# design 1

### src/rtl/noc_switch_alloc.sv
// Switch allocator and credit tracker for a 5-port NoC router: one round-robin arbiter
// per output, with a wormhole lock from head to tail and downstream credit gating.
module noc_switch_alloc #(
  parameter int unsigned BUF_DEPTH = 4,
  parameter int unsigned CNT_W     = 3
) (
  input  logic        clk,
  input  logic        rst_n,
  input  logic [4:0]  req_valid_i,
  input  logic [4:0]  req_tail_i,
  input  logic [2:0]  req_port_addr1_i,
  input  logic [2:0]  req_port_addr2_i,
  input  logic [2:0]  req_port_addr3_i,
  input  logic [2:0]  req_port_addr4_i,
  input  logic [2:0]  req_port_addr5_i,
  input  logic        credit_en_north,
  input  logic        credit_en_south,
  input  logic        credit_en_east,
  input  logic        credit_en_west,
  input  logic        credit_en_local,
  output logic        grant_access_north,
  output logic        grant_access_south,
  output logic        grant_access_east,
  output logic        grant_access_west,
  output logic        grant_access_local,
  output logic [4:0]  in_grant_o,
  output logic [14:0] xbar_sel_o,
  output logic        credit_err_o
);

  typedef enum logic {StUnlocked, StLocked} state_e;

  state_e           state_q [5];
  state_e           state_d [5];
  logic [2:0]       owner_q [5];
  logic [2:0]       owner_d [5];
  logic [2:0]       rr_q    [5];
  logic [2:0]       rr_d    [5];
  logic [CNT_W-1:0] cred_q  [5];
  logic [CNT_W-1:0] cred_d  [5];
  logic             err_q, err_d;

  logic [2:0] addr [5];
  logic [4:0] cred_en;
  logic [4:0] out_gnt;
  logic [2:0] win [5];
  logic [3:0] idx;
  logic       found;

  always_comb begin
    addr[0] = req_port_addr1_i;
    addr[1] = req_port_addr2_i;
    addr[2] = req_port_addr3_i;
    addr[3] = req_port_addr4_i;
    addr[4] = req_port_addr5_i;
    cred_en = {credit_en_local, credit_en_west, credit_en_east, credit_en_south,
               credit_en_north};
    err_d      = err_q;
    in_grant_o = '0;
    xbar_sel_o = '1;
    idx        = '0;
    found      = 1'b0;
    for (int o = 0; o < 5; o++) begin
      out_gnt[o] = 1'b0;
      win[o]     = 3'd7;
      state_d[o] = state_q[o];
      owner_d[o] = owner_q[o];
      rr_d[o]    = rr_q[o];
      cred_d[o]  = cred_q[o];
      found      = 1'b0;
      if (rst_n && cred_q[o] != '0) begin
        if (state_q[o] == StLocked) begin
          if (req_valid_i[owner_q[o]] && addr[owner_q[o]] == 3'(o)) begin
            out_gnt[o] = 1'b1;
            win[o]     = owner_q[o];
          end
        end else begin
          // Cyclic search starting at the round-robin pointer.
          for (int k = 0; k < 5; k++) begin
            idx = {1'b0, rr_q[o]} + 4'(k);
            if (idx >= 4'd5) idx = idx - 4'd5;
            if (!found && req_valid_i[idx[2:0]] && addr[idx[2:0]] == 3'(o)) begin
              found      = 1'b1;
              out_gnt[o] = 1'b1;
              win[o]     = idx[2:0];
            end
          end
        end
      end
      if (out_gnt[o]) begin
        in_grant_o[win[o]]  = 1'b1;
        xbar_sel_o[o*3 +: 3] = win[o];
        rr_d[o] = (win[o] == 3'd4) ? 3'd0 : win[o] + 3'd1;
        if (req_tail_i[win[o]]) begin
          state_d[o] = StUnlocked;
        end else begin
          state_d[o] = StLocked;
          owner_d[o] = win[o];
        end
      end
      unique case ({out_gnt[o], cred_en[o]})
        2'b10: cred_d[o] = cred_q[o] - 1'b1;
        2'b01: begin
          if (cred_q[o] == CNT_W'(BUF_DEPTH)) err_d = 1'b1;
          else cred_d[o] = cred_q[o] + 1'b1;
        end
        default: ;
      endcase
    end
  end

  assign grant_access_north = out_gnt[0];
  assign grant_access_south = out_gnt[1];
  assign grant_access_east  = out_gnt[2];
  assign grant_access_west  = out_gnt[3];
  assign grant_access_local = out_gnt[4];
  assign credit_err_o       = err_q;

  always_ff @(posedge clk or negedge rst_n) begin
    if (!rst_n) begin
      for (int o = 0; o < 5; o++) begin
        state_q[o] <= StUnlocked;
        owner_q[o] <= '0;
        rr_q[o]    <= '0;
        cred_q[o]  <= CNT_W'(BUF_DEPTH);
      end
      err_q <= 1'b0;
    end else begin
      for (int o = 0; o < 5; o++) begin
        state_q[o] <= state_d[o];
        owner_q[o] <= owner_d[o];
        rr_q[o]    <= rr_d[o];
        cred_q[o]  <= cred_d[o];
      end
      err_q <= err_d;
    end
  end

endmodule

### config.mk
export PLATFORM = sky130hd
export DESIGN_NAME = noc_switch_alloc
export DESIGN_NICKNAME = d
export VERILOG_FILES = /design/src/rtl/noc_switch_alloc.sv
export SDC_FILE = /design/constraint.sdc
export NUM_CORES = 1
export LEC_CHECK = 0
export CORE_MARGIN = 1
export CORE_UTILIZATION = 50
export DETAILED_ROUTE_END_ITERATION = 6
export GPL_ROUTABILITY_DRIVEN = 0
export GPL_TIMING_DRIVEN = 0
export PLACE_DENSITY = 0.69
export SYNTH_ARGS = -nofsm -noshare
export SYNTH_HDL_FRONTEND = slang
export SYNTH_SLANG_ARGS = --single-unit
export TNS_END_PERCENT = 50
### constraint.sdc
create_clock -name clk -period 4.6 [get_ports clk]
set_clock_uncertainty 0.2 [all_clocks]
set_input_delay 0.92 -clock clk [delete_from_list [all_inputs] [get_ports clk]]
set_output_delay 0.92 -clock clk [all_outputs]
set_load 0.02 [all_outputs]
# design 2

`src/rtl/param_up_down_counter.sv`:
```
// Parametrised synchronous up/down counter with parallel load, wrap/saturate
// ends and a registered one-cycle wrap pulse.
module param_up_down_counter #(
  parameter int unsigned       WIDTH    = 4,
  parameter logic [WIDTH-1:0]  MAX_VAL  = {WIDTH{1'b1}},
  parameter bit                SATURATE = 1'b0
) (
  input  logic             clk,
  input  logic             rst_n,
  input  logic             en,
  input  logic             up,
  input  logic             load,
  input  logic [WIDTH-1:0] load_val,
  output logic [WIDTH-1:0] count,
  output logic             wrap,
  output logic             at_max,
  output logic             at_zero
);

  localparam logic [WIDTH:0] MAX_EXT = {1'b0, MAX_VAL};

  logic [WIDTH:0]   inc_carry;
  logic [WIDTH:0]   dec_borrow;
  logic [WIDTH-1:0] inc_sum;
  logic [WIDTH-1:0] dec_diff;
  logic [WIDTH:0]   inc_full;
  logic [WIDTH-1:0] count_next;
  logic             wrap_next;

  assign inc_carry[0]  = 1'b1;
  assign dec_borrow[0] = 1'b1;

  // Half-adder / half-subtractor ripple chains, carry-in tied to 1.
  for (genvar i = 0; i < WIDTH; i++) begin : g_bit
    assign inc_sum[i]       = count[i] ^ inc_carry[i];
    assign inc_carry[i+1]   = count[i] & inc_carry[i];
    assign dec_diff[i]      = count[i] ^ dec_borrow[i];
    assign dec_borrow[i+1]  = ~count[i] & dec_borrow[i];
  end

  // Carry-out kept so count+1 at all-ones cannot alias below MAX_VAL.
  assign inc_full = {inc_carry[WIDTH], inc_sum};

  always_comb begin
    count_next = count;
    wrap_next  = 1'b0;
    if (load) begin
      count_next = ({1'b0, load_val} > MAX_EXT) ? MAX_VAL : load_val;
    end else if (en) begin
      if (up) begin
        if (inc_full > MAX_EXT) begin
          if (!SATURATE) begin
            count_next = '0;
            wrap_next  = 1'b1;
          end
        end else begin
          count_next = inc_full[WIDTH-1:0];
        end
      end else begin
        // Borrow out of the top bit means the count was zero.
        if (dec_borrow[WIDTH]) begin
          if (!SATURATE) begin
            count_next = MAX_VAL;
            wrap_next  = 1'b1;
          end
        end else begin
          count_next = dec_diff;
        end
      end
    end
  end

  always_ff @(posedge clk) begin
    if (!rst_n) begin
      count <= '0;
      wrap  <= 1'b0;
    end else begin
      count <= count_next;
      wrap  <= wrap_next;
    end
  end

  assign at_max  = (count == MAX_VAL);
  assign at_zero = (count == '0);

endmodule

```
`config.mk`:
```
export PLATFORM = sky130hd
export DESIGN_NAME = param_up_down_counter
export DESIGN_NICKNAME = d
export VERILOG_FILES = /design/src/rtl/param_up_down_counter.sv
export SDC_FILE = /design/constraint.sdc
export NUM_CORES = 1
export LEC_CHECK = 0
export CAP_MARGIN = 40
export CORE_AREA = 2 2 39 41
export DETAILED_ROUTE_END_ITERATION = 8
export DIE_AREA = 0 0 41 43
export MAX_ROUTING_LAYER = met4
export PLACE_DENSITY = 0.72
export SLEW_MARGIN = 0
export SYNTH_ARGS = -nofsm -noshare
export SYNTH_HDL_FRONTEND = slang
export SYNTH_SLANG_ARGS = --single-unit
```
`constraint.sdc`:
```
create_clock -name clk -period 2 [get_ports clk]
set_input_delay 0.2 -clock clk [delete_from_list [all_inputs] [get_ports clk]]
set_output_delay 0.2 -clock clk [all_outputs]
set_load 0.1 [all_outputs]
```

==> screenshots <==
Supply network.
panel A
The bar under the picture is 10 um long. Pins as bars on the die edge.
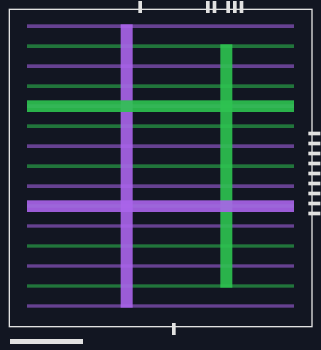
panel B
The bar under the picture is 50 um long. Pins as bars on the die edge.
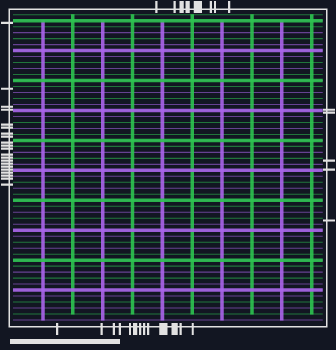
- panel B = design 1
- panel A = design 2
The one with the most pins is panel B.
The one with the largest die is panel B.

Key to panel A:
legend:
  VSS:
    colour: purple
  VDD:
    colour: green
met5 straps: 2
rows: 14
signal pins: 16

### Placement by cell class, design 2

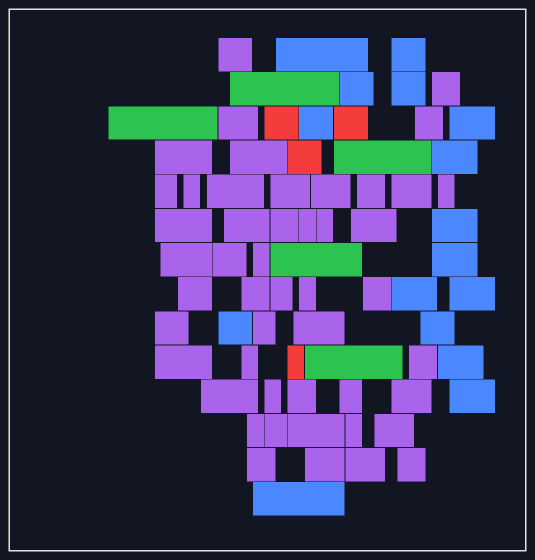
legend:
  sequential cells:
    colour: green
    cells: 5
    share_of_their_area: 17%
  remaining buffers and delay cells:
    colour: blue
    cells: 16
    share_of_their_area: 25%
  combinational and other logic:
    colour: purple
    cells: 48
    share_of_their_area: 54%
  clock drivers and dummy loads:
    colour: red
    cells: 4
    share_of_their_area: 4.0%

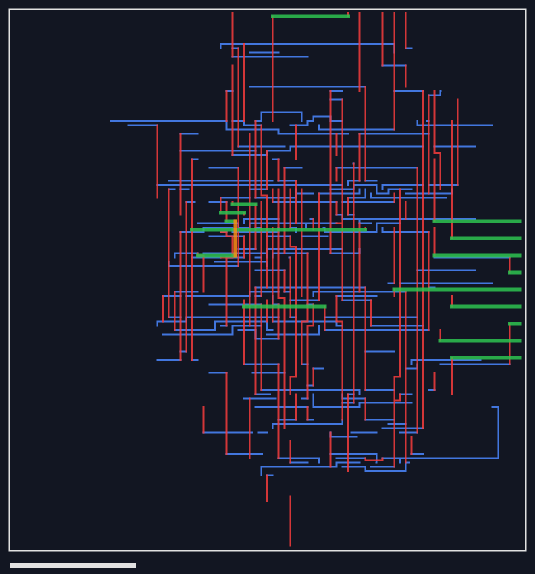
*Metal layers overlaid, design 2*
The bar under the picture is 10 um long.
legend:
  metal 1:
    colour: blue
    wire_length: 564 um
  metal 2:
    colour: red
    wire_length: 614 um
  metal 3:
    colour: green
    wire_length: 81.3 um
  metal 4:
    colour: orange
    wire_length: 2.70 um

==> Changelog: implementation, design 2 <==
### Physical design

* Status: finished, final reports clean
* Setup slack after layout at 129 ps
* R2r setup slk at 130 ps
* GRT Total Usage at 16.2%
* Hold Path Sink: count[0]
* Dpl cell area at 651 um^2
* Worst path slowest cell: or4b_1
* Final setup violation count at 0
* Switching power at 0.000194 W
* CTS root buf: clkbuf_4
* Mapped Cells at 54
* Pre-CTS WS at 167 ps
* VDD IR max at 0.391 mV
* Tmin final at 1870 ps
* P_comb at 0.000217 W
* Critical path destination: count[2]
* Post-cts hold-fix buffer tally at 0
-- design 2: per-layer routing --
layer / wire length (um) / share of wire [%] / vias up
met3: 81 / 6.4 / 2
met5: 0 / 0 / -
met1: 563 / 45 / 224
met2: 613 / 49 / 22
met4: 2 / 0.16 / 0
li1: - / - / 242
-- design 2: cell families after synthesis --
family	after synthesis	synth area share (%)
adders and majority gates	7	19.1
DFF	5	21.8
xor gates and xnor gates	1	1.91
buffers and inverters	8	6.54
AOI/OAI and AO/OA	18	29.4
and+or+nand+nor	15	21.3
-- design 2: registers in the layout, indices dropped and copies added, names as in the netlist --
signal	flops
count	4
wrap	1
-- design 2: cell usage in the layout (no fill, tap or decap), drive strengths merged, types with 3 or more instances in the layout --
cell and count:
clkdlybuf4s50 8, dfxtp 5, nand2b 5, inv 7, clkbuf 4, buf 8
ha 7, o311ai 4, o21ai 3
-- design 2: final cells by class --
class                   instances  area (um^2)  area share [%]
multi-input cells              41          329            48.6
repair buffers                 16          165            24.4
clock buffers                   4         26.3            3.88
flip-flops and latches          5          110            16.3
well taps                      16         20.0            2.96
inverters                       7         26.3            3.88
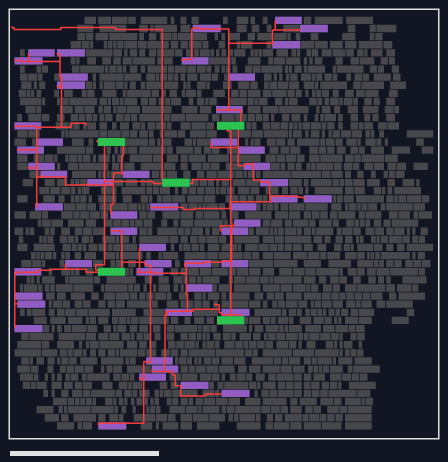
*Clock wires, drivers and flops, design 1*
The bar under the picture is 50 um long.
legend:
  clock wires:
    colour: red
    length: 978 um
  flip-flops:
    colour: purple
    count: 51
  clock drivers:
    colour: green
    count: 5
routed clock nets: 6

==> Changelog: implementation, design 1 <==
### Physical design

* Post-cts hold-fix buffer tally at 0
* Status: complete, but fails checks
* Num CTS Buffers at 5
* Registers, synthesis at 51
* MI comb area at 10000 um^2
* Setup slack after layout at -1120 ps
* Final setup violation count at 32
* Slew HR at 32.1%
* Initial antenna violation count at 6
* Bufs w/o clock at 339
* Mapped Cells at 1249
* Wire length per cell at 25.0 um
* Worst Hold Class: reg -> reg
* Area grow syn2layout at 50.9%
* Clock buffers and inverters, area share at 0.935%
* Failing checks: DRC, setup timing
* Sw Ratio at 53.3%
* DRC viols at 16
* Yosys stat area at 10000 um^2
* Post-Synth AOI/OAI Area at 33.6%
* Initial DRT Pass Iterations at 7
* CP Buf/Inv Count at 3
* Fin. max-slew vios at 0
* Avg Synthesized Cell Area at 8.02 um^2
* NonClk Buf Share at 19.1%
* CTS root buf: clkbuf_16
* Main synth FF type: dfrtp_1
* Synth area leader: dfrtp_1
* Die Size at 20600 um^2
* # diodes at 6
design 1: worst paths after layout:
check | start | cells past startpoint | endpoint | slack (ps)
worst max-delay path | rr_q[1] | 15 | in_grant_o[3] | -1120
worst min-delay path | cred_q[8] | 2 | cred_q[8] | 350
worst max register to register | rr_q[1] | 15 | owner_q[0] | -420
worst min register to register | cred_q[8] | 2 | cred_q[8] | 350
max in group asynchronous | rst_n | 2 | cred_q[14] | 3230
min in group asynchronous | rst_n | 1 | rr_q[3] | 360
design 1: registers in the layout, summed over array words and instances (netlist names):
register and count:
cred_q 15, owner_q 15, rr_q 15, state_q 5, credit_err_o 1
design 1: metrics by stage:
step / TNS, ps / instance area, um^2
final: -10600 / 15100
after global routing: -15450 / 15100
after CTS: -3230 / 14000
after detailed placement: -56790 / 11000
after global placement: -115450 / 11000
after floorplan: -865 / 10200
design 1: metal layers:
layer,vias up,GRT usage (%),wire (um)
li1,5395,-,-
met1,6071,48.8,16000
met2,1075,61.9,19900
met3,375,6.13,5480
met4,0,24.0,3820
met5,-,0,0

# design 3

### Supply network, design 3

The bar under the picture is 50 um long. Pins as bars on the die edge.
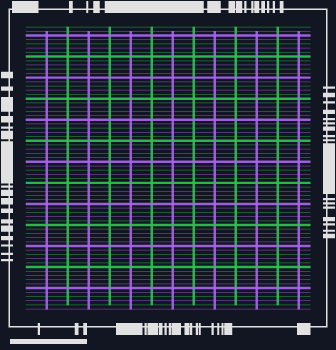

===== src/rtl/branch_resolve_ctrl.sv =====
// Execute-stage branch sequencer: latches one branch/jump request, drives the
// external comparator, registers the outcome and holds fetch in flush after a redirect.
module branch_resolve_ctrl #(
  parameter int XLEN         = 32,
  parameter int FLUSH_CYCLES = 2
) (
  input  logic            clk,
  input  logic            rst_n,
  input  logic            req_valid,
  output logic            req_ready,
  input  logic [1:0]      req_kind,
  input  logic [2:0]      req_funct3,
  input  logic [XLEN-1:0] req_pc,
  input  logic [XLEN-1:0] req_imm,
  input  logic [XLEN-1:0] req_rs1,
  input  logic [XLEN-1:0] req_rs2,
  output logic [2:0]      cmp_funct3,
  output logic [XLEN-1:0] cmp_op1,
  output logic [XLEN-1:0] cmp_op2,
  input  logic            cmp_br_sig,
  input  logic            kill,
  output logic            resp_valid,
  output logic            resp_taken,
  output logic [XLEN-1:0] resp_target,
  output logic [XLEN-1:0] resp_link,
  output logic            resp_fault,
  output logic            flush,
  output logic [15:0]     taken_cnt
);

  typedef enum logic [1:0] {S_IDLE, S_EVAL, S_RESP, S_FLUSH} state_t;

  localparam logic [1:0] K_BRANCH = 2'b00;
  localparam logic [1:0] K_JALR   = 2'b10;
  localparam logic [1:0] K_RSVD   = 2'b11;
  localparam int         CW       = (FLUSH_CYCLES > 1) ? $clog2(FLUSH_CYCLES) : 1;

  state_t            r_state, w_next;
  logic [1:0]        r_kind;
  logic [2:0]        r_funct3;
  logic [XLEN-1:0]   r_pc, r_imm, r_rs1, r_rs2;
  logic              r_resp_valid, r_resp_taken, r_resp_fault;
  logic [XLEN-1:0]   r_resp_target, r_resp_link;
  logic [15:0]       r_taken_cnt;
  logic [CW-1:0]     r_flush_cnt;

  logic              w_accept;
  logic [XLEN-1:0]   w_target;
  logic              w_illegal, w_taken_raw, w_fault, w_taken;

  function automatic logic [15:0] sat_inc(input logic [15:0] v);
    return (v == 16'hFFFF) ? v : v + 16'd1;
  endfunction

  always_ff @(posedge clk or negedge rst_n) begin
    if (!rst_n) r_state <= S_IDLE;
    else        r_state <= w_next;
  end

  always_comb begin
    w_next = r_state;
    if (kill) begin
      w_next = S_IDLE;
    end else begin
      case (r_state)
        S_IDLE:  if (req_valid) w_next = S_EVAL;
        S_EVAL:  w_next = S_RESP;
        S_RESP:  w_next = r_resp_taken ? S_FLUSH : S_IDLE;
        S_FLUSH: if (r_flush_cnt == '0) w_next = S_IDLE;
        default: w_next = S_IDLE;
      endcase
    end
  end

  always_comb begin
    req_ready  = (r_state == S_IDLE) && !kill;
    flush      = (r_state == S_FLUSH);
    cmp_funct3 = '0;
    cmp_op1    = '0;
    cmp_op2    = '0;
    if (r_state == S_EVAL) begin
      cmp_funct3 = r_funct3;
      cmp_op1    = r_rs1;
      cmp_op2    = r_rs2;
    end
  end

  assign w_accept = req_valid && req_ready;

  // Request fields need no reset: they only reach outputs from EVAL onward.
  always_ff @(posedge clk) begin
    if (w_accept) begin
      r_kind   <= req_kind;
      r_funct3 <= req_funct3;
      r_pc     <= req_pc;
      r_imm    <= req_imm;
      r_rs1    <= req_rs1;
      r_rs2    <= req_rs2;
    end
  end

  // funct3 010/011 have no branch meaning; a fault overrides any redirect.
  assign w_target    = (r_kind == K_JALR) ? ((r_rs1 + r_imm) & ~XLEN'(1)) : (r_pc + r_imm);
  assign w_illegal   = (r_kind == K_RSVD) || ((r_kind == K_BRANCH) && (r_funct3[2:1] == 2'b01));
  assign w_taken_raw = (r_kind == K_BRANCH) ? cmp_br_sig : 1'b1;
  assign w_fault     = w_illegal || (w_taken_raw && w_target[1]);
  assign w_taken     = w_taken_raw && !w_fault;

  always_ff @(posedge clk or negedge rst_n) begin
    if (!rst_n) begin
      r_resp_valid  <= 1'b0;
      r_resp_taken  <= 1'b0;
      r_resp_fault  <= 1'b0;
      r_resp_target <= '0;
      r_resp_link   <= '0;
      r_taken_cnt   <= '0;
      r_flush_cnt   <= '0;
    end else begin
      r_resp_valid <= (r_state == S_EVAL) && !kill;
      if ((r_state == S_EVAL) && !kill) begin
        r_resp_taken  <= w_taken;
        r_resp_fault  <= w_fault;
        r_resp_target <= w_target;
        r_resp_link   <= r_pc + XLEN'(4);
      end
      if ((r_state == S_RESP) && r_resp_taken && !kill)
        r_taken_cnt <= sat_inc(r_taken_cnt);
      if (kill)
        r_flush_cnt <= '0;
      else if (r_state == S_RESP)
        r_flush_cnt <= CW'(FLUSH_CYCLES - 1);
      else if ((r_state == S_FLUSH) && (r_flush_cnt != '0))
        r_flush_cnt <= r_flush_cnt - 1'b1;
    end
  end

  assign resp_valid  = r_resp_valid;
  assign resp_taken  = r_resp_taken;
  assign resp_fault  = r_resp_fault;
  assign resp_target = r_resp_target;
  assign resp_link   = r_resp_link;
  assign taken_cnt   = r_taken_cnt;

endmodule


===== config.mk =====
export PLATFORM = sky130hd
export DESIGN_NAME = branch_resolve_ctrl
export DESIGN_NICKNAME = d
export VERILOG_FILES = /design/src/rtl/branch_resolve_ctrl.sv
export SDC_FILE = /design/constraint.sdc
export NUM_CORES = 1
export LEC_CHECK = 0
export ABC_AREA = 0
export CORE_MARGIN = 10
export CORE_UTILIZATION = 34
export DETAILED_ROUTE_END_ITERATION = 10
export DONT_BUFFER_PORTS = 1
export PLACE_DENSITY = 0.48
export RECOVER_POWER = 25
export SLEW_MARGIN = 25
export SYNTH_ARGS = -nofsm -noshare
export SYNTH_HDL_FRONTEND = slang
export SYNTH_SLANG_ARGS = --single-unit

===== constraint.sdc =====
create_clock -name clk -period 5.5 [get_ports clk]
set_input_delay 1.1 -clock clk [delete_from_list [all_inputs] [get_ports clk]]
set_output_delay 1.1 -clock clk [all_outputs]
set_load 0.1 [all_outputs]

# design 4

`config.mk`:
```
export PLATFORM = sky130hd
export DESIGN_NAME = mul_sched
export DESIGN_NICKNAME = d
export VERILOG_FILES = /design/src/rtl/calc_pkg.sv /design/src/rtl/mul.sv /design/src/rtl/mul_sched.sv
export SDC_FILE = /design/constraint.sdc
export NUM_CORES = 1
export LEC_CHECK = 0
export CAP_MARGIN = 40
export CORE_MARGIN = 8
export CORE_UTILIZATION = 33
export DETAILED_ROUTE_END_ITERATION = 7
export PLACE_DENSITY_LB_ADDON = 0.08
export RECOVER_POWER = 25
export SYNTH_ARGS = -nofsm -noshare
export SYNTH_HDL_FRONTEND = slang
export SYNTH_HIERARCHICAL = 1
export SYNTH_SLANG_ARGS = --single-unit
```
`constraint.sdc`:
```
create_clock -name clk -period 2.78 [get_ports clk]
set_clock_uncertainty 0.05 [all_clocks]
set_input_delay 0.417 -clock clk [delete_from_list [all_inputs] [get_ports clk]]
set_output_delay 0.417 -clock clk [all_outputs]
set_load 0.01 [all_outputs]
```
`src/rtl/calc_pkg.sv`:
```
// Shared types and constants for the calculator multiply path.
package calc_pkg;

    localparam int OP_W      = 3;   // sign-magnitude operand width
    localparam int RES_W     = 5;   // sign-magnitude product width
    localparam int OP_SIGN   = 2;   // sign bit position in an operand
    localparam int RES_SIGN  = 4;   // sign bit position in a product
    localparam int RES_MAG_W = 4;   // product magnitude width
    localparam int CNT_W     = 3;   // compute-cycle counter width (MUL_LAT up to 7)

    typedef enum logic [1:0] {
        IDLE = 2'd0,
        CALC = 2'd1,
        RESP = 2'd2
    } state_e;

endpackage

```
`src/rtl/mul.sv`:
```
// 3-bit sign-magnitude multiplier; zero products always carry a positive sign.
module mul
    import calc_pkg::*;
(
    input  logic [OP_W-1:0]  a,
    input  logic [OP_W-1:0]  b,
    output logic [RES_W-1:0] product
);

    logic [RES_MAG_W-1:0] mag;
    logic                 sign;

    // Unsigned magnitude product plus sign, with negative zero folded to +0.
    always_comb begin
        mag     = RES_MAG_W'(a[OP_SIGN-1:0]) * RES_MAG_W'(b[OP_SIGN-1:0]);
        sign    = (a[OP_SIGN] ^ b[OP_SIGN]) & (mag != '0);
        product = {sign, mag};
    end

endmodule

```
`src/rtl/mul_sched.sv`:
```
// Two-port arbiter and sequencer sharing one mul instance; holds each product
// on the owning requester's response port until it is consumed.
module mul_sched
    import calc_pkg::*;
#(
    parameter int unsigned MUL_LAT = 1
) (
    input  logic             clk,
    input  logic             rst_n,
    input  logic             req0_valid,
    output logic             req0_ready,
    input  logic [OP_W-1:0]  req0_a,
    input  logic [OP_W-1:0]  req0_b,
    input  logic             req1_valid,
    output logic             req1_ready,
    input  logic [OP_W-1:0]  req1_a,
    input  logic [OP_W-1:0]  req1_b,
    output logic             rsp0_valid,
    input  logic             rsp0_ready,
    output logic [RES_W-1:0] rsp0_product,
    output logic             rsp1_valid,
    input  logic             rsp1_ready,
    output logic [RES_W-1:0] rsp1_product,
    output logic             busy
);

    localparam logic [CNT_W-1:0] CNT_INIT = CNT_W'(MUL_LAT - 1);

    state_e           state_q, state_d;
    logic             rr_q, rr_d;
    logic             owner_q, owner_d;
    logic [CNT_W-1:0] cnt_q, cnt_d;
    logic [OP_W-1:0]  a_q, a_d;
    logic [OP_W-1:0]  b_q, b_d;
    logic [RES_W-1:0] res_q, res_d;
    logic [RES_W-1:0] mul_product;

    logic req_any;
    logic gnt;
    logic rsp_ready_own;

    mul u_mul (
        .a       (a_q),
        .b       (b_q),
        .product (mul_product)
    );

    // Arbitration: a lone valid wins outright, a tie is settled by rr.
    always_comb begin
        req_any       = req0_valid | req1_valid;
        gnt           = (req0_valid && req1_valid) ? rr_q : req1_valid;
        rsp_ready_own = owner_q ? rsp1_ready : rsp0_ready;
    end

    // State register with synchronous active-low reset.
    always_ff @(posedge clk) begin
        if (!rst_n) begin
            state_q <= IDLE;
        end else begin
            // NOTE: non-blocking so every register updates from pre-edge values.
            state_q <= state_d;
        end
    end

    // Next-state: accept in IDLE, count down in CALC, wait for consumer in RESP.
    always_comb begin
        // NOTE: default first so every path assigns state_d and no latch forms.
        state_d = state_q;
        case (state_q)
            IDLE:    if (req_any)        state_d = CALC;
            CALC:    if (cnt_q == '0)    state_d = RESP;
            RESP:    if (rsp_ready_own)  state_d = IDLE;
            default:                     state_d = IDLE;
        endcase
    end

    // Outputs: ready only for the granted port in IDLE, and never during reset.
    always_comb begin
        req0_ready   = rst_n && (state_q == IDLE) && req_any && !gnt;
        req1_ready   = rst_n && (state_q == IDLE) && req_any &&  gnt;
        rsp0_valid   = (state_q == RESP) && !owner_q;
        rsp1_valid   = (state_q == RESP) &&  owner_q;
        rsp0_product = res_q;
        rsp1_product = res_q;
        busy         = (state_q != IDLE);
    end

    // Datapath next values: operand latch, countdown, result capture, rr flip.
    always_comb begin
        a_d     = a_q;
        b_d     = b_q;
        owner_d = owner_q;
        cnt_d   = cnt_q;
        res_d   = res_q;
        rr_d    = rr_q;
        case (state_q)
            IDLE: begin
                if (req_any) begin
                    a_d     = gnt ? req1_a : req0_a;
                    b_d     = gnt ? req1_b : req0_b;
                    owner_d = gnt;
                    cnt_d   = CNT_INIT;
                end
            end
            CALC: begin
                if (cnt_q == '0) res_d = mul_product;
                else             cnt_d = cnt_q - 1'b1;
            end
            RESP: begin
                if (rsp_ready_own) rr_d = ~owner_q;
            end
            default: ;
        endcase
    end

    // Datapath registers; all cleared so a reset discards any transaction.
    always_ff @(posedge clk) begin
        if (!rst_n) begin
            a_q     <= '0;
            b_q     <= '0;
            owner_q <= 1'b0;
            cnt_q   <= '0;
            res_q   <= '0;
            rr_q    <= 1'b0;
        end else begin
            a_q     <= a_d;
            b_q     <= b_d;
            owner_q <= owner_d;
            cnt_q   <= cnt_d;
            res_q   <= res_d;
            rr_q    <= rr_d;
        end
    end

endmodule

```
# design 5

## src/rtl/video_frame_aligner_pkg.sv

```systemverilog
// video_frame_aligner_pkg: shared FSM state type and sizing helpers for the
// video frame aligner.
package video_frame_aligner_pkg;

  typedef enum logic [2:0] {
    WAIT_SOF,
    PASS,
    DROP_LINE,
    PAD_LINE,
    PAD_FRAME,
    GAP
  } state_t;

  // Counter width for a 0..max-1 counter: one spare bit over $clog2(max).
  function automatic int cnt_w(input int max_val);
    return $clog2(max_val) + 1;
  endfunction

  // 16-bit saturating increment used by the statistics counters.
  function automatic logic [15:0] sat_inc(input logic [15:0] v, input logic hit);
    return (hit && (v != 16'hFFFF)) ? v + 16'd1 : v;
  endfunction

endpackage

```

## src/rtl/video_frame_aligner_if.sv

```systemverilog
// video_frame_aligner_if: AXI4-Stream video bundle (tdata/tvalid/tlast/tuser/
// tready). The master drives the beat, the slave drives tready.
interface video_frame_aligner_if #(
  parameter int TDATA_WIDTH = 32
) ();
  logic [TDATA_WIDTH-1:0] tdata;
  logic                   tvalid;
  logic                   tlast;
  logic                   tuser;
  logic                   tready;

  modport master (output tdata, tvalid, tlast, tuser, input tready);
  modport slave  (input tdata, tvalid, tlast, tuser, output tready);
endinterface

```

## src/rtl/video_frame_aligner_out_reg.sv

```systemverilog
// video_frame_aligner_out_reg: one-entry output stage. Every emit path of the
// aligner (forwarded pixels and pad pixels) goes through this register; the
// beat is held stable while the downstream stalls.
module video_frame_aligner_out_reg #(
  parameter int TDATA_WIDTH = 32
) (
  input  logic                   clk_i,
  input  logic                   rst_i,
  input  logic                   push,
  input  logic [TDATA_WIDTH-1:0] din,
  input  logic                   lin,
  input  logic                   uin,
  output logic                   free,
  output logic                   full,
  video_frame_aligner_if.master  video_o
);
  logic                   vld;
  logic [TDATA_WIDTH-1:0] data;
  logic                   last;
  logic                   user;

  // Loadable when empty or when the current beat leaves this cycle.
  assign free = !vld || video_o.tready;
  assign full = vld;

  // Register load: push is only honoured when the slot is free.
  always_ff @(posedge clk_i) begin
    if (rst_i) begin
      vld  <= 1'b0;
      data <= '0;
      last <= 1'b0;
      user <= 1'b0;
    end else if (free) begin
      vld <= push;
      if (push) begin
        data <= din;
        last <= lin;
        user <= uin;
      end
    end
  end

  assign video_o.tvalid = vld;
  assign video_o.tdata  = data;
  assign video_o.tlast  = last;
  assign video_o.tuser  = user;

endmodule

```

## src/rtl/video_frame_aligner.sv

```systemverilog
// video_frame_aligner: forces every outgoing frame to FRAME_RES_X x
// FRAME_RES_Y pixels with SOF on the first pixel and EOL on each line,
// padding short lines/frames, truncating long lines, dropping pre-SOF beats,
// and inserting INTERLINE_GAP idle cycles after each output line.
// Optional statistics counters: define VIDEO_FRAME_ALIGNER_STAT_EN.
// Assumes FRAME_RES_X >= 2 and FRAME_RES_Y >= 1.
module video_frame_aligner
  import video_frame_aligner_pkg::*;
#(
  parameter int                     TDATA_WIDTH   = 32,
  parameter int                     FRAME_RES_X   = 1920,
  parameter int                     FRAME_RES_Y   = 1080,
  parameter int                     INTERLINE_GAP = 100,
  parameter logic [TDATA_WIDTH-1:0] PAD_VALUE     = '0
) (
  input  logic                  clk_i,
  input  logic                  rst_i,
  video_frame_aligner_if.slave  video_i,
  video_frame_aligner_if.master video_o,
  output logic                  err_short_o,
  output logic                  err_long_o,
  output logic                  err_sof_o
`ifdef VIDEO_FRAME_ALIGNER_STAT_EN
  ,
  input  logic                  stat_clr_i,
  output logic [15:0]           stat_short_o,
  output logic [15:0]           stat_long_o,
  output logic [15:0]           stat_sof_o,
  output logic [15:0]           stat_frames_o
`endif
);
  localparam int PX_W = cnt_w(FRAME_RES_X);
  localparam int LN_W = cnt_w(FRAME_RES_Y);
  localparam int GP_W = cnt_w(INTERLINE_GAP);
  localparam logic [PX_W-1:0] PX_MAX = PX_W'(FRAME_RES_X - 1);
  localparam logic [LN_W-1:0] LN_MAX = LN_W'(FRAME_RES_Y - 1);
  localparam logic [GP_W-1:0] GP_MAX = GP_W'(INTERLINE_GAP - 1);
  localparam bit              HAS_GAP = (INTERLINE_GAP != 0);

  state_t                 state, state_n;
  logic                   pad_mode, pad_n;
  logic [PX_W-1:0]        px_cnt;
  logic [LN_W-1:0]        ln_cnt;
  logic [GP_W-1:0]        gap_cnt;

  logic                   push, p_last, p_user;
  logic [TDATA_WIDTH-1:0] p_data;
  logic                   free, full;
  logic                   in_ready;
  logic                   err_s, err_l, err_f;
  logic                   px_last, ln_last, origin;
  state_t                 eol_tgt, post_eol;

  assign px_last = (px_cnt == PX_MAX);
  assign ln_last = (ln_cnt == LN_MAX);
  assign origin  = (px_cnt == '0) && (ln_cnt == '0);

  // Where to go once an EOL beat is pushed this cycle (counters not yet advanced).
  assign eol_tgt  = ln_last ? WAIT_SOF : (pad_mode ? PAD_FRAME : PASS);
  // Where to go after a line that already advanced the counters (ln wrapped = frame done).
  assign post_eol = (ln_cnt == '0) ? WAIT_SOF : (pad_mode ? PAD_FRAME : PASS);

  // State, mode and position counters.
  always_ff @(posedge clk_i) begin
    if (rst_i) begin
      state    <= WAIT_SOF;
      pad_mode <= 1'b0;
      px_cnt   <= '0;
      ln_cnt   <= '0;
      gap_cnt  <= '0;
    end else begin
      state    <= state_n;
      pad_mode <= pad_n;
      if (push) begin
        if (px_last) begin
          px_cnt <= '0;
          ln_cnt <= ln_last ? '0 : ln_cnt + LN_W'(1);
        end else begin
          px_cnt <= px_cnt + PX_W'(1);
        end
      end
      // Gap cycles only count once the EOL beat has left the output register.
      if (state == GAP && !full)
        gap_cnt <= (gap_cnt == GP_MAX) ? '0 : gap_cnt + GP_W'(1);
    end
  end

  // Next state, input ready, emit request and error detection.
  always_comb begin
    state_n  = state;
    pad_n    = pad_mode;
    push     = 1'b0;
    p_data   = video_i.tdata;
    p_last   = 1'b0;
    p_user   = 1'b0;
    in_ready = 1'b0;
    err_s    = 1'b0;
    err_l    = 1'b0;
    err_f    = 1'b0;
    case (state)
      WAIT_SOF: begin
        // The register is always empty here when a gap precedes this state,
        // so ready reads as 1; it only drops if INTERLINE_GAP=0 and the
        // last EOL is still stalled downstream.
        in_ready = free;
        pad_n    = 1'b0;
        if (video_i.tvalid && video_i.tuser && free) begin
          push    = 1'b1;
          p_user  = 1'b1;
          state_n = PASS;
        end
      end
      PASS: begin
        if (video_i.tvalid && video_i.tuser && !origin) begin
          // Premature SOF: leave the beat pending for WAIT_SOF.
          err_f   = 1'b1;
          pad_n   = 1'b1;
          state_n = PAD_FRAME;
        end else begin
          in_ready = free;
          if (video_i.tvalid && free) begin
            push   = 1'b1;
            p_user = origin;
            p_last = px_last;
            if (video_i.tlast && !px_last) begin
              err_s   = 1'b1;
              state_n = PAD_LINE;
            end else if (px_last && !video_i.tlast) begin
              err_l   = 1'b1;
              state_n = DROP_LINE;
            end else if (px_last) begin
              state_n = HAS_GAP ? GAP : eol_tgt;
            end
          end
        end
      end
      DROP_LINE: begin
        if (video_i.tvalid && video_i.tuser) begin
          // The truncated line already emitted its EOL, so px_cnt is 0 here.
          // An SOF is premature only if the frame still lacks lines; either
          // way the gap owed to the truncated line is still inserted.
          err_f   = (ln_cnt != '0);
          pad_n   = (ln_cnt != '0);
          state_n = HAS_GAP ? GAP : ((ln_cnt == '0) ? WAIT_SOF : PAD_FRAME);
        end else begin
          in_ready = 1'b1;
          if (video_i.tvalid && video_i.tlast)
            state_n = HAS_GAP ? GAP : post_eol;
        end
      end
      PAD_LINE, PAD_FRAME: begin
        if (free) begin
          push   = 1'b1;
          p_data = PAD_VALUE;
          p_last = px_last;
          if (px_last)
            state_n = HAS_GAP ? GAP : eol_tgt;
        end
      end
      GAP: begin
        if (!full && gap_cnt == GP_MAX)
          state_n = post_eol;
      end
      default: state_n = WAIT_SOF;
    endcase
  end

  video_frame_aligner_out_reg #(
    .TDATA_WIDTH (TDATA_WIDTH)
  ) u_out_reg (
    .clk_i   (clk_i),
    .rst_i   (rst_i),
    .push    (push),
    .din     (p_data),
    .lin     (p_last),
    .uin     (p_user),
    .free    (free),
    .full    (full),
    .video_o (video_o)
  );

  // Combinational outputs are forced low while reset is held.
  assign video_i.tready = in_ready && !rst_i;
  assign err_short_o    = err_s && !rst_i;
  assign err_long_o     = err_l && !rst_i;
  assign err_sof_o      = err_f && !rst_i;

`ifdef VIDEO_FRAME_ALIGNER_STAT_EN
  logic frame_done;
  assign frame_done = push && px_last && ln_last;

  // Saturating event counters; clear wins over a same-cycle increment.
  always_ff @(posedge clk_i) begin
    if (rst_i || stat_clr_i) begin
      stat_short_o  <= '0;
      stat_long_o   <= '0;
      stat_sof_o    <= '0;
      stat_frames_o <= '0;
    end else begin
      stat_short_o  <= sat_inc(stat_short_o, err_s);
      stat_long_o   <= sat_inc(stat_long_o, err_l);
      stat_sof_o    <= sat_inc(stat_sof_o, err_f);
      stat_frames_o <= sat_inc(stat_frames_o, frame_done);
    end
  end
`endif

endmodule
```

## src/flat_wrapper.sv

```systemverilog
// flat-port wrapper written by rule: the top's interface ports become plain ports
module video_frame_aligner_flat import video_frame_aligner_pkg::*;
#(
  parameter int                     TDATA_WIDTH   = 32,
  parameter int                     FRAME_RES_X   = 1920,
  parameter int                     FRAME_RES_Y   = 1080,
  parameter int                     INTERLINE_GAP = 100,
  parameter logic [TDATA_WIDTH-1:0] PAD_VALUE     = '0
)
  (clk_i, rst_i, err_short_o, err_long_o, err_sof_o, video_i_tdata, video_i_tvalid, video_i_tlast, video_i_tuser, video_i_tready, video_o_tdata, video_o_tvalid, video_o_tlast, video_o_tuser, video_o_tready);
  video_frame_aligner_if #(.TDATA_WIDTH(TDATA_WIDTH)) video_i_i ();
  video_frame_aligner_if #(.TDATA_WIDTH(TDATA_WIDTH)) video_o_i ();
  input  logic clk_i;
  input  logic rst_i;
  output logic err_short_o;
  output logic err_long_o;
  output logic err_sof_o;
  input wire logic [$bits(video_i_i.tdata)-1:0] video_i_tdata;
  input wire logic [$bits(video_i_i.tvalid)-1:0] video_i_tvalid;
  input wire logic [$bits(video_i_i.tlast)-1:0] video_i_tlast;
  input wire logic [$bits(video_i_i.tuser)-1:0] video_i_tuser;
  output wire logic [$bits(video_i_i.tready)-1:0] video_i_tready;
  output wire logic [$bits(video_o_i.tdata)-1:0] video_o_tdata;
  output wire logic [$bits(video_o_i.tvalid)-1:0] video_o_tvalid;
  output wire logic [$bits(video_o_i.tlast)-1:0] video_o_tlast;
  output wire logic [$bits(video_o_i.tuser)-1:0] video_o_tuser;
  input wire logic [$bits(video_o_i.tready)-1:0] video_o_tready;
  assign video_i_i.tdata = video_i_tdata;
  assign video_i_i.tvalid = video_i_tvalid;
  assign video_i_i.tlast = video_i_tlast;
  assign video_i_i.tuser = video_i_tuser;
  assign video_i_tready = video_i_i.tready;
  assign video_o_tdata = video_o_i.tdata;
  assign video_o_tvalid = video_o_i.tvalid;
  assign video_o_tlast = video_o_i.tlast;
  assign video_o_tuser = video_o_i.tuser;
  assign video_o_i.tready = video_o_tready;
  video_frame_aligner #(.TDATA_WIDTH(TDATA_WIDTH), .FRAME_RES_X(FRAME_RES_X), .FRAME_RES_Y(FRAME_RES_Y), .INTERLINE_GAP(INTERLINE_GAP), .PAD_VALUE(PAD_VALUE)) u_core (.clk_i(clk_i), .rst_i(rst_i), .video_i(video_i_i), .video_o(video_o_i), .err_short_o(err_short_o), .err_long_o(err_long_o), .err_sof_o(err_sof_o));
endmodule
```

## config.mk

```make
export PLATFORM = sky130hd
export DESIGN_NAME = video_frame_aligner_flat
export DESIGN_NICKNAME = d
export VERILOG_FILES = /design/src/rtl/video_frame_aligner_pkg.sv /design/src/rtl/video_frame_aligner_if.sv /design/src/rtl/video_frame_aligner_out_reg.sv /design/src/rtl/video_frame_aligner.sv /design/src/flat_wrapper.sv
export SDC_FILE = /design/constraint.sdc
export NUM_CORES = 1
export LEC_CHECK = 0
export CORE_AREA = 2 2 136 72
export CTS_BUF_LIST = sky130_fd_sc_hd__clkbuf_8
export DETAILED_ROUTE_END_ITERATION = 7
export DIE_AREA = 0 0 138 74
export PLACE_DENSITY = 0.72
export SLEW_MARGIN = 20
export SYNTH_ARGS = -nofsm -noshare
export SYNTH_HDL_FRONTEND = slang
export SYNTH_HIERARCHICAL = 1
export SYNTH_SLANG_ARGS = --single-unit
```

## constraint.sdc

```tcl
create_clock -name clk_i -period 4.4 [get_ports clk_i]
set_clock_uncertainty 0.2 [all_clocks]
set_input_delay 0.88 -clock clk_i [delete_from_list [all_inputs] [get_ports clk_i]]
set_output_delay 0.88 -clock clk_i [all_outputs]
set_load 0.1 [all_outputs]
```

# design 6

File: config.mk
export PLATFORM = sky130hd
export DESIGN_NAME = dram_write_arbiter_flat
export DESIGN_NICKNAME = d
export VERILOG_FILES = /design/src/rtl/dram_write_arbiter_if.sv /design/src/rtl/dram_write_arbiter.sv /design/src/flat_wrapper.sv
export SDC_FILE = /design/constraint.sdc
export NUM_CORES = 2
export LEC_CHECK = 0
export ABC_AREA = 1
export CORE_AREA = 2 2 669 671
export DETAILED_ROUTE_END_ITERATION = 16
export DIE_AREA = 0 0 671 673
export SYNTH_ARGS = -nofsm -noshare
export SYNTH_HDL_FRONTEND = slang
export SYNTH_SLANG_ARGS = --single-unit
export TNS_END_PERCENT = 5
File: constraint.sdc
create_clock -name m_axi_aclk -period 28.7 [get_ports m_axi_aclk]
set_input_delay 4.305 -clock m_axi_aclk [delete_from_list [all_inputs] [get_ports m_axi_aclk]]
set_output_delay 4.305 -clock m_axi_aclk [all_outputs]
set_load 0.1 [all_outputs]
File: src/rtl/dram_write_arbiter_if.sv
// dram_write_arbiter_if: request, DRAM issue and status signals of the two-requester write arbiter
interface dram_write_arbiter_if #(
  parameter int ADDR_WIDTH = 39,
  parameter int DATA_WIDTH = 512
);
  logic                  req0_en;
  logic                  req1_en;
  logic [ADDR_WIDTH-1:0] req0_addr;
  logic [ADDR_WIDTH-1:0] req1_addr;
  logic [7:0]            req0_len;
  logic [7:0]            req1_len;
  logic [DATA_WIDTH-1:0] req0_data;
  logic [DATA_WIDTH-1:0] req1_data;
  logic                  req0_ack;
  logic                  req1_ack;
  logic [ADDR_WIDTH-1:0] dram_write_addr;
  logic [7:0]            dram_write_len;
  logic [DATA_WIDTH-1:0] dram_write_data;
  logic                  dram_write_en;
  logic                  dram_write_busy;
  logic                  grant_id;
  logic                  timeout_err;
  logic [15:0]           grant_cnt0;
  logic [15:0]           grant_cnt1;
  modport slave (
    input  req0_en, req1_en, req0_addr, req1_addr, req0_len, req1_len, req0_data, req1_data,
    input  dram_write_busy,
    output req0_ack, req1_ack, dram_write_addr, dram_write_len, dram_write_data, dram_write_en,
    output grant_id, timeout_err, grant_cnt0, grant_cnt1
  );
  modport master (
    output req0_en, req1_en, req0_addr, req1_addr, req0_len, req1_len, req0_data, req1_data,
    output dram_write_busy,
    input  req0_ack, req1_ack, dram_write_addr, dram_write_len, dram_write_data, dram_write_en,
    input  grant_id, timeout_err, grant_cnt0, grant_cnt1
  );
endinterface

File: src/rtl/dram_write_arbiter.sv
// dram_write_arbiter: round-robin arbiter issuing one DRAM write burst at a time, with busy timeout
module dram_write_arbiter #(
  parameter int ADDR_WIDTH   = 39,
  parameter int DATA_WIDTH   = 512,
  parameter int BUSY_TIMEOUT = 255
) (
  input logic           m_axi_aclk,
  input logic           reset,
  dram_write_arbiter_if.slave bus
);
  localparam int TW = $clog2(BUSY_TIMEOUT + 1);
  typedef enum logic [1:0] {IDLE, ISSUE, WAIT_BUSY, WAIT_DONE} state_t;
  state_t                state;
  state_t                state_nxt;
  logic                  ptr;
  logic                  gid;
  logic                  terr;
  logic                  win;
  logic                  grant;
  logic                  timeout;
  logic                  done;
  logic                  en;
  logic                  busy;
  logic [TW-1:0]         tcnt;
  logic [15:0]           cnt0;
  logic [15:0]           cnt1;
  logic [ADDR_WIDTH-1:0] addr;
  logic [7:0]            len;
  logic [DATA_WIDTH-1:0] data;
  assign busy = bus.dram_write_busy;
  assign win  = (bus.req0_en & bus.req1_en) ? ptr : bus.req1_en;
  always_comb begin
    state_nxt = state;
    grant     = 1'b0;
    timeout   = 1'b0;
    done      = 1'b0;
    en        = 1'b0;
    unique case (state)
      IDLE: begin
        grant     = (bus.req0_en | bus.req1_en) & ~busy;
        state_nxt = grant ? ISSUE : IDLE;
      end
      ISSUE: begin
        en        = 1'b1;
        state_nxt = WAIT_BUSY;
      end
      WAIT_BUSY: begin
        // tcnt holds the number of WAIT_BUSY cycles already spent without busy
        timeout   = ~busy & (tcnt == TW'(BUSY_TIMEOUT - 1));
        state_nxt = busy ? WAIT_DONE : timeout ? IDLE : WAIT_BUSY;
      end
      WAIT_DONE: begin
        done      = ~busy;
        state_nxt = done ? IDLE : WAIT_DONE;
      end
      default: state_nxt = IDLE;
    endcase
  end
  always_ff @(posedge m_axi_aclk or posedge reset) begin
    if (reset) begin
      state <= IDLE;
      tcnt  <= '0;
      ptr   <= 1'b0;
      gid   <= 1'b0;
      terr  <= 1'b0;
      cnt0  <= '0;
      cnt1  <= '0;
      addr  <= '0;
      len   <= '0;
      data  <= '0;
    end else begin
      state <= state_nxt;
      tcnt  <= (state == WAIT_BUSY) ? tcnt + 1'b1 : '0;
      if (grant) begin
        gid  <= win;
        addr <= win ? bus.req1_addr : bus.req0_addr;
        len  <= win ? bus.req1_len : bus.req0_len;
        data <= win ? bus.req1_data : bus.req0_data;
      end
      if (timeout) terr <= 1'b1;
      if (timeout | done) ptr <= ~gid;
      if (done & ~gid) cnt0 <= cnt0 + 16'd1;
      if (done & gid) cnt1 <= cnt1 + 16'd1;
    end
  end
  assign bus.dram_write_en   = en;
  assign bus.req0_ack        = en & ~gid;
  assign bus.req1_ack        = en & gid;
  assign bus.dram_write_addr = addr;
  assign bus.dram_write_len  = len;
  assign bus.dram_write_data = data;
  assign bus.grant_id        = gid;
  assign bus.timeout_err     = terr;
  assign bus.grant_cnt0      = cnt0;
  assign bus.grant_cnt1      = cnt1;
endmodule

File: src/flat_wrapper.sv
// flat-port wrapper written by rule: the top's interface ports become plain ports
module dram_write_arbiter_flat 
#(
  parameter int ADDR_WIDTH   = 39,
  parameter int DATA_WIDTH   = 512,
  parameter int BUSY_TIMEOUT = 255
)
  (m_axi_aclk, reset, bus_req0_en, bus_req1_en, bus_req0_addr, bus_req1_addr, bus_req0_len, bus_req1_len, bus_req0_data, bus_req1_data, bus_dram_write_busy, bus_req0_ack, bus_req1_ack, bus_dram_write_addr, bus_dram_write_len, bus_dram_write_data, bus_dram_write_en, bus_grant_id, bus_timeout_err, bus_grant_cnt0, bus_grant_cnt1);
  dram_write_arbiter_if #(.ADDR_WIDTH(ADDR_WIDTH), .DATA_WIDTH(DATA_WIDTH)) bus_i ();
  input logic m_axi_aclk;
  input logic reset;
  input wire logic [$bits(bus_i.req0_en)-1:0] bus_req0_en;
  input wire logic [$bits(bus_i.req1_en)-1:0] bus_req1_en;
  input wire logic [$bits(bus_i.req0_addr)-1:0] bus_req0_addr;
  input wire logic [$bits(bus_i.req1_addr)-1:0] bus_req1_addr;
  input wire logic [$bits(bus_i.req0_len)-1:0] bus_req0_len;
  input wire logic [$bits(bus_i.req1_len)-1:0] bus_req1_len;
  input wire logic [$bits(bus_i.req0_data)-1:0] bus_req0_data;
  input wire logic [$bits(bus_i.req1_data)-1:0] bus_req1_data;
  input wire logic [$bits(bus_i.dram_write_busy)-1:0] bus_dram_write_busy;
  output wire logic [$bits(bus_i.req0_ack)-1:0] bus_req0_ack;
  output wire logic [$bits(bus_i.req1_ack)-1:0] bus_req1_ack;
  output wire logic [$bits(bus_i.dram_write_addr)-1:0] bus_dram_write_addr;
  output wire logic [$bits(bus_i.dram_write_len)-1:0] bus_dram_write_len;
  output wire logic [$bits(bus_i.dram_write_data)-1:0] bus_dram_write_data;
  output wire logic [$bits(bus_i.dram_write_en)-1:0] bus_dram_write_en;
  output wire logic [$bits(bus_i.grant_id)-1:0] bus_grant_id;
  output wire logic [$bits(bus_i.timeout_err)-1:0] bus_timeout_err;
  output wire logic [$bits(bus_i.grant_cnt0)-1:0] bus_grant_cnt0;
  output wire logic [$bits(bus_i.grant_cnt1)-1:0] bus_grant_cnt1;
  assign bus_i.req0_en = bus_req0_en;
  assign bus_i.req1_en = bus_req1_en;
  assign bus_i.req0_addr = bus_req0_addr;
  assign bus_i.req1_addr = bus_req1_addr;
  assign bus_i.req0_len = bus_req0_len;
  assign bus_i.req1_len = bus_req1_len;
  assign bus_i.req0_data = bus_req0_data;
  assign bus_i.req1_data = bus_req1_data;
  assign bus_i.dram_write_busy = bus_dram_write_busy;
  assign bus_req0_ack = bus_i.req0_ack;
  assign bus_req1_ack = bus_i.req1_ack;
  assign bus_dram_write_addr = bus_i.dram_write_addr;
  assign bus_dram_write_len = bus_i.dram_write_len;
  assign bus_dram_write_data = bus_i.dram_write_data;
  assign bus_dram_write_en = bus_i.dram_write_en;
  assign bus_grant_id = bus_i.grant_id;
  assign bus_timeout_err = bus_i.timeout_err;
  assign bus_grant_cnt0 = bus_i.grant_cnt0;
  assign bus_grant_cnt1 = bus_i.grant_cnt1;
  dram_write_arbiter #(.ADDR_WIDTH(ADDR_WIDTH), .DATA_WIDTH(DATA_WIDTH), .BUSY_TIMEOUT(BUSY_TIMEOUT)) u_core (.m_axi_aclk(m_axi_aclk), .reset(reset), .bus(bus_i));
endmodule
### The clock network, design 6

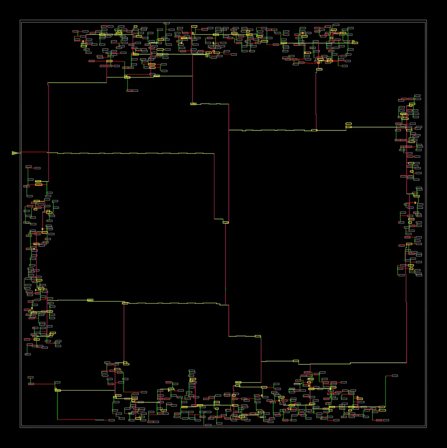
Final Skew: 107 ps
Clk Latency, worst-skew pair: 870 ps

==> Changelog: implementation, design 6 <==
### Physical design

* Status: finished, final reports clean
* Max Fclk at 112 MHz
* Largest net degree at the start of global routing at 168
* Final Non-Filler Cells at 11582
* Most used cell, CP: buf_4
* First-pass GRT wire length at 424 mm
* Post-cts hold-fix buffer tally at 0
* CP Buf/Inv Count at 7
* Crit start category: input port
* Worst setup path startpoint: bus_dram_write_busy
* Max-Cap Viols at 0
* Starting Density at 6.43%
* Area grow syn2layout at 93.1%
* Post-Synth AOI/OAI Area at 10.1%
* R2r setup slk at 23440 ps
* DRC viols at 0
-- design 6: layout make-up --
class / instances / area (um^2)
multi-input combinational: 2984 / 12200
sequential: 604 / 15100
clock buffer: 117 / 2440
tap: 5928 / 7420
timing repair buffer: 1761 / 17200
inverter: 40 / 165
antenna: 128 / 320
clock inverter: 20 / 295
fill: 51126 / 389000
-- design 6: cell usage after synthesis, drive strengths merged --
| master | instances | share of area, % |
|---|---|---|
| xor2 | 11 | 0.34 |
| ha | 4 | 0.18 |
| o21bai | 2 | 0.053 |
| buf | 174 | 3.1 |
| dfrtp | 604 | 53 |
| nand3 | 18 | 0.32 |
| inv | 40 | 0.53 |
| o21ai | 568 | 10 |
| xnor2 | 10 | 0.31 |
| a21oi | 3 | 0.053 |
| nand4 | 3 | 0.066 |
| nor2 | 1160 | 15 |
| nand2 | 1197 | 16 |
| clkbuf | 74 | 0.97 |
| nand3b | 3 | 0.079 |
| nor3 | 5 | 0.14 |
-- design 6: sequential cells by signal, summed over array words and instances (netlist names), 2 cells and up --
signal,count
u_core.bus.grant_cnt1,16
u_core.tcnt,8
u_core.bus.dram_write_addr,39
u_core.bus.dram_write_len,8
u_core.state,2
u_core.bus.dram_write_data,512
u_core.bus.grant_cnt0,16
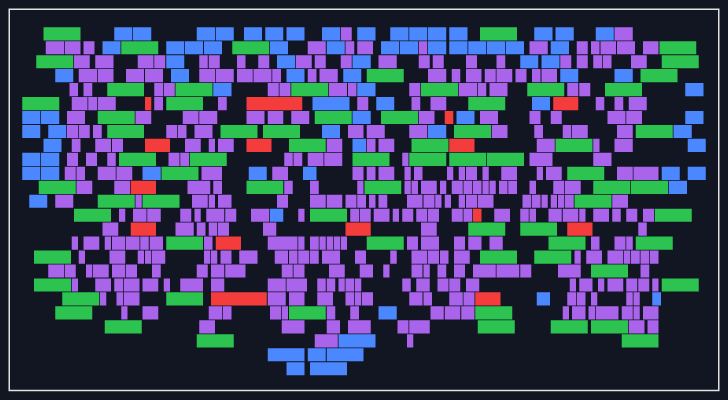
*Placement by cell class, design 5*
legend:
  clock drivers and dummy loads:
    colour: red
    cells: 15
    share_of_their_area: 4.2%
  combinational and other logic:
    colour: purple
    cells: 381
    share_of_their_area: 51%
  remaining buffers and delay cells:
    colour: blue
    cells: 81
    share_of_their_area: 17%
  sequential cells:
    colour: green
    cells: 71
    share_of_their_area: 28%

==> Changelog: implementation, design 5 <==
### Physical design

* Status: finished, final reports clean
* Final ANT Viol Nets at 0
* Htree depth at 3
* Mi-comb count at 366
* Final hold violations at 0
* Number of library cell types mapped by synthesis at 64
* Top-count cell post-synth: dfxtp_1
* Dominant kind of combinational cell: AND-OR/OR-AND gates
* Initial DRT Pass Iterations at 5
* Avg Synthesized Cell Area at 8.54 um^2
* DR vias at 3843
* Hold_ws at 296 ps
* Critical path destination: err_long_o
* Vias in the first global route at 3521
* Overall Power at 0.00297 W
* MI comb area at 2530 um^2
* Number of setup buffers added after CTS at 0
* Yosys warning count at 6
* # clk buffers at 10
design 5: how the worst min path moves through the flow:
stage | start | endpoint | slack [ps] | cells past startpoint
after floorplan | u_core/pad_mode | u_core/pad_mode | 250 | 1
after global placement | u_core/ln_cnt[1] | u_core/ln_cnt[1] | 280 | 2
after detailed placement | u_core/pad_mode | u_core/pad_mode | 280 | 1
after CTS | u_core/pad_mode | u_core/pad_mode | 300 | 1
after global routing | u_core/pad_mode | u_core/pad_mode | 310 | 1
final | u_core/pad_mode | u_core/pad_mode | 300 | 1
design 5: worst max-delay path, cell delays in order (launching register included):
cell	delay, ps
dfxtp_1	350
inv_1	90
ha_1	140
or4b_1	460
or4_4	550
o21bai_2	290
nand2b_1	180
nor4_2	350
buf_12	220
design 5: layer usage:
metal	vias up	track usage [%]	routed length (um)
met3	9	4.89	619
met1	1837	31.1	5450
met2	110	30.5	4570
met5	-	0	0
met4	0	5.67	100
li1	1887	-	-
design 5: stage by stage:
stage	utilization, %	instance area (um^2)
after floorplan	-	4220
after CTS	57.5	5220
after global routing	57.5	5220
after global placement	55.2	5010
after detailed placement	55.2	5010
final	57.5	5220
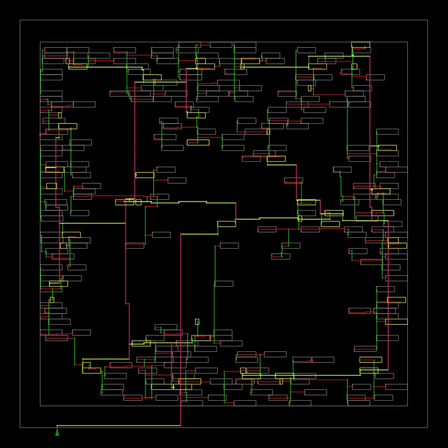
*The clock network, design 3*
Final Skew: 14.0 ps
Num CTS Buffers: 28
flop count: 219
Clk Latency, worst-skew pair: 550 ps

About 'Supply network' of design 3:
legend:
  VDD:
    colour: green
  VSS:
    colour: purple
met5 straps: 13
rows: 67
met1 rails: 68
met4 straps: 13
signal pins: 290

==> Changelog: implementation, design 3 <==
### Physical design

* Status: finished, final reports clean
* Worst Hold Class: in -> async
* R2r setup slk at 1840 ps
* Tap cells at 448
* Util after Layout at 38.8%
* Number of library cell types mapped by synthesis at 65
* I/O Pins at 290
* Mapped Cells at 1070
* Slowest stage delay, CP at 930 ps
* Largest cells by area: edfxtp_1 35%, dfrtp_1 19%, ha_1 6.8%
* CTS tree: built
* Sequential cell area share at 47.2%
* Fin. max-slew vios at 0
* Row cnt at 67
* PortBufs at 0
* Adder share at 7.18%
* Crit path arrival time at 2670 ps
* Registers, synthesis at 219
* Total gr overflow at 0
## design 3: kinds of logic (layout without fill, tap and decap cells)
| logic type | count (synthesis) | after routing |
|---|---|---|
| AND-OR/OR-AND | 250 | 250 |
| XOR/XNOR | 89 | 89 |
| adder cells (fa/ha/maj) | 65 | 65 |
| buffers and inverters | 61 | 75 |
| flip-flops | 219 | 219 |
| multiplexers | 6 | 6 |
| AND/OR/NAND/NOR | 380 | 380 |
## design 3: layer usage
| metal | up-vias | share of wire, % | global-route usage (%) |
|---|---|---|---|
| li1 | 3908 | - | - |
| met1 | 3847 | 42 | 19.7 |
| met2 | 223 | 49 | 27.4 |
| met3 | 41 | 6.6 | 4.63 |
| met4 | 0 | 2.2 | 4.26 |
| met5 | - | 0 | 0 |
## design 3: power breakdown
part           internal (W)  switching (W)  leakage, nW
clock network       0.00128       0.000731        0.499
logic              0.000265       0.000621         2.47
registers           0.00196        0.00156         2.30
## design 3: worst max-delay path: cells and delay by family, from the launching register on
kind | cells | cell delay, ps
buffers and inverters | 1 | 500
DFF | 1 | 640
and+or+nand+nor | 1 | 930
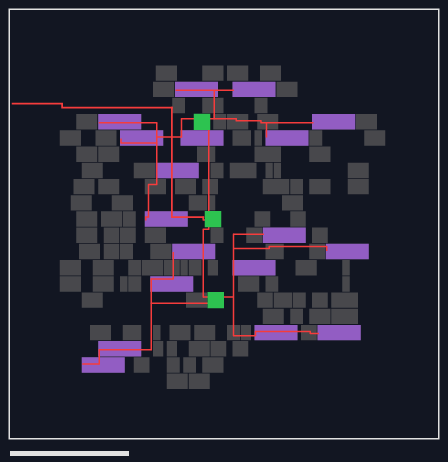
*Clock wires, drivers and flops, design 4*
The bar under the picture is 20 um long.
legend:
  clock drivers:
    colour: green
    count: 3
  clock wires:
    colour: red
    length: 268 um
  flip-flops:
    colour: purple
    count: 18
routed clock nets: 4

==> Changelog: implementation, design 4 <==
### Physical design

* Worst hold start: cnt_q[1]
* Switching power at 0.000222 W
* Critical path destination: req1_ready
* Max Fclk at 409 MHz
* Mapped Cells at 106
* Dominant kind of combinational cell: simple AND/OR/NAND/NOR gates
* Number of setup buffers added after CTS at 0
* Status: finished, final reports clean
* CTS tree: built
* MI comb area at 559 um^2
* R2r setup slk at 1150 ps
* Post-cts hold-fix buffer tally at 0
* Yosys stat area at 1030 um^2
* Dpl cell area at 1340 um^2
* Crit path arrival time at 1980 ps
* Tmin final at 2450 ps
* Initial DRT Pass Iterations at 4
* Crit path kind: in -> out
* Placed wire-length estimate at 1.85 mm
* Util after Layout at 45.2%
* DR WL met2 at 1.03 mm
* Unrepaired setup endpoints after global routing: false
* Post-Syn Area at 1030 um^2
* # diodes at 0
* # Cells Yosys at 106
* I/O Pins at 33
* Yosys warning count at 6
[design 4: power by group through the flow]
| stage | logic (W) | clock network, W | registers (W) |
|---|---|---|---|
| final | 0.000240 | 0.000130 | 0.000331 |
| after global routing | 0.000266 | 0.000144 | 0.000337 |
| after CTS | 0.000247 | 0.000137 | 0.000331 |
| after detailed placement | 0.000245 | 0 | 0.000337 |
| after global placement | 0.000245 | 0 | 0.000336 |
| after floorplan | 0.000178 | 0 | 0.000322 |
[design 4: area by class of cell]
class                      instances  share of cell area (%)
clock buffer                       3                    1.66
inverter                           6                    1.66
multi-input combinational         69                    41.2
sequential                        18                    26.6
tap                               33                    3.04
timing repair buffer              36                    25.8
[design 4: per-stage QoR]
step	setup WS, ps	instances
finish	334	165
global route	225	165
CTS	337	165
detailed placement	353	162
global placement	309	162
floorplan	1140	106
[design 4: critical path, stage by stage]
cell and delay [ps]:
clkdlybuf4s50_1 470, nor3b_1 290, and3_1 240, clkdlybuf4s50_1 560
[design 4: worst min path at each step]
stage	to	cells past startpoint
finish	cnt_q[1]	2
global route	cnt_q[1]	2
CTS	cnt_q[1]	2
detailed placement	cnt_q[1]	2
global placement	cnt_q[1]	2
floorplan	cnt_q[1]	2

## Gallery

Supply network.
image #1
The bar under the picture is 50 um long. Pins as bars on the die edge.
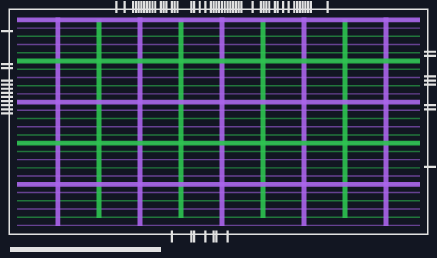
image #2
The bar under the picture is 200 um long. Pins as bars on the die edge.
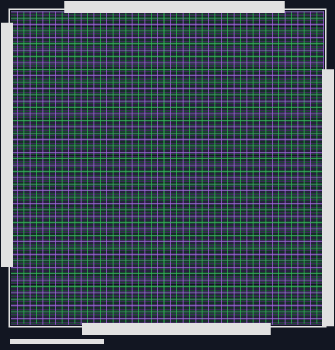
image #3
The bar under the picture is 20 um long. Pins as bars on the die edge.
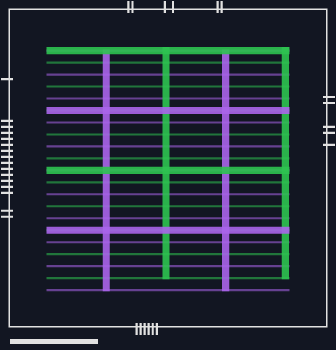
- fewest pins: image #3
- smallest die: image #3
Image #3 is design 4.
Image #1 is design 5.
Image #2 is design 6.

Key to image #1:
legend:
  VSS:
    colour: purple
  VDD:
    colour: green
met1 rails: 26
rows: 25
signal pins: 77
met5 straps: 5
met4 straps: 9


# design 7

<file path="src/rtl/mips_ctrl_pkg.sv">
// Shared definitions for the multi-cycle MIPS control unit: state encoding,
// instruction field constants, ALU codes and datapath mux encodings.
package mips_ctrl_pkg;

    typedef enum logic [3:0] {
        S_FETCH    = 4'd0,
        S_DECODE   = 4'd1,
        S_MEM_ADDR = 4'd2,
        S_MEM_RD   = 4'd3,
        S_MEM_WB   = 4'd4,
        S_MEM_WR   = 4'd5,
        S_R_EXEC   = 4'd6,
        S_ALU_WB   = 4'd7,
        S_BRANCH   = 4'd8,
        S_JUMP     = 4'd9,
        S_I_EXEC   = 4'd10
    } state_t;

    localparam logic [5:0] OP_RTYPE = 6'b000000;
    localparam logic [5:0] OP_LW    = 6'b100011;
    localparam logic [5:0] OP_SW    = 6'b101011;
    localparam logic [5:0] OP_BEQ   = 6'b000100;
    localparam logic [5:0] OP_BNE   = 6'b000101;
    localparam logic [5:0] OP_J     = 6'b000010;
    localparam logic [5:0] OP_ADDI  = 6'b001000;
    localparam logic [5:0] OP_ORI   = 6'b001101;

    localparam logic [5:0] FN_ADD = 6'b100000;
    localparam logic [5:0] FN_SUB = 6'b100010;
    localparam logic [5:0] FN_AND = 6'b100100;
    localparam logic [5:0] FN_OR  = 6'b100101;
    localparam logic [5:0] FN_SLT = 6'b101010;
    localparam logic [5:0] FN_SLL = 6'b000000;

    localparam logic [3:0] ALU_ADD = 4'b0010;
    localparam logic [3:0] ALU_SUB = 4'b0110;
    localparam logic [3:0] ALU_AND = 4'b0000;
    localparam logic [3:0] ALU_OR  = 4'b0001;
    localparam logic [3:0] ALU_SLT = 4'b0111;
    localparam logic [3:0] ALU_SLL = 4'b1110;

    localparam logic [1:0] SRCB_REGB    = 2'b00;
    localparam logic [1:0] SRCB_FOUR    = 2'b01;
    localparam logic [1:0] SRCB_IMM     = 2'b10;
    localparam logic [1:0] SRCB_IMM_SH2 = 2'b11;

    localparam logic [1:0] PCSRC_ALU    = 2'b00;
    localparam logic [1:0] PCSRC_ALUOUT = 2'b01;
    localparam logic [1:0] PCSRC_JUMP   = 2'b10;

    // True for every opcode the control unit knows how to sequence.
    function automatic logic is_known_opcode(input logic [5:0] op);
        logic known;
        case (op)
            OP_RTYPE, OP_LW, OP_SW, OP_BEQ, OP_BNE, OP_J, OP_ADDI, OP_ORI: known = 1'b1;
            default: known = 1'b0;
        endcase
        return known;
    endfunction

endpackage

</file>
<file path="src/rtl/alu_decoder.sv">
// Maps an R-type funct field to its ALU operation and flags unsupported functs.
module alu_decoder
    import mips_ctrl_pkg::*;
(
    input  logic [5:0] funct,
    output logic [3:0] alu_control,
    output logic       funct_valid
);

    // Pure lookup; unknown functs fall back to ADD with the valid flag low.
    always_comb begin
        alu_control = ALU_ADD;
        funct_valid = 1'b1;
        case (funct)
            FN_ADD:  alu_control = ALU_ADD;
            FN_SUB:  alu_control = ALU_SUB;
            FN_AND:  alu_control = ALU_AND;
            FN_OR:   alu_control = ALU_OR;
            FN_SLT:  alu_control = ALU_SLT;
            FN_SLL:  alu_control = ALU_SLL;
            default: begin
                alu_control = ALU_ADD;
                funct_valid = 1'b0;
            end
        endcase
    end

endmodule

</file>
<file path="src/rtl/multi_cycle_control.sv">
// Main control FSM of a multi-cycle MIPS datapath; control outputs are
// decoded combinationally from the current state and instruction fields.
module multi_cycle_control
    import mips_ctrl_pkg::*;
(
    input  logic       clk,
    input  logic       rst_n,
    input  logic [5:0] opcode,
    input  logic [5:0] funct,
    input  logic       mem_ready,
    output logic       pc_write,
    output logic       pc_write_cond,
    output logic       branch_ne,
    output logic       i_or_d,
    output logic       mem_read,
    output logic       mem_write,
    output logic       ir_write,
    output logic       mem_to_reg,
    output logic       reg_dst,
    output logic       reg_write,
    output logic       alu_src_a,
    output logic [1:0] alu_src_b,
    output logic [1:0] pc_source,
    output logic [3:0] alu_control,
    output logic       illegal,
    output logic [3:0] state
);

    state_t     state_r;
    state_t     next_state_s;
    logic [3:0] funct_alu_s;
    logic       funct_valid_s;
    logic       decode_bad_s;

    alu_decoder u_alu_decoder (
        .funct       (funct),
        .alu_control (funct_alu_s),
        .funct_valid (funct_valid_s)
    );

    assign state = state_r;

    // An instruction is rejected in DECODE for an unknown opcode or an unsupported R-type funct.
    always_comb begin
        if (opcode == OP_RTYPE) begin
            decode_bad_s = ~funct_valid_s;
        end else begin
            decode_bad_s = ~is_known_opcode(opcode);
        end
    end

    // Output decode and next-state selection for the current state.
    always_comb begin
        next_state_s  = S_FETCH;
        pc_write      = 1'b0;
        pc_write_cond = 1'b0;
        branch_ne     = 1'b0;
        i_or_d        = 1'b0;
        mem_read      = 1'b0;
        mem_write     = 1'b0;
        ir_write      = 1'b0;
        mem_to_reg    = 1'b0;
        reg_dst       = 1'b0;
        reg_write     = 1'b0;
        alu_src_a     = 1'b0;
        alu_src_b     = SRCB_REGB;
        pc_source     = PCSRC_ALU;
        alu_control   = ALU_ADD;
        illegal       = 1'b0;
        case (state_r)
            S_FETCH: begin
                mem_read  = 1'b1;
                alu_src_b = SRCB_FOUR;
                if (mem_ready) begin
                    ir_write     = 1'b1;
                    pc_write     = 1'b1;
                    next_state_s = S_DECODE;
                end else begin
                    next_state_s = S_FETCH;
                end
            end
            S_DECODE: begin
                alu_src_b = SRCB_IMM_SH2;
                if (decode_bad_s) begin
                    illegal      = 1'b1;
                    next_state_s = S_FETCH;
                end else begin
                    case (opcode)
                        OP_RTYPE:       next_state_s = S_R_EXEC;
                        OP_LW, OP_SW:   next_state_s = S_MEM_ADDR;
                        OP_BEQ, OP_BNE: next_state_s = S_BRANCH;
                        OP_J:           next_state_s = S_JUMP;
                        OP_ADDI, OP_ORI: next_state_s = S_I_EXEC;
                        default:        next_state_s = S_FETCH;
                    endcase
                end
            end
            S_MEM_ADDR: begin
                alu_src_a = 1'b1;
                alu_src_b = SRCB_IMM;
                if (opcode == OP_SW) begin
                    next_state_s = S_MEM_WR;
                end else begin
                    next_state_s = S_MEM_RD;
                end
            end
            S_MEM_RD: begin
                i_or_d   = 1'b1;
                mem_read = 1'b1;
                if (mem_ready) begin
                    next_state_s = S_MEM_WB;
                end else begin
                    next_state_s = S_MEM_RD;
                end
            end
            S_MEM_WB: begin
                reg_write    = 1'b1;
                mem_to_reg   = 1'b1;
                next_state_s = S_FETCH;
            end
            S_MEM_WR: begin
                i_or_d    = 1'b1;
                mem_write = 1'b1;
                if (mem_ready) begin
                    next_state_s = S_FETCH;
                end else begin
                    next_state_s = S_MEM_WR;
                end
            end
            S_R_EXEC: begin
                alu_src_a    = 1'b1;
                alu_src_b    = SRCB_REGB;
                alu_control  = funct_alu_s;
                next_state_s = S_ALU_WB;
            end
            S_I_EXEC: begin
                alu_src_a    = 1'b1;
                alu_src_b    = SRCB_IMM;
                if (opcode == OP_ORI) begin
                    alu_control = ALU_OR;
                end else begin
                    alu_control = ALU_ADD;
                end
                next_state_s = S_ALU_WB;
            end
            S_ALU_WB: begin
                reg_write    = 1'b1;
                reg_dst      = (opcode == OP_RTYPE);
                next_state_s = S_FETCH;
            end
            S_BRANCH: begin
                alu_src_a     = 1'b1;
                alu_src_b     = SRCB_REGB;
                alu_control   = ALU_SUB;
                pc_write_cond = 1'b1;
                pc_source     = PCSRC_ALUOUT;
                branch_ne     = (opcode == OP_BNE);
                next_state_s  = S_FETCH;
            end
            S_JUMP: begin
                pc_write     = 1'b1;
                pc_source    = PCSRC_JUMP;
                next_state_s = S_FETCH;
            end
            default: begin
                next_state_s = S_FETCH;
            end
        endcase
    end

    // State register; the synchronous reset aborts any instruction in flight.
    always_ff @(posedge clk) begin
        if (!rst_n) begin
            state_r <= S_FETCH;
        end else begin
            state_r <= next_state_s;
        end
    end

endmodule
</file>
<file path="config.mk">
export PLATFORM = sky130hd
export DESIGN_NAME = multi_cycle_control
export DESIGN_NICKNAME = d
export VERILOG_FILES = /design/src/rtl/mips_ctrl_pkg.sv /design/src/rtl/alu_decoder.sv /design/src/rtl/multi_cycle_control.sv
export SDC_FILE = /design/constraint.sdc
export NUM_CORES = 1
export LEC_CHECK = 0
export CORE_UTILIZATION = 41
export CTS_CLUSTER_SIZE = 24
export DETAILED_ROUTE_END_ITERATION = 12
export GPL_TIMING_DRIVEN = 0
export PLACE_DENSITY = 0.83
export SLEW_MARGIN = 5
export SYNTH_ARGS = -nofsm -noshare
export SYNTH_HDL_FRONTEND = slang
export SYNTH_SLANG_ARGS = --single-unit
</file>
<file path="constraint.sdc">
create_clock -name clk -period 8.3 [get_ports clk]
set_clock_uncertainty 0.05 [all_clocks]
set_input_delay 2.49 -clock clk [delete_from_list [all_inputs] [get_ports clk]]
set_output_delay 2.49 -clock clk [all_outputs]
set_load 0.01 [all_outputs]
</file>
# design 8

===== src/rtl/light_pkg.sv =====
// Shared codes for the intersection phase scheduler:
// light colours, phase states, grant owners.
package light_pkg;

  typedef enum logic [1:0] {
    RED    = 2'b00,
    YELLOW = 2'b01,
    GREEN  = 2'b10
  } light_e;

  typedef enum logic [2:0] {
    HG  = 3'd0,
    HY  = 3'd1,
    AR1 = 3'd2,
    CG  = 3'd3,
    CY  = 3'd4,
    WK  = 3'd5,
    AR2 = 3'd6,
    BAD = 3'd7
  } state_e;

  typedef enum logic [1:0] {
    G_NONE  = 2'd0,
    G_CNTRY = 2'd1,
    G_PED   = 2'd2
  } grant_e;

  // Round-robin owner choice at the end of highway yellow.
  function automatic grant_e pick_grant(
    input logic   x,
    input logic   pend,
    input grant_e last
  );
    grant_e g;
    g = G_NONE;
    if (x && pend)
      g = (last == G_CNTRY) ? G_PED : G_CNTRY;
    else if (x)
      g = G_CNTRY;
    else if (pend)
      g = G_PED;
    return g;
  endfunction

endpackage


===== src/rtl/light_phase_scheduler_phase_timer.sv =====
// Phase duration counter: clears on clr, counts ticks, saturates.
// Ports: clock/clear, clr, tick, n -> cnt, done (tick & cnt==n-1).
module phase_timer #(
  parameter int TW = 8
) (
  input  logic          clock,
  input  logic          clear,
  input  logic          clr,
  input  logic          tick,
  input  logic [TW-1:0] n,
  output logic [TW-1:0] cnt,
  output logic          done
);

  logic [TW-1:0] r_cnt;

  always_ff @(posedge clock or posedge clear) begin
    if (clear)
      r_cnt <= '0;
    else if (clr)
      r_cnt <= '0;
    else if (tick && (r_cnt != '1))
      r_cnt <= r_cnt + TW'(1);
  end

  assign cnt  = r_cnt;
  assign done = tick && (r_cnt == n - TW'(1));

endmodule


===== src/rtl/light_phase_scheduler.sv =====
// Highway/country/pedestrian phase scheduler with emergency preempt.
// Ports: clock, clear, tick, x, ped_req, emg -> hwy, cntry, walk, ped_ack, phase.
module light_phase_scheduler
  import light_pkg::*;
#(
  parameter int TW        = 8,
  parameter int HWY_MIN   = 4,
  parameter int YEL       = 3,
  parameter int ALLRED    = 2,
  parameter int CNTRY_MIN = 2,
  parameter int CNTRY_MAX = 6,
  parameter int WALK      = 5
) (
  input  logic       clock,
  input  logic       clear,
  input  logic       tick,
  input  logic       x,
  input  logic       ped_req,
  input  logic       emg,
  output logic [1:0] hwy,
  output logic [1:0] cntry,
  output logic       walk,
  output logic       ped_ack,
  output logic [2:0] phase
);

  state_e        r_state;
  state_e        w_next;
  grant_e        r_grant;
  grant_e        r_last;
  logic          r_pend;
  logic          r_ack;
  logic [TW-1:0] w_n;
  logic [TW-1:0] w_cnt;
  logic          w_done;
  logic          w_req;
  logic          w_chg;
  logic          w_enter_wk;

  assign w_req      = x | r_pend;
  assign w_chg      = (w_next != r_state);
  assign w_enter_wk = (w_next == WK) && (r_state != WK);

  // Terminal count for the timed exit of the current phase.
  always_comb begin
    w_n = TW'(1);
    unique case (r_state)
      HY, CY:   w_n = TW'(YEL);
      AR1, AR2: w_n = TW'(ALLRED);
      CG:       w_n = TW'(CNTRY_MAX);
      WK:       w_n = TW'(WALK);
      default:  w_n = TW'(1);
    endcase
  end

  phase_timer #(.TW(TW)) u_tmr (
    .clock (clock),
    .clear (clear),
    .clr   (w_chg),
    .tick  (tick),
    .n     (w_n),
    .cnt   (w_cnt),
    .done  (w_done)
  );

  always_ff @(posedge clock or posedge clear) begin
    if (clear)
      r_state <= HG;
    else
      r_state <= w_next;
  end

  always_comb begin
    w_next = r_state;
    unique case (r_state)
      HG:
        if (tick && (w_cnt >= TW'(HWY_MIN - 1))
            && w_req && !emg)
          w_next = HY;
      HY:
        if (w_done) w_next = AR1;
      AR1:
        if (w_done) begin
          if (emg)                    w_next = HG;
          else if (r_grant == G_CNTRY) w_next = CG;
          else if (r_grant == G_PED)   w_next = WK;
          else                         w_next = HG;
        end
      CG:
        if (emg || w_done
            || (tick && (w_cnt >= TW'(CNTRY_MIN - 1)) && !x))
          w_next = CY;
      CY:
        if (w_done) w_next = AR2;
      WK:
        if (emg || w_done) w_next = AR2;
      AR2:
        if (w_done) w_next = HG;
      default:
        w_next = HG;
    endcase
  end

  // Request bookkeeping: a new press on the WK-entry edge stays pending.
  always_ff @(posedge clock or posedge clear) begin
    if (clear) begin
      r_pend  <= 1'b0;
      r_last  <= G_PED;
      r_grant <= G_CNTRY;
      r_ack   <= 1'b0;
    end else begin
      r_pend <= ped_req | (r_pend & ~w_enter_wk);
      r_ack  <= w_enter_wk;
      if ((r_state == HY) && (w_next == AR1))
        r_grant <= pick_grant(x, r_pend, r_last);
      if ((w_next == CG) && (r_state != CG))
        r_last <= G_CNTRY;
      else if (w_enter_wk)
        r_last <= G_PED;
    end
  end

  always_comb begin
    hwy     = RED;
    cntry   = RED;
    walk    = 1'b0;
    ped_ack = r_ack;
    phase   = r_state;
    unique case (r_state)
      HG:      hwy   = GREEN;
      HY:      hwy   = YELLOW;
      CG:      cntry = GREEN;
      CY:      cntry = YELLOW;
      WK:      walk  = 1'b1;
      default: hwy   = RED;
    endcase
  end

endmodule

===== config.mk =====
export PLATFORM = sky130hd
export DESIGN_NAME = light_phase_scheduler
export DESIGN_NICKNAME = d
export VERILOG_FILES = /design/src/rtl/light_pkg.sv /design/src/rtl/light_phase_scheduler_phase_timer.sv /design/src/rtl/light_phase_scheduler.sv
export SDC_FILE = /design/constraint.sdc
export NUM_CORES = 1
export LEC_CHECK = 0
export ABC_CLOCK_PERIOD_IN_PS = 5200
export CAP_MARGIN = 20
export CORE_MARGIN = 1.5
export CORE_UTILIZATION = 50
export CTS_BUF_LIST = sky130_fd_sc_hd__clkbuf_8
export DETAILED_ROUTE_END_ITERATION = 8
export GPL_TIMING_DRIVEN = 0
export PLACE_DENSITY = 0.72
export SYNTH_ARGS = -nofsm -noshare
export SYNTH_HDL_FRONTEND = slang
export SYNTH_HIERARCHICAL = 1
export SYNTH_SLANG_ARGS = --single-unit

===== constraint.sdc =====
create_clock -name clock -period 5.2 [get_ports clock]
set_input_delay 1.04 -clock clock [delete_from_list [all_inputs] [get_ports clock]]
set_output_delay 1.04 -clock clock [all_outputs]
set_load 0.02 [all_outputs]


==> screenshots <==
Clock wires, drivers and flops.
shot_01.png
The bar under the picture is 20 um long.
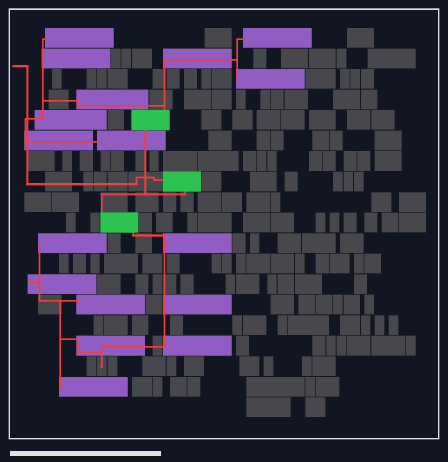
shot_02.png
The bar under the picture is 10 um long.
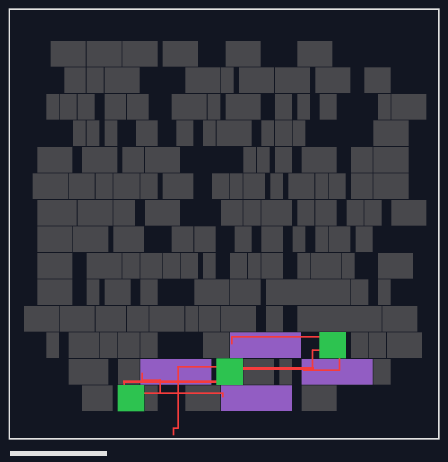
shot_01.png is design 8.
shot_02.png is design 7.

Key to shot_02.png:
legend:
  flip-flops:
    colour: purple
    count: 4
  clock drivers:
    colour: green
    count: 3
  clock wires:
    colour: red
    length: 67.7 um
routed clock nets: 4

### Metal layers overlaid, design 7

The bar under the picture is 10 um long.
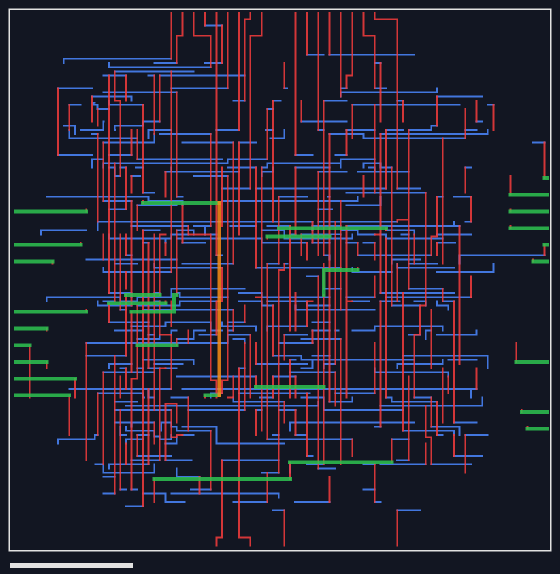
legend:
  metal 3:
    colour: green
    wire_length: 118 um
  metal 2:
    colour: red
    wire_length: 1080 um
  metal 1:
    colour: blue
    wire_length: 957 um
  metal 4:
    colour: orange
    wire_length: 15.6 um
GRT Total Usage: 24.3%
wire length per cell: 13.4 um
DR vias: 952
WL final: 2.17 mm

==> Changelog: implementation, design 7 <==
### Physical design

* Row cnt at 14
* Status: finished, final reports clean
* Design area at 1110 um^2
* Crit path arrival time at 5050 ps
* Htree depth at 1
* Resized cells post-CTS at 0
* Sw Ratio at 30.1%
* Most common logic cells in the final layout: 35 x clkdlybuf4s50_1, 12 x nor2_1, 11 x nor3_1
* # Cells Yosys at 108
* Mapped Cells at 108
* CTS root buf: clkbuf_4
* P_comb at 0.0000306 W
* Pwr top: combinational cells
* Yosys warning count at 0
* Hold_ws at 594 ps
* Die Size at 1930 um^2
* Clk Latency, worst-skew pair at 230 ps
* Post-cts hold-fix buffer tally at 0
* Delay-heaviest family, CP: simple AND/OR/NAND/NOR gates
design 7: kinds of logic (layout without fill, tap and decap cells):
group                    count (synthesis)  count (layout)  share of synthesized area [%]
XOR/XNOR                                 2               2                           2.43
AND/OR/NAND/NOR                         60              60                           51.4
flip-flops                               4               4                           11.1
adder cells (fa/ha/maj)                  2               2                           2.78
AND-OR/OR-AND                           25              25                           22.7
buffers and inverters                   15              53                           9.55
design 7: tightest hold or removal path, cell delays in order (launching register included):
cell	delay [ps]
dfxtp_1	370
or4_1	160
nor3_1	60
design 7: layer usage:
| metal | global-route usage (%) | up-vias |
|---|---|---|
| li1 | - | 474 |
| met1 | 29.6 | 436 |
| met2 | 42.4 | 40 |
| met3 | 5.83 | 2 |
| met4 | 6.67 | 0 |
| met5 | 0 | - |
design 7: final cells by class:
cell class | instances | area, um^2
multi-input combinational | 89 | 572
fill | 136 | 463
timing repair buffer | 35 | 350
sequential | 4 | 80.1
buffer | 8 | 42.5
inverter | 7 | 26.3
clock buffer | 3 | 22.5
tap | 16 | 20.0
design 7: worst paths after layout:
kind / to / depth (start not counted)
worst max-delay path: illegal / 7
worst min-delay path: state[3] / 2
worst max register to register: state[1] / 5
worst min register to register: state[3] / 2
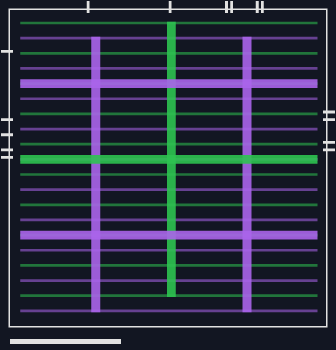
*Supply network, design 8*
The bar under the picture is 20 um long. Pins as bars on the die edge.
legend:
  VSS:
    colour: purple
  VDD:
    colour: green
met5 straps: 3
rows: 19
die y size: 56.7 um
VDD IR max: 0.337 mV

==> Changelog: implementation, design 8 <==
### Physical design

* WL final at 3.11 mm
* Status: finished, final reports clean
* CTS tree: built
* Synth area leader: dfrtp_1
* Htree depth at 1
* Main synth FF type: dfrtp_1
* Initial DRT Pass Iterations at 4
* DR vias at 1340
* Setup slack after layout at 620 ps
* Initial antenna violation count at 0
* Clock tree sinks at 17
* Final ANT Viol Nets at 0
* DR WL met2 at 1.46 mm
* Fraction of registers with async set/reset at 100%
* Worst setup path startpoint: phase[2]
* XOR/XNOR Fraction of Synth Area at 9.01%
* Slowest stage delay, CP at 680 ps
* Post-Synth AOI/OAI Area at 22.5%
* Final setup violation count at 0
-- design 8: metrics by stage --
stage / hold WS (ps) / total power [W] / instances / area (um^2)
5_1_grt: 549 / 0.000702 / 233 / 1710
4_1_cts: 538 / 0.000649 / 233 / 1710
2_1_floorplan: 466 / 0.000450 / 184 / 1490
6_report: 531 / 0.000648 / 233 / 1710
3_5_place_dp: 524 / 0.000553 / 229 / 1660
3_3_place_gp: 487 / 0.000544 / 229 / 1660
-- design 8: placed cells by master, fill, tap and decap left out, drive strengths merged, types with 7 or more instances in the layout --
| master | Yosys | layout |
|---|---|---|
| nor2 | 15 | 15 |
| dfrtp | 15 | 15 |
| clkdlybuf4s50 | 0 | 14 |
| inv | 13 | 14 |
| nand2 | 13 | 13 |
| conb | 1 | 12 |
| a21oi | 12 | 12 |
| nand3 | 9 | 9 |
| xnor2 | 9 | 9 |
| o21ai | 9 | 9 |
| clkbuf | 4 | 7 |
-- design 8: sequential cells by signal, indices dropped and copies added (netlist names) --
name / cells
u_tmr/cnt: 8
phase: 3
r_grant: 2
r_last: 2
ped_ack: 1
r_pend: 1
-- design 8: where the power goes --
part	switching (W)	internal, W
clock	0.0000409	0.0000523
combinational	0.000212	0.000156
sequential	0.0000262	0.000161

# design 9

### Supply network, design 9

The bar under the picture is 20 um long. Pins as bars on the die edge.
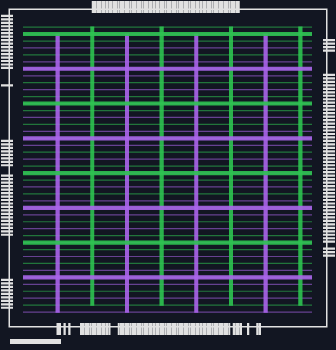

$ cat config.mk
export PLATFORM = sky130hd
export DESIGN_NAME = num_ram_access_ctrl_flat
export DESIGN_NICKNAME = d
export VERILOG_FILES = /design/src/rtl/num_ram_access_ctrl_if.sv /design/src/rtl/num_ram_access_ctrl.sv /design/src/flat_wrapper.sv
export SDC_FILE = /design/constraint.sdc
export NUM_CORES = 1
export LEC_CHECK = 0
export ABC_AREA = 0
export CORE_MARGIN = 5
export CORE_UTILIZATION = 36
export DETAILED_ROUTE_END_ITERATION = 8
export MAX_ROUTING_LAYER = met4
export PLACE_DENSITY = 0.74
export SETUP_SLACK_MARGIN = 0.05
export SLEW_MARGIN = 30
export SYNTH_ARGS = -nofsm -noshare
export SYNTH_HDL_FRONTEND = slang
export SYNTH_SLANG_ARGS = --single-unit
$ cat constraint.sdc
create_clock -name clk -period 3.3 [get_ports clk]
set_input_delay 0.66 -clock clk [delete_from_list [all_inputs] [get_ports clk]]
set_output_delay 0.66 -clock clk [all_outputs]
set_load 0.005 [all_outputs]
$ cat src/rtl/num_ram_access_ctrl_if.sv
// Request/response bundle between the number-RAM access controller and its clients:
// one writer (the separator) and two read clients.
interface num_ram_access_ctrl_if #(
  parameter int DATA_WIDTH = 32,
  parameter int ADDR_WIDTH = 11
) ();
  logic                  w_valid;
  logic [ADDR_WIDTH-1:0] w_addr;
  logic [DATA_WIDTH-1:0] w_data;
  logic                  w_ready;

  logic                  r0_valid;
  logic [ADDR_WIDTH-1:0] r0_addr;
  logic                  r0_ready;
  logic                  r0_rvalid;
  logic [DATA_WIDTH-1:0] r0_rdata;

  logic                  r1_valid;
  logic [ADDR_WIDTH-1:0] r1_addr;
  logic                  r1_ready;
  logic                  r1_rvalid;
  logic [DATA_WIDTH-1:0] r1_rdata;

  modport master (
    output w_valid, w_addr, w_data, r0_valid, r0_addr, r1_valid, r1_addr,
    input  w_ready, r0_ready, r0_rvalid, r0_rdata, r1_ready, r1_rvalid, r1_rdata
  );

  modport slave (
    input  w_valid, w_addr, w_data, r0_valid, r0_addr, r1_valid, r1_addr,
    output w_ready, r0_ready, r0_rvalid, r0_rdata, r1_ready, r1_rvalid, r1_rdata
  );
endinterface

$ cat src/rtl/num_ram_access_ctrl.sv
// Access controller for the number RAM: shares the write port and arbitrates the read port,
// sequences clears. Optional read-after-write bypass: define NUM_RAM_RAW_BYPASS_EN.
module num_ram_access_ctrl #(
  parameter int DATA_WIDTH = 32,
  parameter int DEPTH      = 2048,
  parameter int ADDR_WIDTH = 11
) (
  input  logic                  clk,
  input  logic                  rst,
  num_ram_access_ctrl_if.slave  bus,
  input  logic                  clear_req,
  output logic                  clear_busy,
  output logic [ADDR_WIDTH:0]   wr_count,
  output logic                  addr_err,
  output logic                  ram_clear,
  output logic                  ram_wr_en,
  output logic [ADDR_WIDTH-1:0] ram_wr_addr,
  output logic [DATA_WIDTH-1:0] ram_wr_data,
  output logic [ADDR_WIDTH-1:0] ram_rd_addr,
  input  logic [DATA_WIDTH-1:0] ram_rd_data,
  output logic                  dbg_state
);

  // Handshake: a request is taken in every cycle where its valid and ready are both high.
  // Ready is combinational (read readies also depend on the other client's valid), and each
  // granted read returns a one-cycle rvalid pulse exactly one cycle later.

  typedef enum logic {S_IDLE = 1'b0, S_CLEAR = 1'b1} state_t;

  localparam logic [ADDR_WIDTH:0] DEPTH_W = (ADDR_WIDTH+1)'(DEPTH);
  localparam logic [ADDR_WIDTH:0] ONE_W   = (ADDR_WIDTH+1)'(1);

  state_t                state, state_nxt;
  logic [ADDR_WIDTH:0]   cnt, cnt_nxt;
  logic                  accept;
  logic                  rr_ptr;
  logic                  gnt0, gnt1;
  logic                  w_in_range, rd_oor;
  logic [ADDR_WIDTH-1:0] sel_addr, rd_addr_q;
  logic                  rv0_q, rv1_q, oor_q;
  logic [DATA_WIDTH-1:0] hold0_q, hold1_q;
  logic [DATA_WIDTH-1:0] rd_ram, rd_src;

  always_comb begin
    state_nxt = state;
    cnt_nxt   = cnt;
    ram_clear = 1'b0;
    accept    = 1'b0;
    case (state)
      S_IDLE: begin
        if (clear_req) begin
          ram_clear = 1'b1;
          cnt_nxt   = DEPTH_W;
          state_nxt = S_CLEAR;
        end else begin
          accept = 1'b1;
        end
      end
      S_CLEAR: begin
        // Stays here DEPTH cycles, matching the RAM's own clear walk.
        cnt_nxt = cnt - ONE_W;
        if (cnt == ONE_W) state_nxt = S_IDLE;
      end
      default: state_nxt = S_IDLE;
    endcase
  end

  assign clear_busy = (state == S_CLEAR);
  assign dbg_state  = state;

  assign w_in_range  = {1'b0, bus.w_addr} < DEPTH_W;
  assign bus.w_ready = accept;
  assign ram_wr_en   = accept && bus.w_valid && w_in_range;
  assign ram_wr_addr = bus.w_addr;
  assign ram_wr_data = bus.w_data;

  // rr_ptr names the client that wins when both request.
  assign gnt0 = accept && bus.r0_valid && (!bus.r1_valid || !rr_ptr);
  assign gnt1 = accept && bus.r1_valid && (!bus.r0_valid ||  rr_ptr);
  assign bus.r0_ready = gnt0;
  assign bus.r1_ready = gnt1;

  assign sel_addr    = gnt0 ? bus.r0_addr : bus.r1_addr;
  assign rd_oor      = {1'b0, sel_addr} >= DEPTH_W;
  assign ram_rd_addr = (gnt0 || gnt1) ? sel_addr : rd_addr_q;

`ifdef NUM_RAM_RAW_BYPASS_EN
  logic                  byp_q;
  logic [DATA_WIDTH-1:0] byp_data_q;

  always_ff @(posedge clk or posedge rst) begin
    if (rst) begin
      byp_q      <= 1'b0;
      byp_data_q <= '0;
    end else begin
      byp_q      <= ram_wr_en && (gnt0 || gnt1) && (sel_addr == bus.w_addr);
      byp_data_q <= bus.w_data;
    end
  end

  assign rd_ram = byp_q ? byp_data_q : ram_rd_data;
`else
  assign rd_ram = ram_rd_data;
`endif

  assign rd_src = oor_q ? '0 : rd_ram;

  assign bus.r0_rvalid = rv0_q;
  assign bus.r1_rvalid = rv1_q;
  assign bus.r0_rdata  = rv0_q ? rd_src : hold0_q;
  assign bus.r1_rdata  = rv1_q ? rd_src : hold1_q;

  always_ff @(posedge clk or posedge rst) begin
    if (rst) begin
      state     <= S_IDLE;
      cnt       <= '0;
      rr_ptr    <= 1'b0;
      wr_count  <= '0;
      addr_err  <= 1'b0;
      rv0_q     <= 1'b0;
      rv1_q     <= 1'b0;
      oor_q     <= 1'b0;
      rd_addr_q <= '0;
      hold0_q   <= '0;
      hold1_q   <= '0;
    end else begin
      state    <= state_nxt;
      cnt      <= cnt_nxt;
      rv0_q    <= gnt0;
      rv1_q    <= gnt1;
      oor_q    <= (gnt0 || gnt1) && rd_oor;
      addr_err <= (accept && bus.w_valid && !w_in_range) || ((gnt0 || gnt1) && rd_oor);
      if (gnt0 || gnt1) begin
        rr_ptr    <= gnt0;
        rd_addr_q <= sel_addr;
      end
      if (ram_clear)
        wr_count <= '0;
      else if (ram_wr_en && (wr_count != DEPTH_W))
        wr_count <= wr_count + ONE_W;
      if (rv0_q) hold0_q <= rd_src;
      if (rv1_q) hold1_q <= rd_src;
    end
  end

endmodule

$ cat src/flat_wrapper.sv
// flat-port wrapper written by rule: the top's interface ports become plain ports
module num_ram_access_ctrl_flat 
#(
  parameter int DATA_WIDTH = 32,
  parameter int DEPTH      = 2048,
  parameter int ADDR_WIDTH = 11
)
  (clk, rst, clear_req, clear_busy, wr_count, addr_err, ram_clear, ram_wr_en, ram_wr_addr, ram_wr_data, ram_rd_addr, ram_rd_data, dbg_state, bus_w_valid, bus_w_addr, bus_w_data, bus_r0_valid, bus_r0_addr, bus_r1_valid, bus_r1_addr, bus_w_ready, bus_r0_ready, bus_r0_rvalid, bus_r0_rdata, bus_r1_ready, bus_r1_rvalid, bus_r1_rdata);
  num_ram_access_ctrl_if #(.DATA_WIDTH(DATA_WIDTH), .ADDR_WIDTH(ADDR_WIDTH)) bus_i ();
  input  logic clk;
  input  logic rst;
  input  logic clear_req;
  output logic clear_busy;
  output logic [ADDR_WIDTH:0] wr_count;
  output logic addr_err;
  output logic ram_clear;
  output logic ram_wr_en;
  output logic [ADDR_WIDTH-1:0] ram_wr_addr;
  output logic [DATA_WIDTH-1:0] ram_wr_data;
  output logic [ADDR_WIDTH-1:0] ram_rd_addr;
  input  logic [DATA_WIDTH-1:0] ram_rd_data;
  output logic dbg_state;
  input wire logic [$bits(bus_i.w_valid)-1:0] bus_w_valid;
  input wire logic [$bits(bus_i.w_addr)-1:0] bus_w_addr;
  input wire logic [$bits(bus_i.w_data)-1:0] bus_w_data;
  input wire logic [$bits(bus_i.r0_valid)-1:0] bus_r0_valid;
  input wire logic [$bits(bus_i.r0_addr)-1:0] bus_r0_addr;
  input wire logic [$bits(bus_i.r1_valid)-1:0] bus_r1_valid;
  input wire logic [$bits(bus_i.r1_addr)-1:0] bus_r1_addr;
  output wire logic [$bits(bus_i.w_ready)-1:0] bus_w_ready;
  output wire logic [$bits(bus_i.r0_ready)-1:0] bus_r0_ready;
  output wire logic [$bits(bus_i.r0_rvalid)-1:0] bus_r0_rvalid;
  output wire logic [$bits(bus_i.r0_rdata)-1:0] bus_r0_rdata;
  output wire logic [$bits(bus_i.r1_ready)-1:0] bus_r1_ready;
  output wire logic [$bits(bus_i.r1_rvalid)-1:0] bus_r1_rvalid;
  output wire logic [$bits(bus_i.r1_rdata)-1:0] bus_r1_rdata;
  assign bus_i.w_valid = bus_w_valid;
  assign bus_i.w_addr = bus_w_addr;
  assign bus_i.w_data = bus_w_data;
  assign bus_i.r0_valid = bus_r0_valid;
  assign bus_i.r0_addr = bus_r0_addr;
  assign bus_i.r1_valid = bus_r1_valid;
  assign bus_i.r1_addr = bus_r1_addr;
  assign bus_w_ready = bus_i.w_ready;
  assign bus_r0_ready = bus_i.r0_ready;
  assign bus_r0_rvalid = bus_i.r0_rvalid;
  assign bus_r0_rdata = bus_i.r0_rdata;
  assign bus_r1_ready = bus_i.r1_ready;
  assign bus_r1_rvalid = bus_i.r1_rvalid;
  assign bus_r1_rdata = bus_i.r1_rdata;
  num_ram_access_ctrl #(.DATA_WIDTH(DATA_WIDTH), .DEPTH(DEPTH), .ADDR_WIDTH(ADDR_WIDTH)) u_core (.clk(clk), .rst(rst), .bus(bus_i), .clear_req(clear_req), .clear_busy(clear_busy), .wr_count(wr_count), .addr_err(addr_err), .ram_clear(ram_clear), .ram_wr_en(ram_wr_en), .ram_wr_addr(ram_wr_addr), .ram_wr_data(ram_wr_data), .ram_rd_addr(ram_rd_addr), .ram_rd_data(ram_rd_data), .dbg_state(dbg_state));
endmodule
# design 10

===== config.mk =====
export PLATFORM = sky130hd
export DESIGN_NAME = gate_bist_ctrl
export DESIGN_NICKNAME = d
export VERILOG_FILES = /design/src/rtl/gate_bist_ctrl.sv
export SDC_FILE = /design/constraint.sdc
export NUM_CORES = 1
export LEC_CHECK = 0
export CORE_MARGIN = 8
export CORE_UTILIZATION = 33
export CTS_CLUSTER_SIZE = 30
export DETAILED_ROUTE_END_ITERATION = 8
export PLACE_DENSITY_LB_ADDON = 0.15
export SLEW_MARGIN = 20
export SYNTH_ARGS = -nofsm -noshare
export SYNTH_HDL_FRONTEND = slang
export SYNTH_SLANG_ARGS = --single-unit
export TNS_END_PERCENT = 1

===== constraint.sdc =====
create_clock -name clk -period 2.4 [get_ports clk]
set_input_delay 0.24 -clock clk [delete_from_list [all_inputs] [get_ports clk]]
set_output_delay 0.24 -clock clk [all_outputs]
set_load 0.02 [all_outputs]

===== src/rtl/gate_bist_ctrl.sv =====
// Self-test sequencer: walks every input vector through a small combinational gate and
// checks the output against a truth table. Optional macro GATE_BIST_STOP_ON_FAIL_EN ends a run at the first mismatch.
module gate_bist_ctrl #(
    parameter int unsigned N_IN   = 2,
    parameter int unsigned SETTLE = 2
) (
    input  logic                      clk,
    input  logic                      rst_n,
    input  logic                      start,
    input  logic                      abort,
    input  logic [(2**N_IN)-1:0]      expected_tt,
    output logic [N_IN-1:0]           gate_in,
    input  logic                      gate_out,
    output logic                      busy,
    output logic                      done,
    output logic                      pass,
    output logic [N_IN:0]             err_count,
    output logic                      fail_valid,
    output logic [N_IN-1:0]           first_fail_vec
);

    localparam int unsigned NVEC = 2 ** N_IN;
    localparam int unsigned CW   = 4;
    localparam int unsigned EW   = N_IN + 1;

`ifdef GATE_BIST_STOP_ON_FAIL_EN
    localparam bit STOP_ON_FAIL = 1'b1;
`else
    localparam bit STOP_ON_FAIL = 1'b0;
`endif

    typedef enum logic [2:0] {
        ST_IDLE,
        ST_APPLY,
        ST_SETTLE,
        ST_CHECK,
        ST_DONE
    } state_t;

    state_t             state;
    logic [NVEC-1:0]    tt;
    logic [N_IN-1:0]    vec;
    logic [CW-1:0]      cnt;

    logic               mismatch;
    logic [EW-1:0]      err_next;
    logic               run_end;

    // Comparison of the sampled gate output against the latched truth table.
    assign mismatch = (gate_out != tt[vec]);
    assign err_next = err_count + EW'(mismatch);
    assign run_end  = (vec == N_IN'(NVEC - 1)) || (STOP_ON_FAIL && mismatch);

    always_ff @(posedge clk or negedge rst_n) begin
        if (!rst_n) begin
            state          <= ST_IDLE;
            tt             <= '0;
            vec            <= '0;
            cnt            <= '0;
            gate_in        <= '0;
            busy           <= 1'b0;
            done           <= 1'b0;
            pass           <= 1'b0;
            err_count      <= '0;
            fail_valid     <= 1'b0;
            first_fail_vec <= '0;
        end else begin
            done <= 1'b0;
            case (state)
                ST_IDLE: begin
                    if (start) begin
                        tt             <= expected_tt;
                        err_count      <= '0;
                        fail_valid     <= 1'b0;
                        first_fail_vec <= '0;
                        vec            <= '0;
                        busy           <= 1'b1;
                        state          <= ST_APPLY;
                    end
                end
                ST_APPLY: begin
                    if (abort) begin
                        busy  <= 1'b0;
                        state <= ST_IDLE;
                    end else begin
                        gate_in <= vec;
                        cnt     <= CW'(SETTLE - 1);
                        state   <= ST_SETTLE;
                    end
                end
                ST_SETTLE: begin
                    if (abort) begin
                        busy  <= 1'b0;
                        state <= ST_IDLE;
                    end else if (cnt == '0) begin
                        state <= ST_CHECK;
                    end else begin
                        cnt <= cnt - CW'(1);
                    end
                end
                ST_CHECK: begin
                    if (abort) begin
                        busy  <= 1'b0;
                        state <= ST_IDLE;
                    end else begin
                        if (mismatch) begin
                            err_count <= err_next;
                            if (!fail_valid) begin
                                fail_valid     <= 1'b1;
                                first_fail_vec <= vec;
                            end
                        end
                        // pass uses the updated count so a final-vector mismatch is included.
                        if (run_end) begin
                            done  <= 1'b1;
                            pass  <= (err_next == '0);
                            state <= ST_DONE;
                        end else begin
                            vec   <= vec + N_IN'(1);
                            state <= ST_APPLY;
                        end
                    end
                end
                ST_DONE: begin
                    busy  <= 1'b0;
                    state <= ST_IDLE;
                end
                default: begin
                    busy  <= 1'b0;
                    state <= ST_IDLE;
                end
            endcase
        end
    end

endmodule


# design 11

--- src/rtl/rx_frame_buffer_ctrl.sv ---
// Receive frame buffer controller: captures one deserialised frame, holds it until released.
// Optional RX_FRAME_BUFFER_CTRL_PARTIAL_BYTE_EN enables storing and reporting a partial last byte.
module rx_frame_buffer_ctrl #(
  parameter int unsigned MAX_BYTES = 16,
  parameter int unsigned LEN_W     = $clog2(MAX_BYTES + 1)
) (
  input  logic             clk,
  input  logic             rst,
  input  logic             in_soc,
  input  logic             in_eoc,
  input  logic             in_error,
  input  logic [7:0]       in_data,
  input  logic             in_data_valid,
  input  logic [2:0]       in_data_bits,
  output logic             frame_ready,
  output logic [LEN_W-1:0] frame_len,
  output logic [2:0]       frame_last_bits,
  output logic             frame_error,
  output logic             frame_overflow,
  input  logic [LEN_W-1:0] rd_addr,
  output logic [7:0]       rd_data,
  input  logic             frame_release,
  output logic             frame_dropped
);

  localparam int unsigned AW = (MAX_BYTES > 1) ? $clog2(MAX_BYTES) : 1;

  localparam logic [1:0] IDLE    = 2'd0;
  localparam logic [1:0] RX      = 2'd1;
  localparam logic [1:0] READY   = 2'd2;
  localparam logic [1:0] DISCARD = 2'd3;

  logic [1:0]       state_q, state_d;
  logic [LEN_W-1:0] wr_ptr_q, wr_ptr_d;
  logic [2:0]       bits_q, bits_d;
  logic             err_q, err_d;
  logic             ovf_q, ovf_d;
  logic             rel_q, rel_d;
  logic             ready_q, ready_d;
  logic             dropped_q, dropped_d;
  logic [7:0]       rd_data_q;
  logic             mem_we;
  logic [AW-1:0]    mem_waddr;
  logic             start;
  logic             capture;
  logic [7:0]       mem [MAX_BYTES];

  // Next-state and frame bookkeeping; a restart (soc) clears before same-cycle data is applied
  always_comb begin
    state_d   = state_q;
    wr_ptr_d  = wr_ptr_q;
    bits_d    = bits_q;
    err_d     = err_q;
    ovf_d     = ovf_q;
    rel_d     = rel_q;
    dropped_d = 1'b0;
    mem_we    = 1'b0;
    mem_waddr = '0;
    start     = 1'b0;
    capture   = 1'b0;
    ready_d   = 1'b0;

    case (state_q)
      IDLE: begin
        if (in_soc) begin
          start   = 1'b1;
          capture = 1'b1;
          state_d = RX;
        end
      end
      RX: begin
        start   = in_soc;
        capture = 1'b1;
      end
      READY: begin
        if (frame_release) begin
          if (in_soc) begin
            start   = 1'b1;
            capture = 1'b1;
            state_d = RX;
          end else begin
            state_d = IDLE;
          end
        end else if (in_soc) begin
          state_d   = DISCARD;
          rel_d     = 1'b0;
          dropped_d = 1'b1;
        end
      end
      DISCARD: begin
        if (in_soc) dropped_d = 1'b1;
        if (frame_release) rel_d = 1'b1;
        if (in_eoc) begin
          state_d = (rel_q || frame_release) ? IDLE : READY;
          rel_d   = 1'b0;
        end
      end
      default: state_d = IDLE;
    endcase

    if (start) begin
      wr_ptr_d = '0;
      bits_d   = 3'd0;
      err_d    = 1'b0;
      ovf_d    = 1'b0;
    end

    if (capture) begin
      if (in_data_valid) begin
`ifdef RX_FRAME_BUFFER_CTRL_PARTIAL_BYTE_EN
        if (bits_d != 3'd0) err_d = 1'b1;
`else
        if (in_data_bits != 3'd0) err_d = 1'b1;
`endif
        if (wr_ptr_d < LEN_W'(MAX_BYTES)) begin
          mem_we    = 1'b1;
          mem_waddr = wr_ptr_d[AW-1:0];
          wr_ptr_d  = wr_ptr_d + LEN_W'(1);
`ifdef RX_FRAME_BUFFER_CTRL_PARTIAL_BYTE_EN
          bits_d    = in_data_bits;
`endif
        end else begin
          ovf_d = 1'b1;
          err_d = 1'b1;
        end
      end
      if (in_error) err_d = 1'b1;
      if (in_eoc) state_d = READY;
    end

    // A release seen during DISCARD frees the held frame immediately
    ready_d = (state_d == READY) || ((state_d == DISCARD) && !rel_d);
  end

  always_ff @(posedge clk) begin
    if (rst) begin
      state_q   <= IDLE;
      wr_ptr_q  <= '0;
      bits_q    <= 3'd0;
      err_q     <= 1'b0;
      ovf_q     <= 1'b0;
      rel_q     <= 1'b0;
      ready_q   <= 1'b0;
      dropped_q <= 1'b0;
      rd_data_q <= 8'h00;
    end else begin
      state_q   <= state_d;
      wr_ptr_q  <= wr_ptr_d;
      bits_q    <= bits_d;
      err_q     <= err_d;
      ovf_q     <= ovf_d;
      rel_q     <= rel_d;
      ready_q   <= ready_d;
      dropped_q <= dropped_d;
      rd_data_q <= (rd_addr < wr_ptr_q) ? mem[rd_addr[AW-1:0]] : 8'h00;
    end
  end

  // Frame storage, no reset needed: reads beyond frame_len are masked to zero
  always_ff @(posedge clk) begin
    if (mem_we) mem[mem_waddr] <= in_data;
  end

  assign frame_ready     = ready_q;
  assign frame_len       = wr_ptr_q;
  assign frame_last_bits = bits_q;
  assign frame_error     = err_q;
  assign frame_overflow  = ovf_q;
  assign rd_data         = rd_data_q;
  assign frame_dropped   = dropped_q;

endmodule

--- config.mk ---
export PLATFORM = sky130hd
export DESIGN_NAME = rx_frame_buffer_ctrl
export DESIGN_NICKNAME = d
export VERILOG_FILES = /design/src/rtl/rx_frame_buffer_ctrl.sv
export SDC_FILE = /design/constraint.sdc
export NUM_CORES = 1
export LEC_CHECK = 0
export CORE_UTILIZATION = 34
export CTS_CLUSTER_SIZE = 30
export DETAILED_ROUTE_END_ITERATION = 16
export GPL_TIMING_DRIVEN = 0
export PLACE_DENSITY_LB_ADDON = 0.05
export SLEW_MARGIN = 20
export SYNTH_ARGS = -nofsm -noshare
export SYNTH_HDL_FRONTEND = slang
export SYNTH_SLANG_ARGS = --single-unit
--- constraint.sdc ---
create_clock -name clk -period 7.8 [get_ports clk]
set_clock_uncertainty 0.1 [all_clocks]
set_input_delay 1.56 -clock clk [delete_from_list [all_inputs] [get_ports clk]]
set_output_delay 1.56 -clock clk [all_outputs]
set_load 0.01 [all_outputs]
### The clock network, design 10

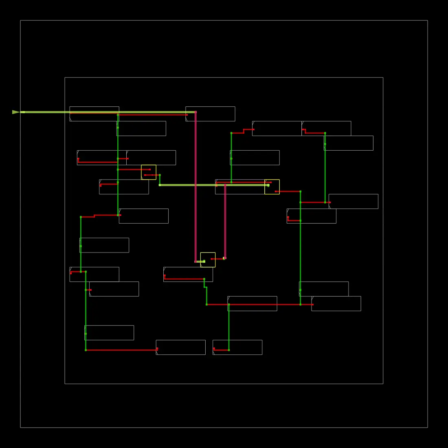
Clock net power: 0.000176 W
Final Skew: 6.32 ps

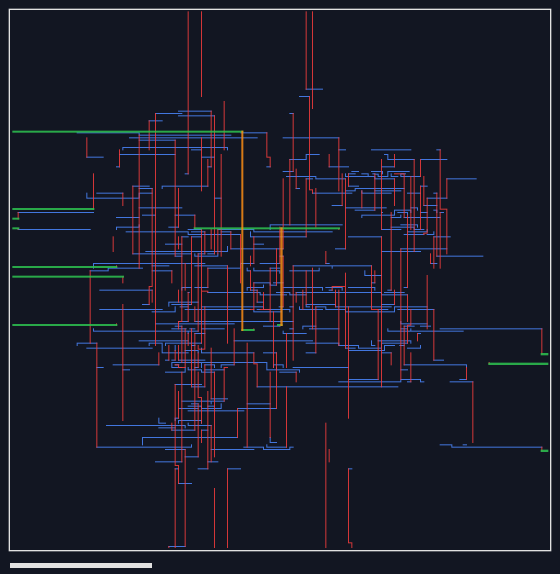
*Metal layers overlaid, design 10*
The bar under the picture is 20 um long.
legend:
  metal 1:
    colour: blue
    wire_length: 1120 um
  metal 3:
    colour: green
    wire_length: 121 um
  metal 4:
    colour: orange
    wire_length: 41.5 um
  metal 2:
    colour: red
    wire_length: 1120 um

==> Changelog: implementation, design 10 <==
### Physical design

* Mapped Cells at 105
* Die x size at 75.9 um
* Max Fclk at 440 MHz
* VDD IR max at 0.553 mV
* R2R depth at 8
* Seq pwr at 0.000621 W
* Met3 WL post-DR at 120 um
* Design area at 1480 um^2
* Number of library cell types mapped by synthesis at 34
* Flop count at 24
* PortBufs at 19
* Switching power at 0.000544 W
* Adder share at 5.28%
* Status: finished, final reports clean
* Number of setup buffers added after CTS at 0
* Avg Synthesized Cell Area at 11.3 um^2
* Clock buffers and inverters, area share at 1.52%
* Reg2reg start: vec[0]
* Final hold violations at 0
* Sequential share of power at 42.6%
* Vias per cell at 4.79
* WP data required at 2620 ps
* Sequential cell area share at 40.6%
* Clk network pwr share at 12.1%
* Yosys stat area at 1180 um^2
* Clock tree sinks at 24
* Util after Layout at 43.7%
* Post-synth EDFFs at 0
* Post-Synth AOI/OAI Area at 10.5%
* # clk buffers at 3
-- design 10: critical path, cell delays in order (launching register included) --
cell,delay (ps)
dfrtp_1,390
mux4_2,570
xnor2_4,210
inv_1,110
ha_1,200
ha_1,220
xor2_1,160
nor3_1,60
mux2_2,260
-- design 10: cell usage in the layout, fill, tap and decap left out, types with 3 or more instances in the layout --
| master | n |
|---|---|
| ha_1 | 5 |
| o21ai_0 | 3 |
| nor3_1 | 5 |
| a22o_1 | 3 |
| mux2_2 | 7 |
| nand2_1 | 6 |
| xor2_1 | 3 |
| inv_1 | 4 |
| dfrtp_1 | 24 |
| clkdlybuf4s50_1 | 19 |
| a21oi_1 | 5 |
| nor2_1 | 10 |
| buf_4 | 5 |
| clkbuf_4 | 3 |
-- design 10: worst max path at each step --
| stage | start | slack [ps] | depth (start not counted) | end |
|---|---|---|---|---|
| final | vec[0] | 130 | 8 | pass |
| after global routing | vec[0] | -3 | 8 | pass |
| after CTS | vec[0] | 110 | 8 | pass |
| after detailed placement | vec[0] | 130 | 8 | pass |
| after global placement | vec[0] | 200 | 8 | pass |
| after floorplan | vec[0] | 200 | 8 | pass |
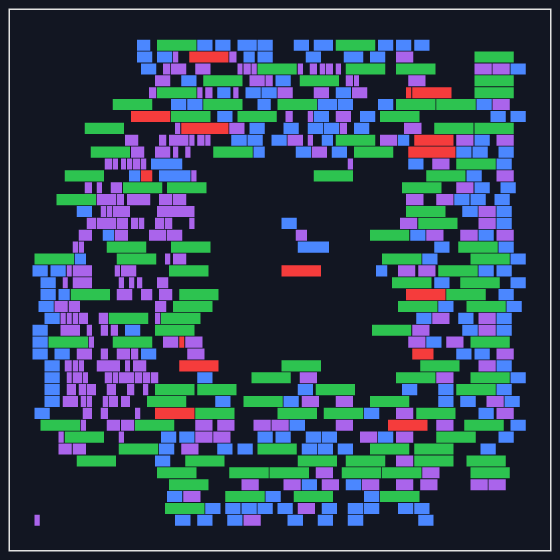
*Placement by cell class, design 9*
legend:
  combinational and other logic:
    colour: purple
    cells: 215
    share_of_their_area: 27%
  clock drivers and dummy loads:
    colour: red
    cells: 15
    share_of_their_area: 5.0%
  remaining buffers and delay cells:
    colour: blue
    cells: 167
    share_of_their_area: 27%
  sequential cells:
    colour: green
    cells: 103
    share_of_their_area: 41%
design area: 6480 um^2
sequential cell area share: 39.8%
CORE AREA: 12600 um^2

About 'Supply network' of design 9:
legend:
  VSS:
    colour: purple
  VDD:
    colour: green
met5 straps: 8
met1 rails: 42
rows: 41
signal pins: 243

==> Changelog: implementation, design 9 <==
### Physical design

* Status: finished, final reports clean
* Clk Latency, worst-skew pair at 340 ps
* DR WL met2 at 5.71 mm
* Mapped Cells at 376
* Most numerous logic cell after layout: clkdlybuf4s50_1
* Clock tree sinks at 103
* Post-synth EDFFs at 0
* CP Max Fanout at 13
* Final hold violations at 0
* Uppermost layer routed: met4
* Met3 global-route usage at 4.27%
* OpenROAD warning count at 31
* WP data required at 2640 ps
* Most common logic cells in the final layout: 148 x clkdlybuf4s50_1, 103 x dfrtp_1, 64 x mux2_2
* Simple-gate share of the synthesized area at 8.50%
* PortBufs at 155
* Adder share at 1.08%
* Crit path kind: in -> out
* Main synth FF type: dfrtp_1
* Setup slack after layout at 126 ps
* MI comb area at 1620 um^2
* Wire length per cell at 16.7 um
* Starting Density at 36.9%
* Hold_ws at 495 ps
* Slew HR at 64.3%
* Leakage at 2.97 nW
* Htree depth at 3
-- design 9: flip-flops by register name (all words and copies together) (netlist names) --
register and cells:
u_core.bus.r1_rvalid 1, u_core.clear_busy 1, u_core.bus.r0_rvalid 1, u_core.hold1_q 32
u_core.hold0_q 32, u_core.wr_count 12, u_core.rr_ptr 1, u_core.rd_addr_q 11
u_core.cnt 12
-- design 9: Yosys cell counts, drive strengths merged, types with 4 or more instances --
| library cell | number |
|---|---|
| buf | 53 |
| clkbuf | 5 |
| dfrtp | 103 |
| ha | 4 |
| inv | 14 |
| mux2 | 64 |
| mux2i | 16 |
| nand2 | 32 |
| nand3 | 5 |
| nand4 | 4 |
| nor2 | 12 |
| nor3 | 6 |
| nor4 | 4 |
| o21ai | 18 |
| xnor2 | 6 |
-- design 9: where the power goes --
| group | leakage [nW] | switching, W | internal, W | total, W |
|---|---|---|---|---|
| Clock | 0.149 | 0.000446 | 0.000682 | 0.00113 |
| Combinational | 1.48 | 0.000236 | 0.000367 | 0.000603 |
| Sequential | 1.34 | 0.000128 | 0.00142 | 0.00155 |
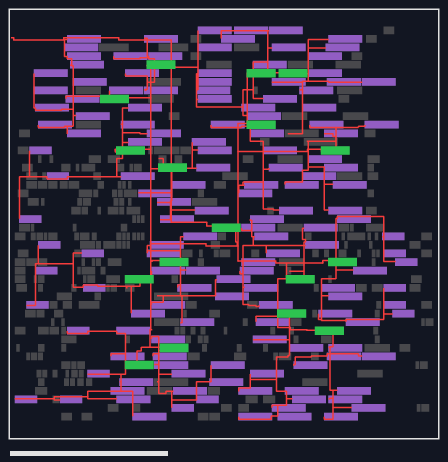
*Clock wires, drivers and flops, design 11*
The bar under the picture is 50 um long.
legend:
  clock wires:
    colour: red
    length: 1850 um
  clock drivers:
    colour: green
    count: 17
  flip-flops:
    colour: purple
    count: 148
routed clock nets: 18

==> Changelog: implementation, design 11 <==
### Physical design

* Pwr top: the clock network
* # Cells Yosys at 364
* Clk pin slew, worst setup/hold paths at 60 ps
* OpenROAD warning count at 26
* Main synth FF type: edfxtp_1
* Crit-path cells: clkdlybuf4s50_1 > nor2b_4 > o21a_1 > nor2_1 > inv_1 > ha_1 > inv_1 > a21boi_2 > nor2_1
* CTS root buf: clkbuf_16
* CTS tree: built
* CP Max Fanout at 8
* Die Size at 18400 um^2
* PortBufs at 36
* Status: finished, final reports clean
* Worst path slowest cell: nor2_1
* Max Fclk at 251 MHz
* CTS max path bufs at 2
* NumNets Final at 452
* First-pass GRT wire length at 21.1 mm
* Number of setup buffers added after CTS at 0
* R2R depth at 9
* Slowest stage delay, CP at 800 ps
* Tmin final at 3980 ps
* Critical path destination: mem[8][6]
* Sequential share of power at 46.8%
* Number of library cell types mapped by synthesis at 49
* Avg Synthesized Cell Area at 16.7 um^2
* Area leader share at 63.3%
* Clk network pwr share at 47.5%
* Simple-gate share of the synthesized area at 7.23%
* Util after Layout at 42.6%
==> design 11: per-stage QoR <==
stage	instance area [um^2]	power [W]	setup WS, ps	instances
floorplan	6080	0.000945	3960	366
global placement	6720	0.000993	2350	627
detailed placement	6760	0.000995	3320	630
CTS	7400	0.00188	3770	662
global route	7400	0.00192	3620	662
finish	7400	0.00186	3820	662
==> design 11: routing by layer <==
metal / global-route usage (%) / vias up / wire [um]
li1: - / 1536 / -
met4: 6.55 / 0 / 184
met2: 26.3 / 67 / 6650
met3: 3.52 / 14 / 378
met1: 21.9 / 1673 / 6490
met5: 0 / - / 0
==> design 11: sequential cells by signal, indices dropped and copies added (netlist names) <==
name,cells
frame_dropped,1
frame_error,1
frame_len,5
frame_overflow,1
frame_ready,1
mem,128
rd_data,8
rel_q,1
state_q,2
==> design 11: final cells by class <==
class / count / area, um^2 / area share [%]
clock buffers: 18 / 429 / 5.80
flip-flops and latches: 148 / 4240 / 57.4
inverters: 7 / 26.3 / 0.355
repair buffers: 39 / 380 / 5.14
clock inverters: 14 / 210 / 2.84
plain buffers: 20 / 145 / 1.96
well taps: 225 / 282 / 3.80
multi-input cells: 191 / 1680 / 22.7


==> notes/layouts.md <==
Pictures saved along the way, in no particular order.

The clock network.
picture 1
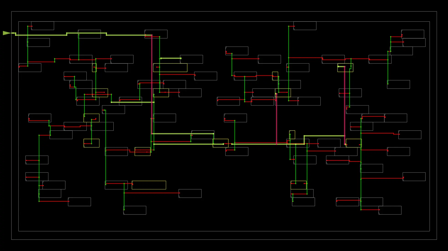
picture 2
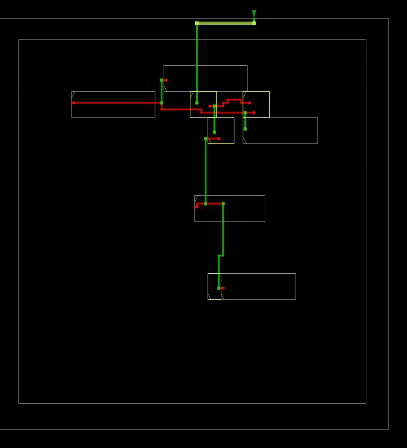
picture 3
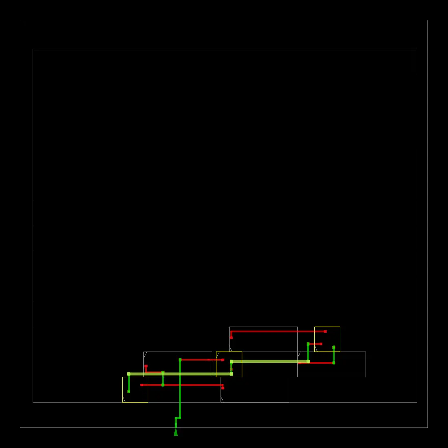
picture 4
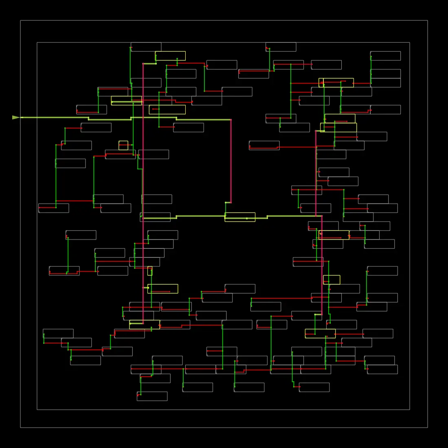
picture 5
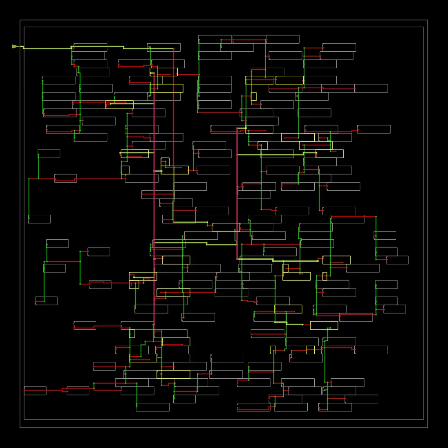
picture 6
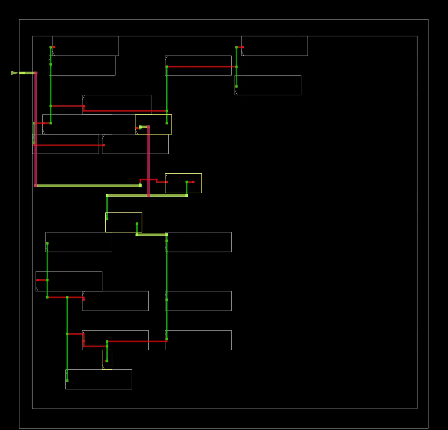
design 11: picture 5
design 8: picture 6
design 5: picture 1
design 9: picture 4
design 2: picture 2
design 7: picture 3


## Gallery

Metal layers overlaid.
(a)
The bar under the picture is 20 um long.
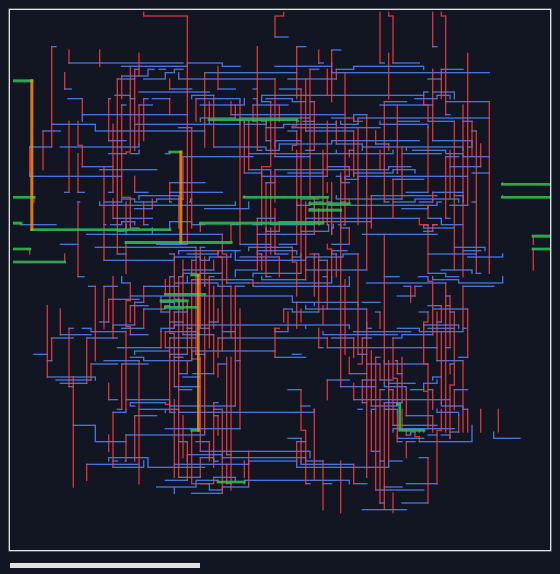
(b)
The bar under the picture is 50 um long.
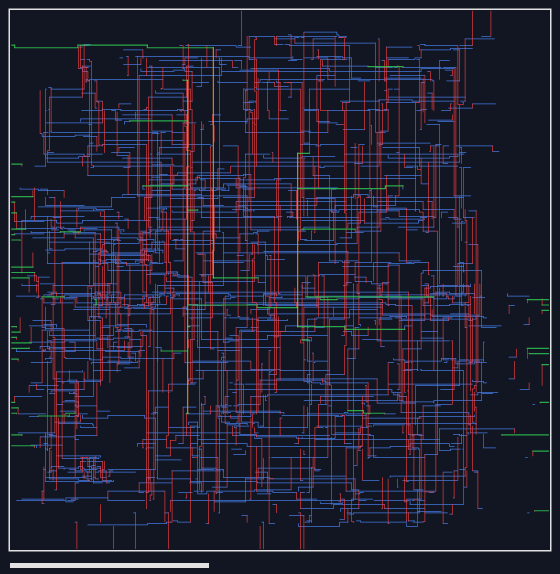
(c)
The bar under the picture is 50 um long.
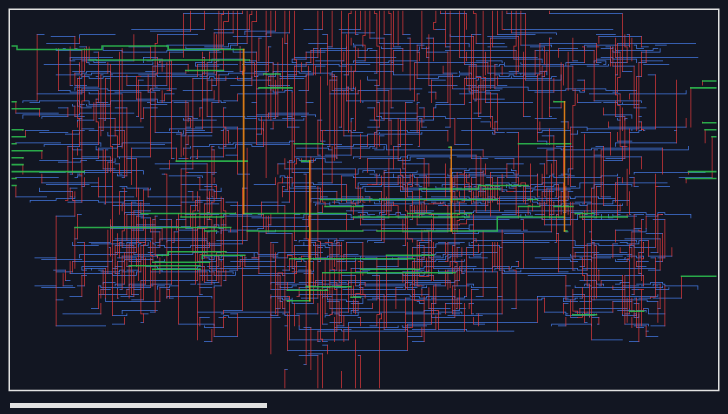
(d)
The bar under the picture is 20 um long.
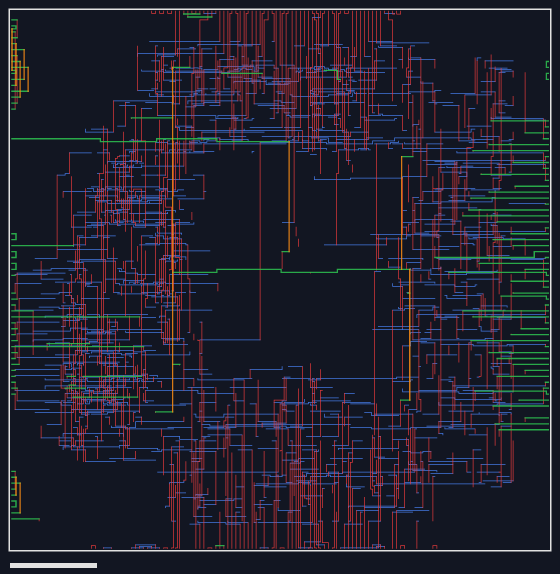
(e)
The bar under the picture is 20 um long.
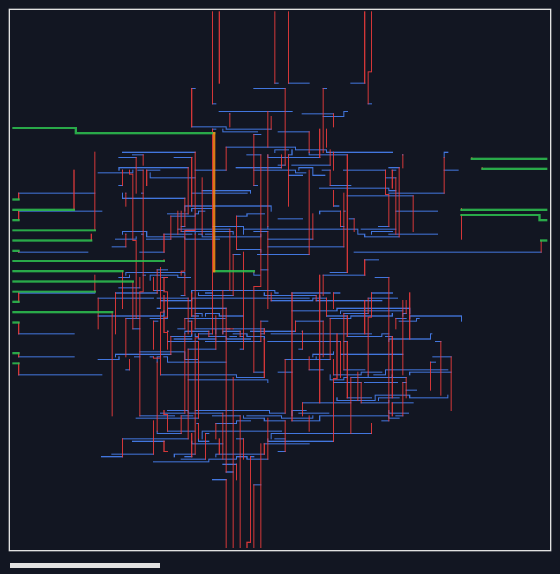
(f)
The bar under the picture is 50 um long.
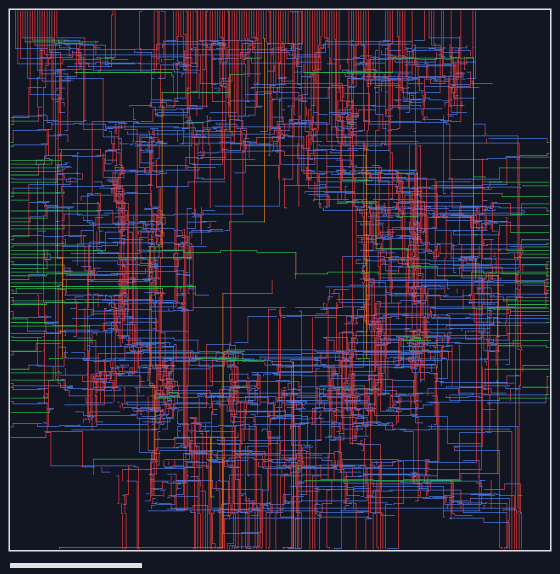
- smallest die: (a)
- least wire: (e)
(c) is design 5.
(b) is design 11.
(f) is design 3.
(d) is design 9.
(a) is design 8.
(e) is design 4.

Key to (a):
legend:
  metal 2:
    colour: red
    wire_length: 1460 um
  metal 1:
    colour: blue
    wire_length: 1490 um
  metal 3:
    colour: green
    wire_length: 109 um
  metal 4:
    colour: orange
    wire_length: 41.5 um

Power and IR drop assume default switching activity.
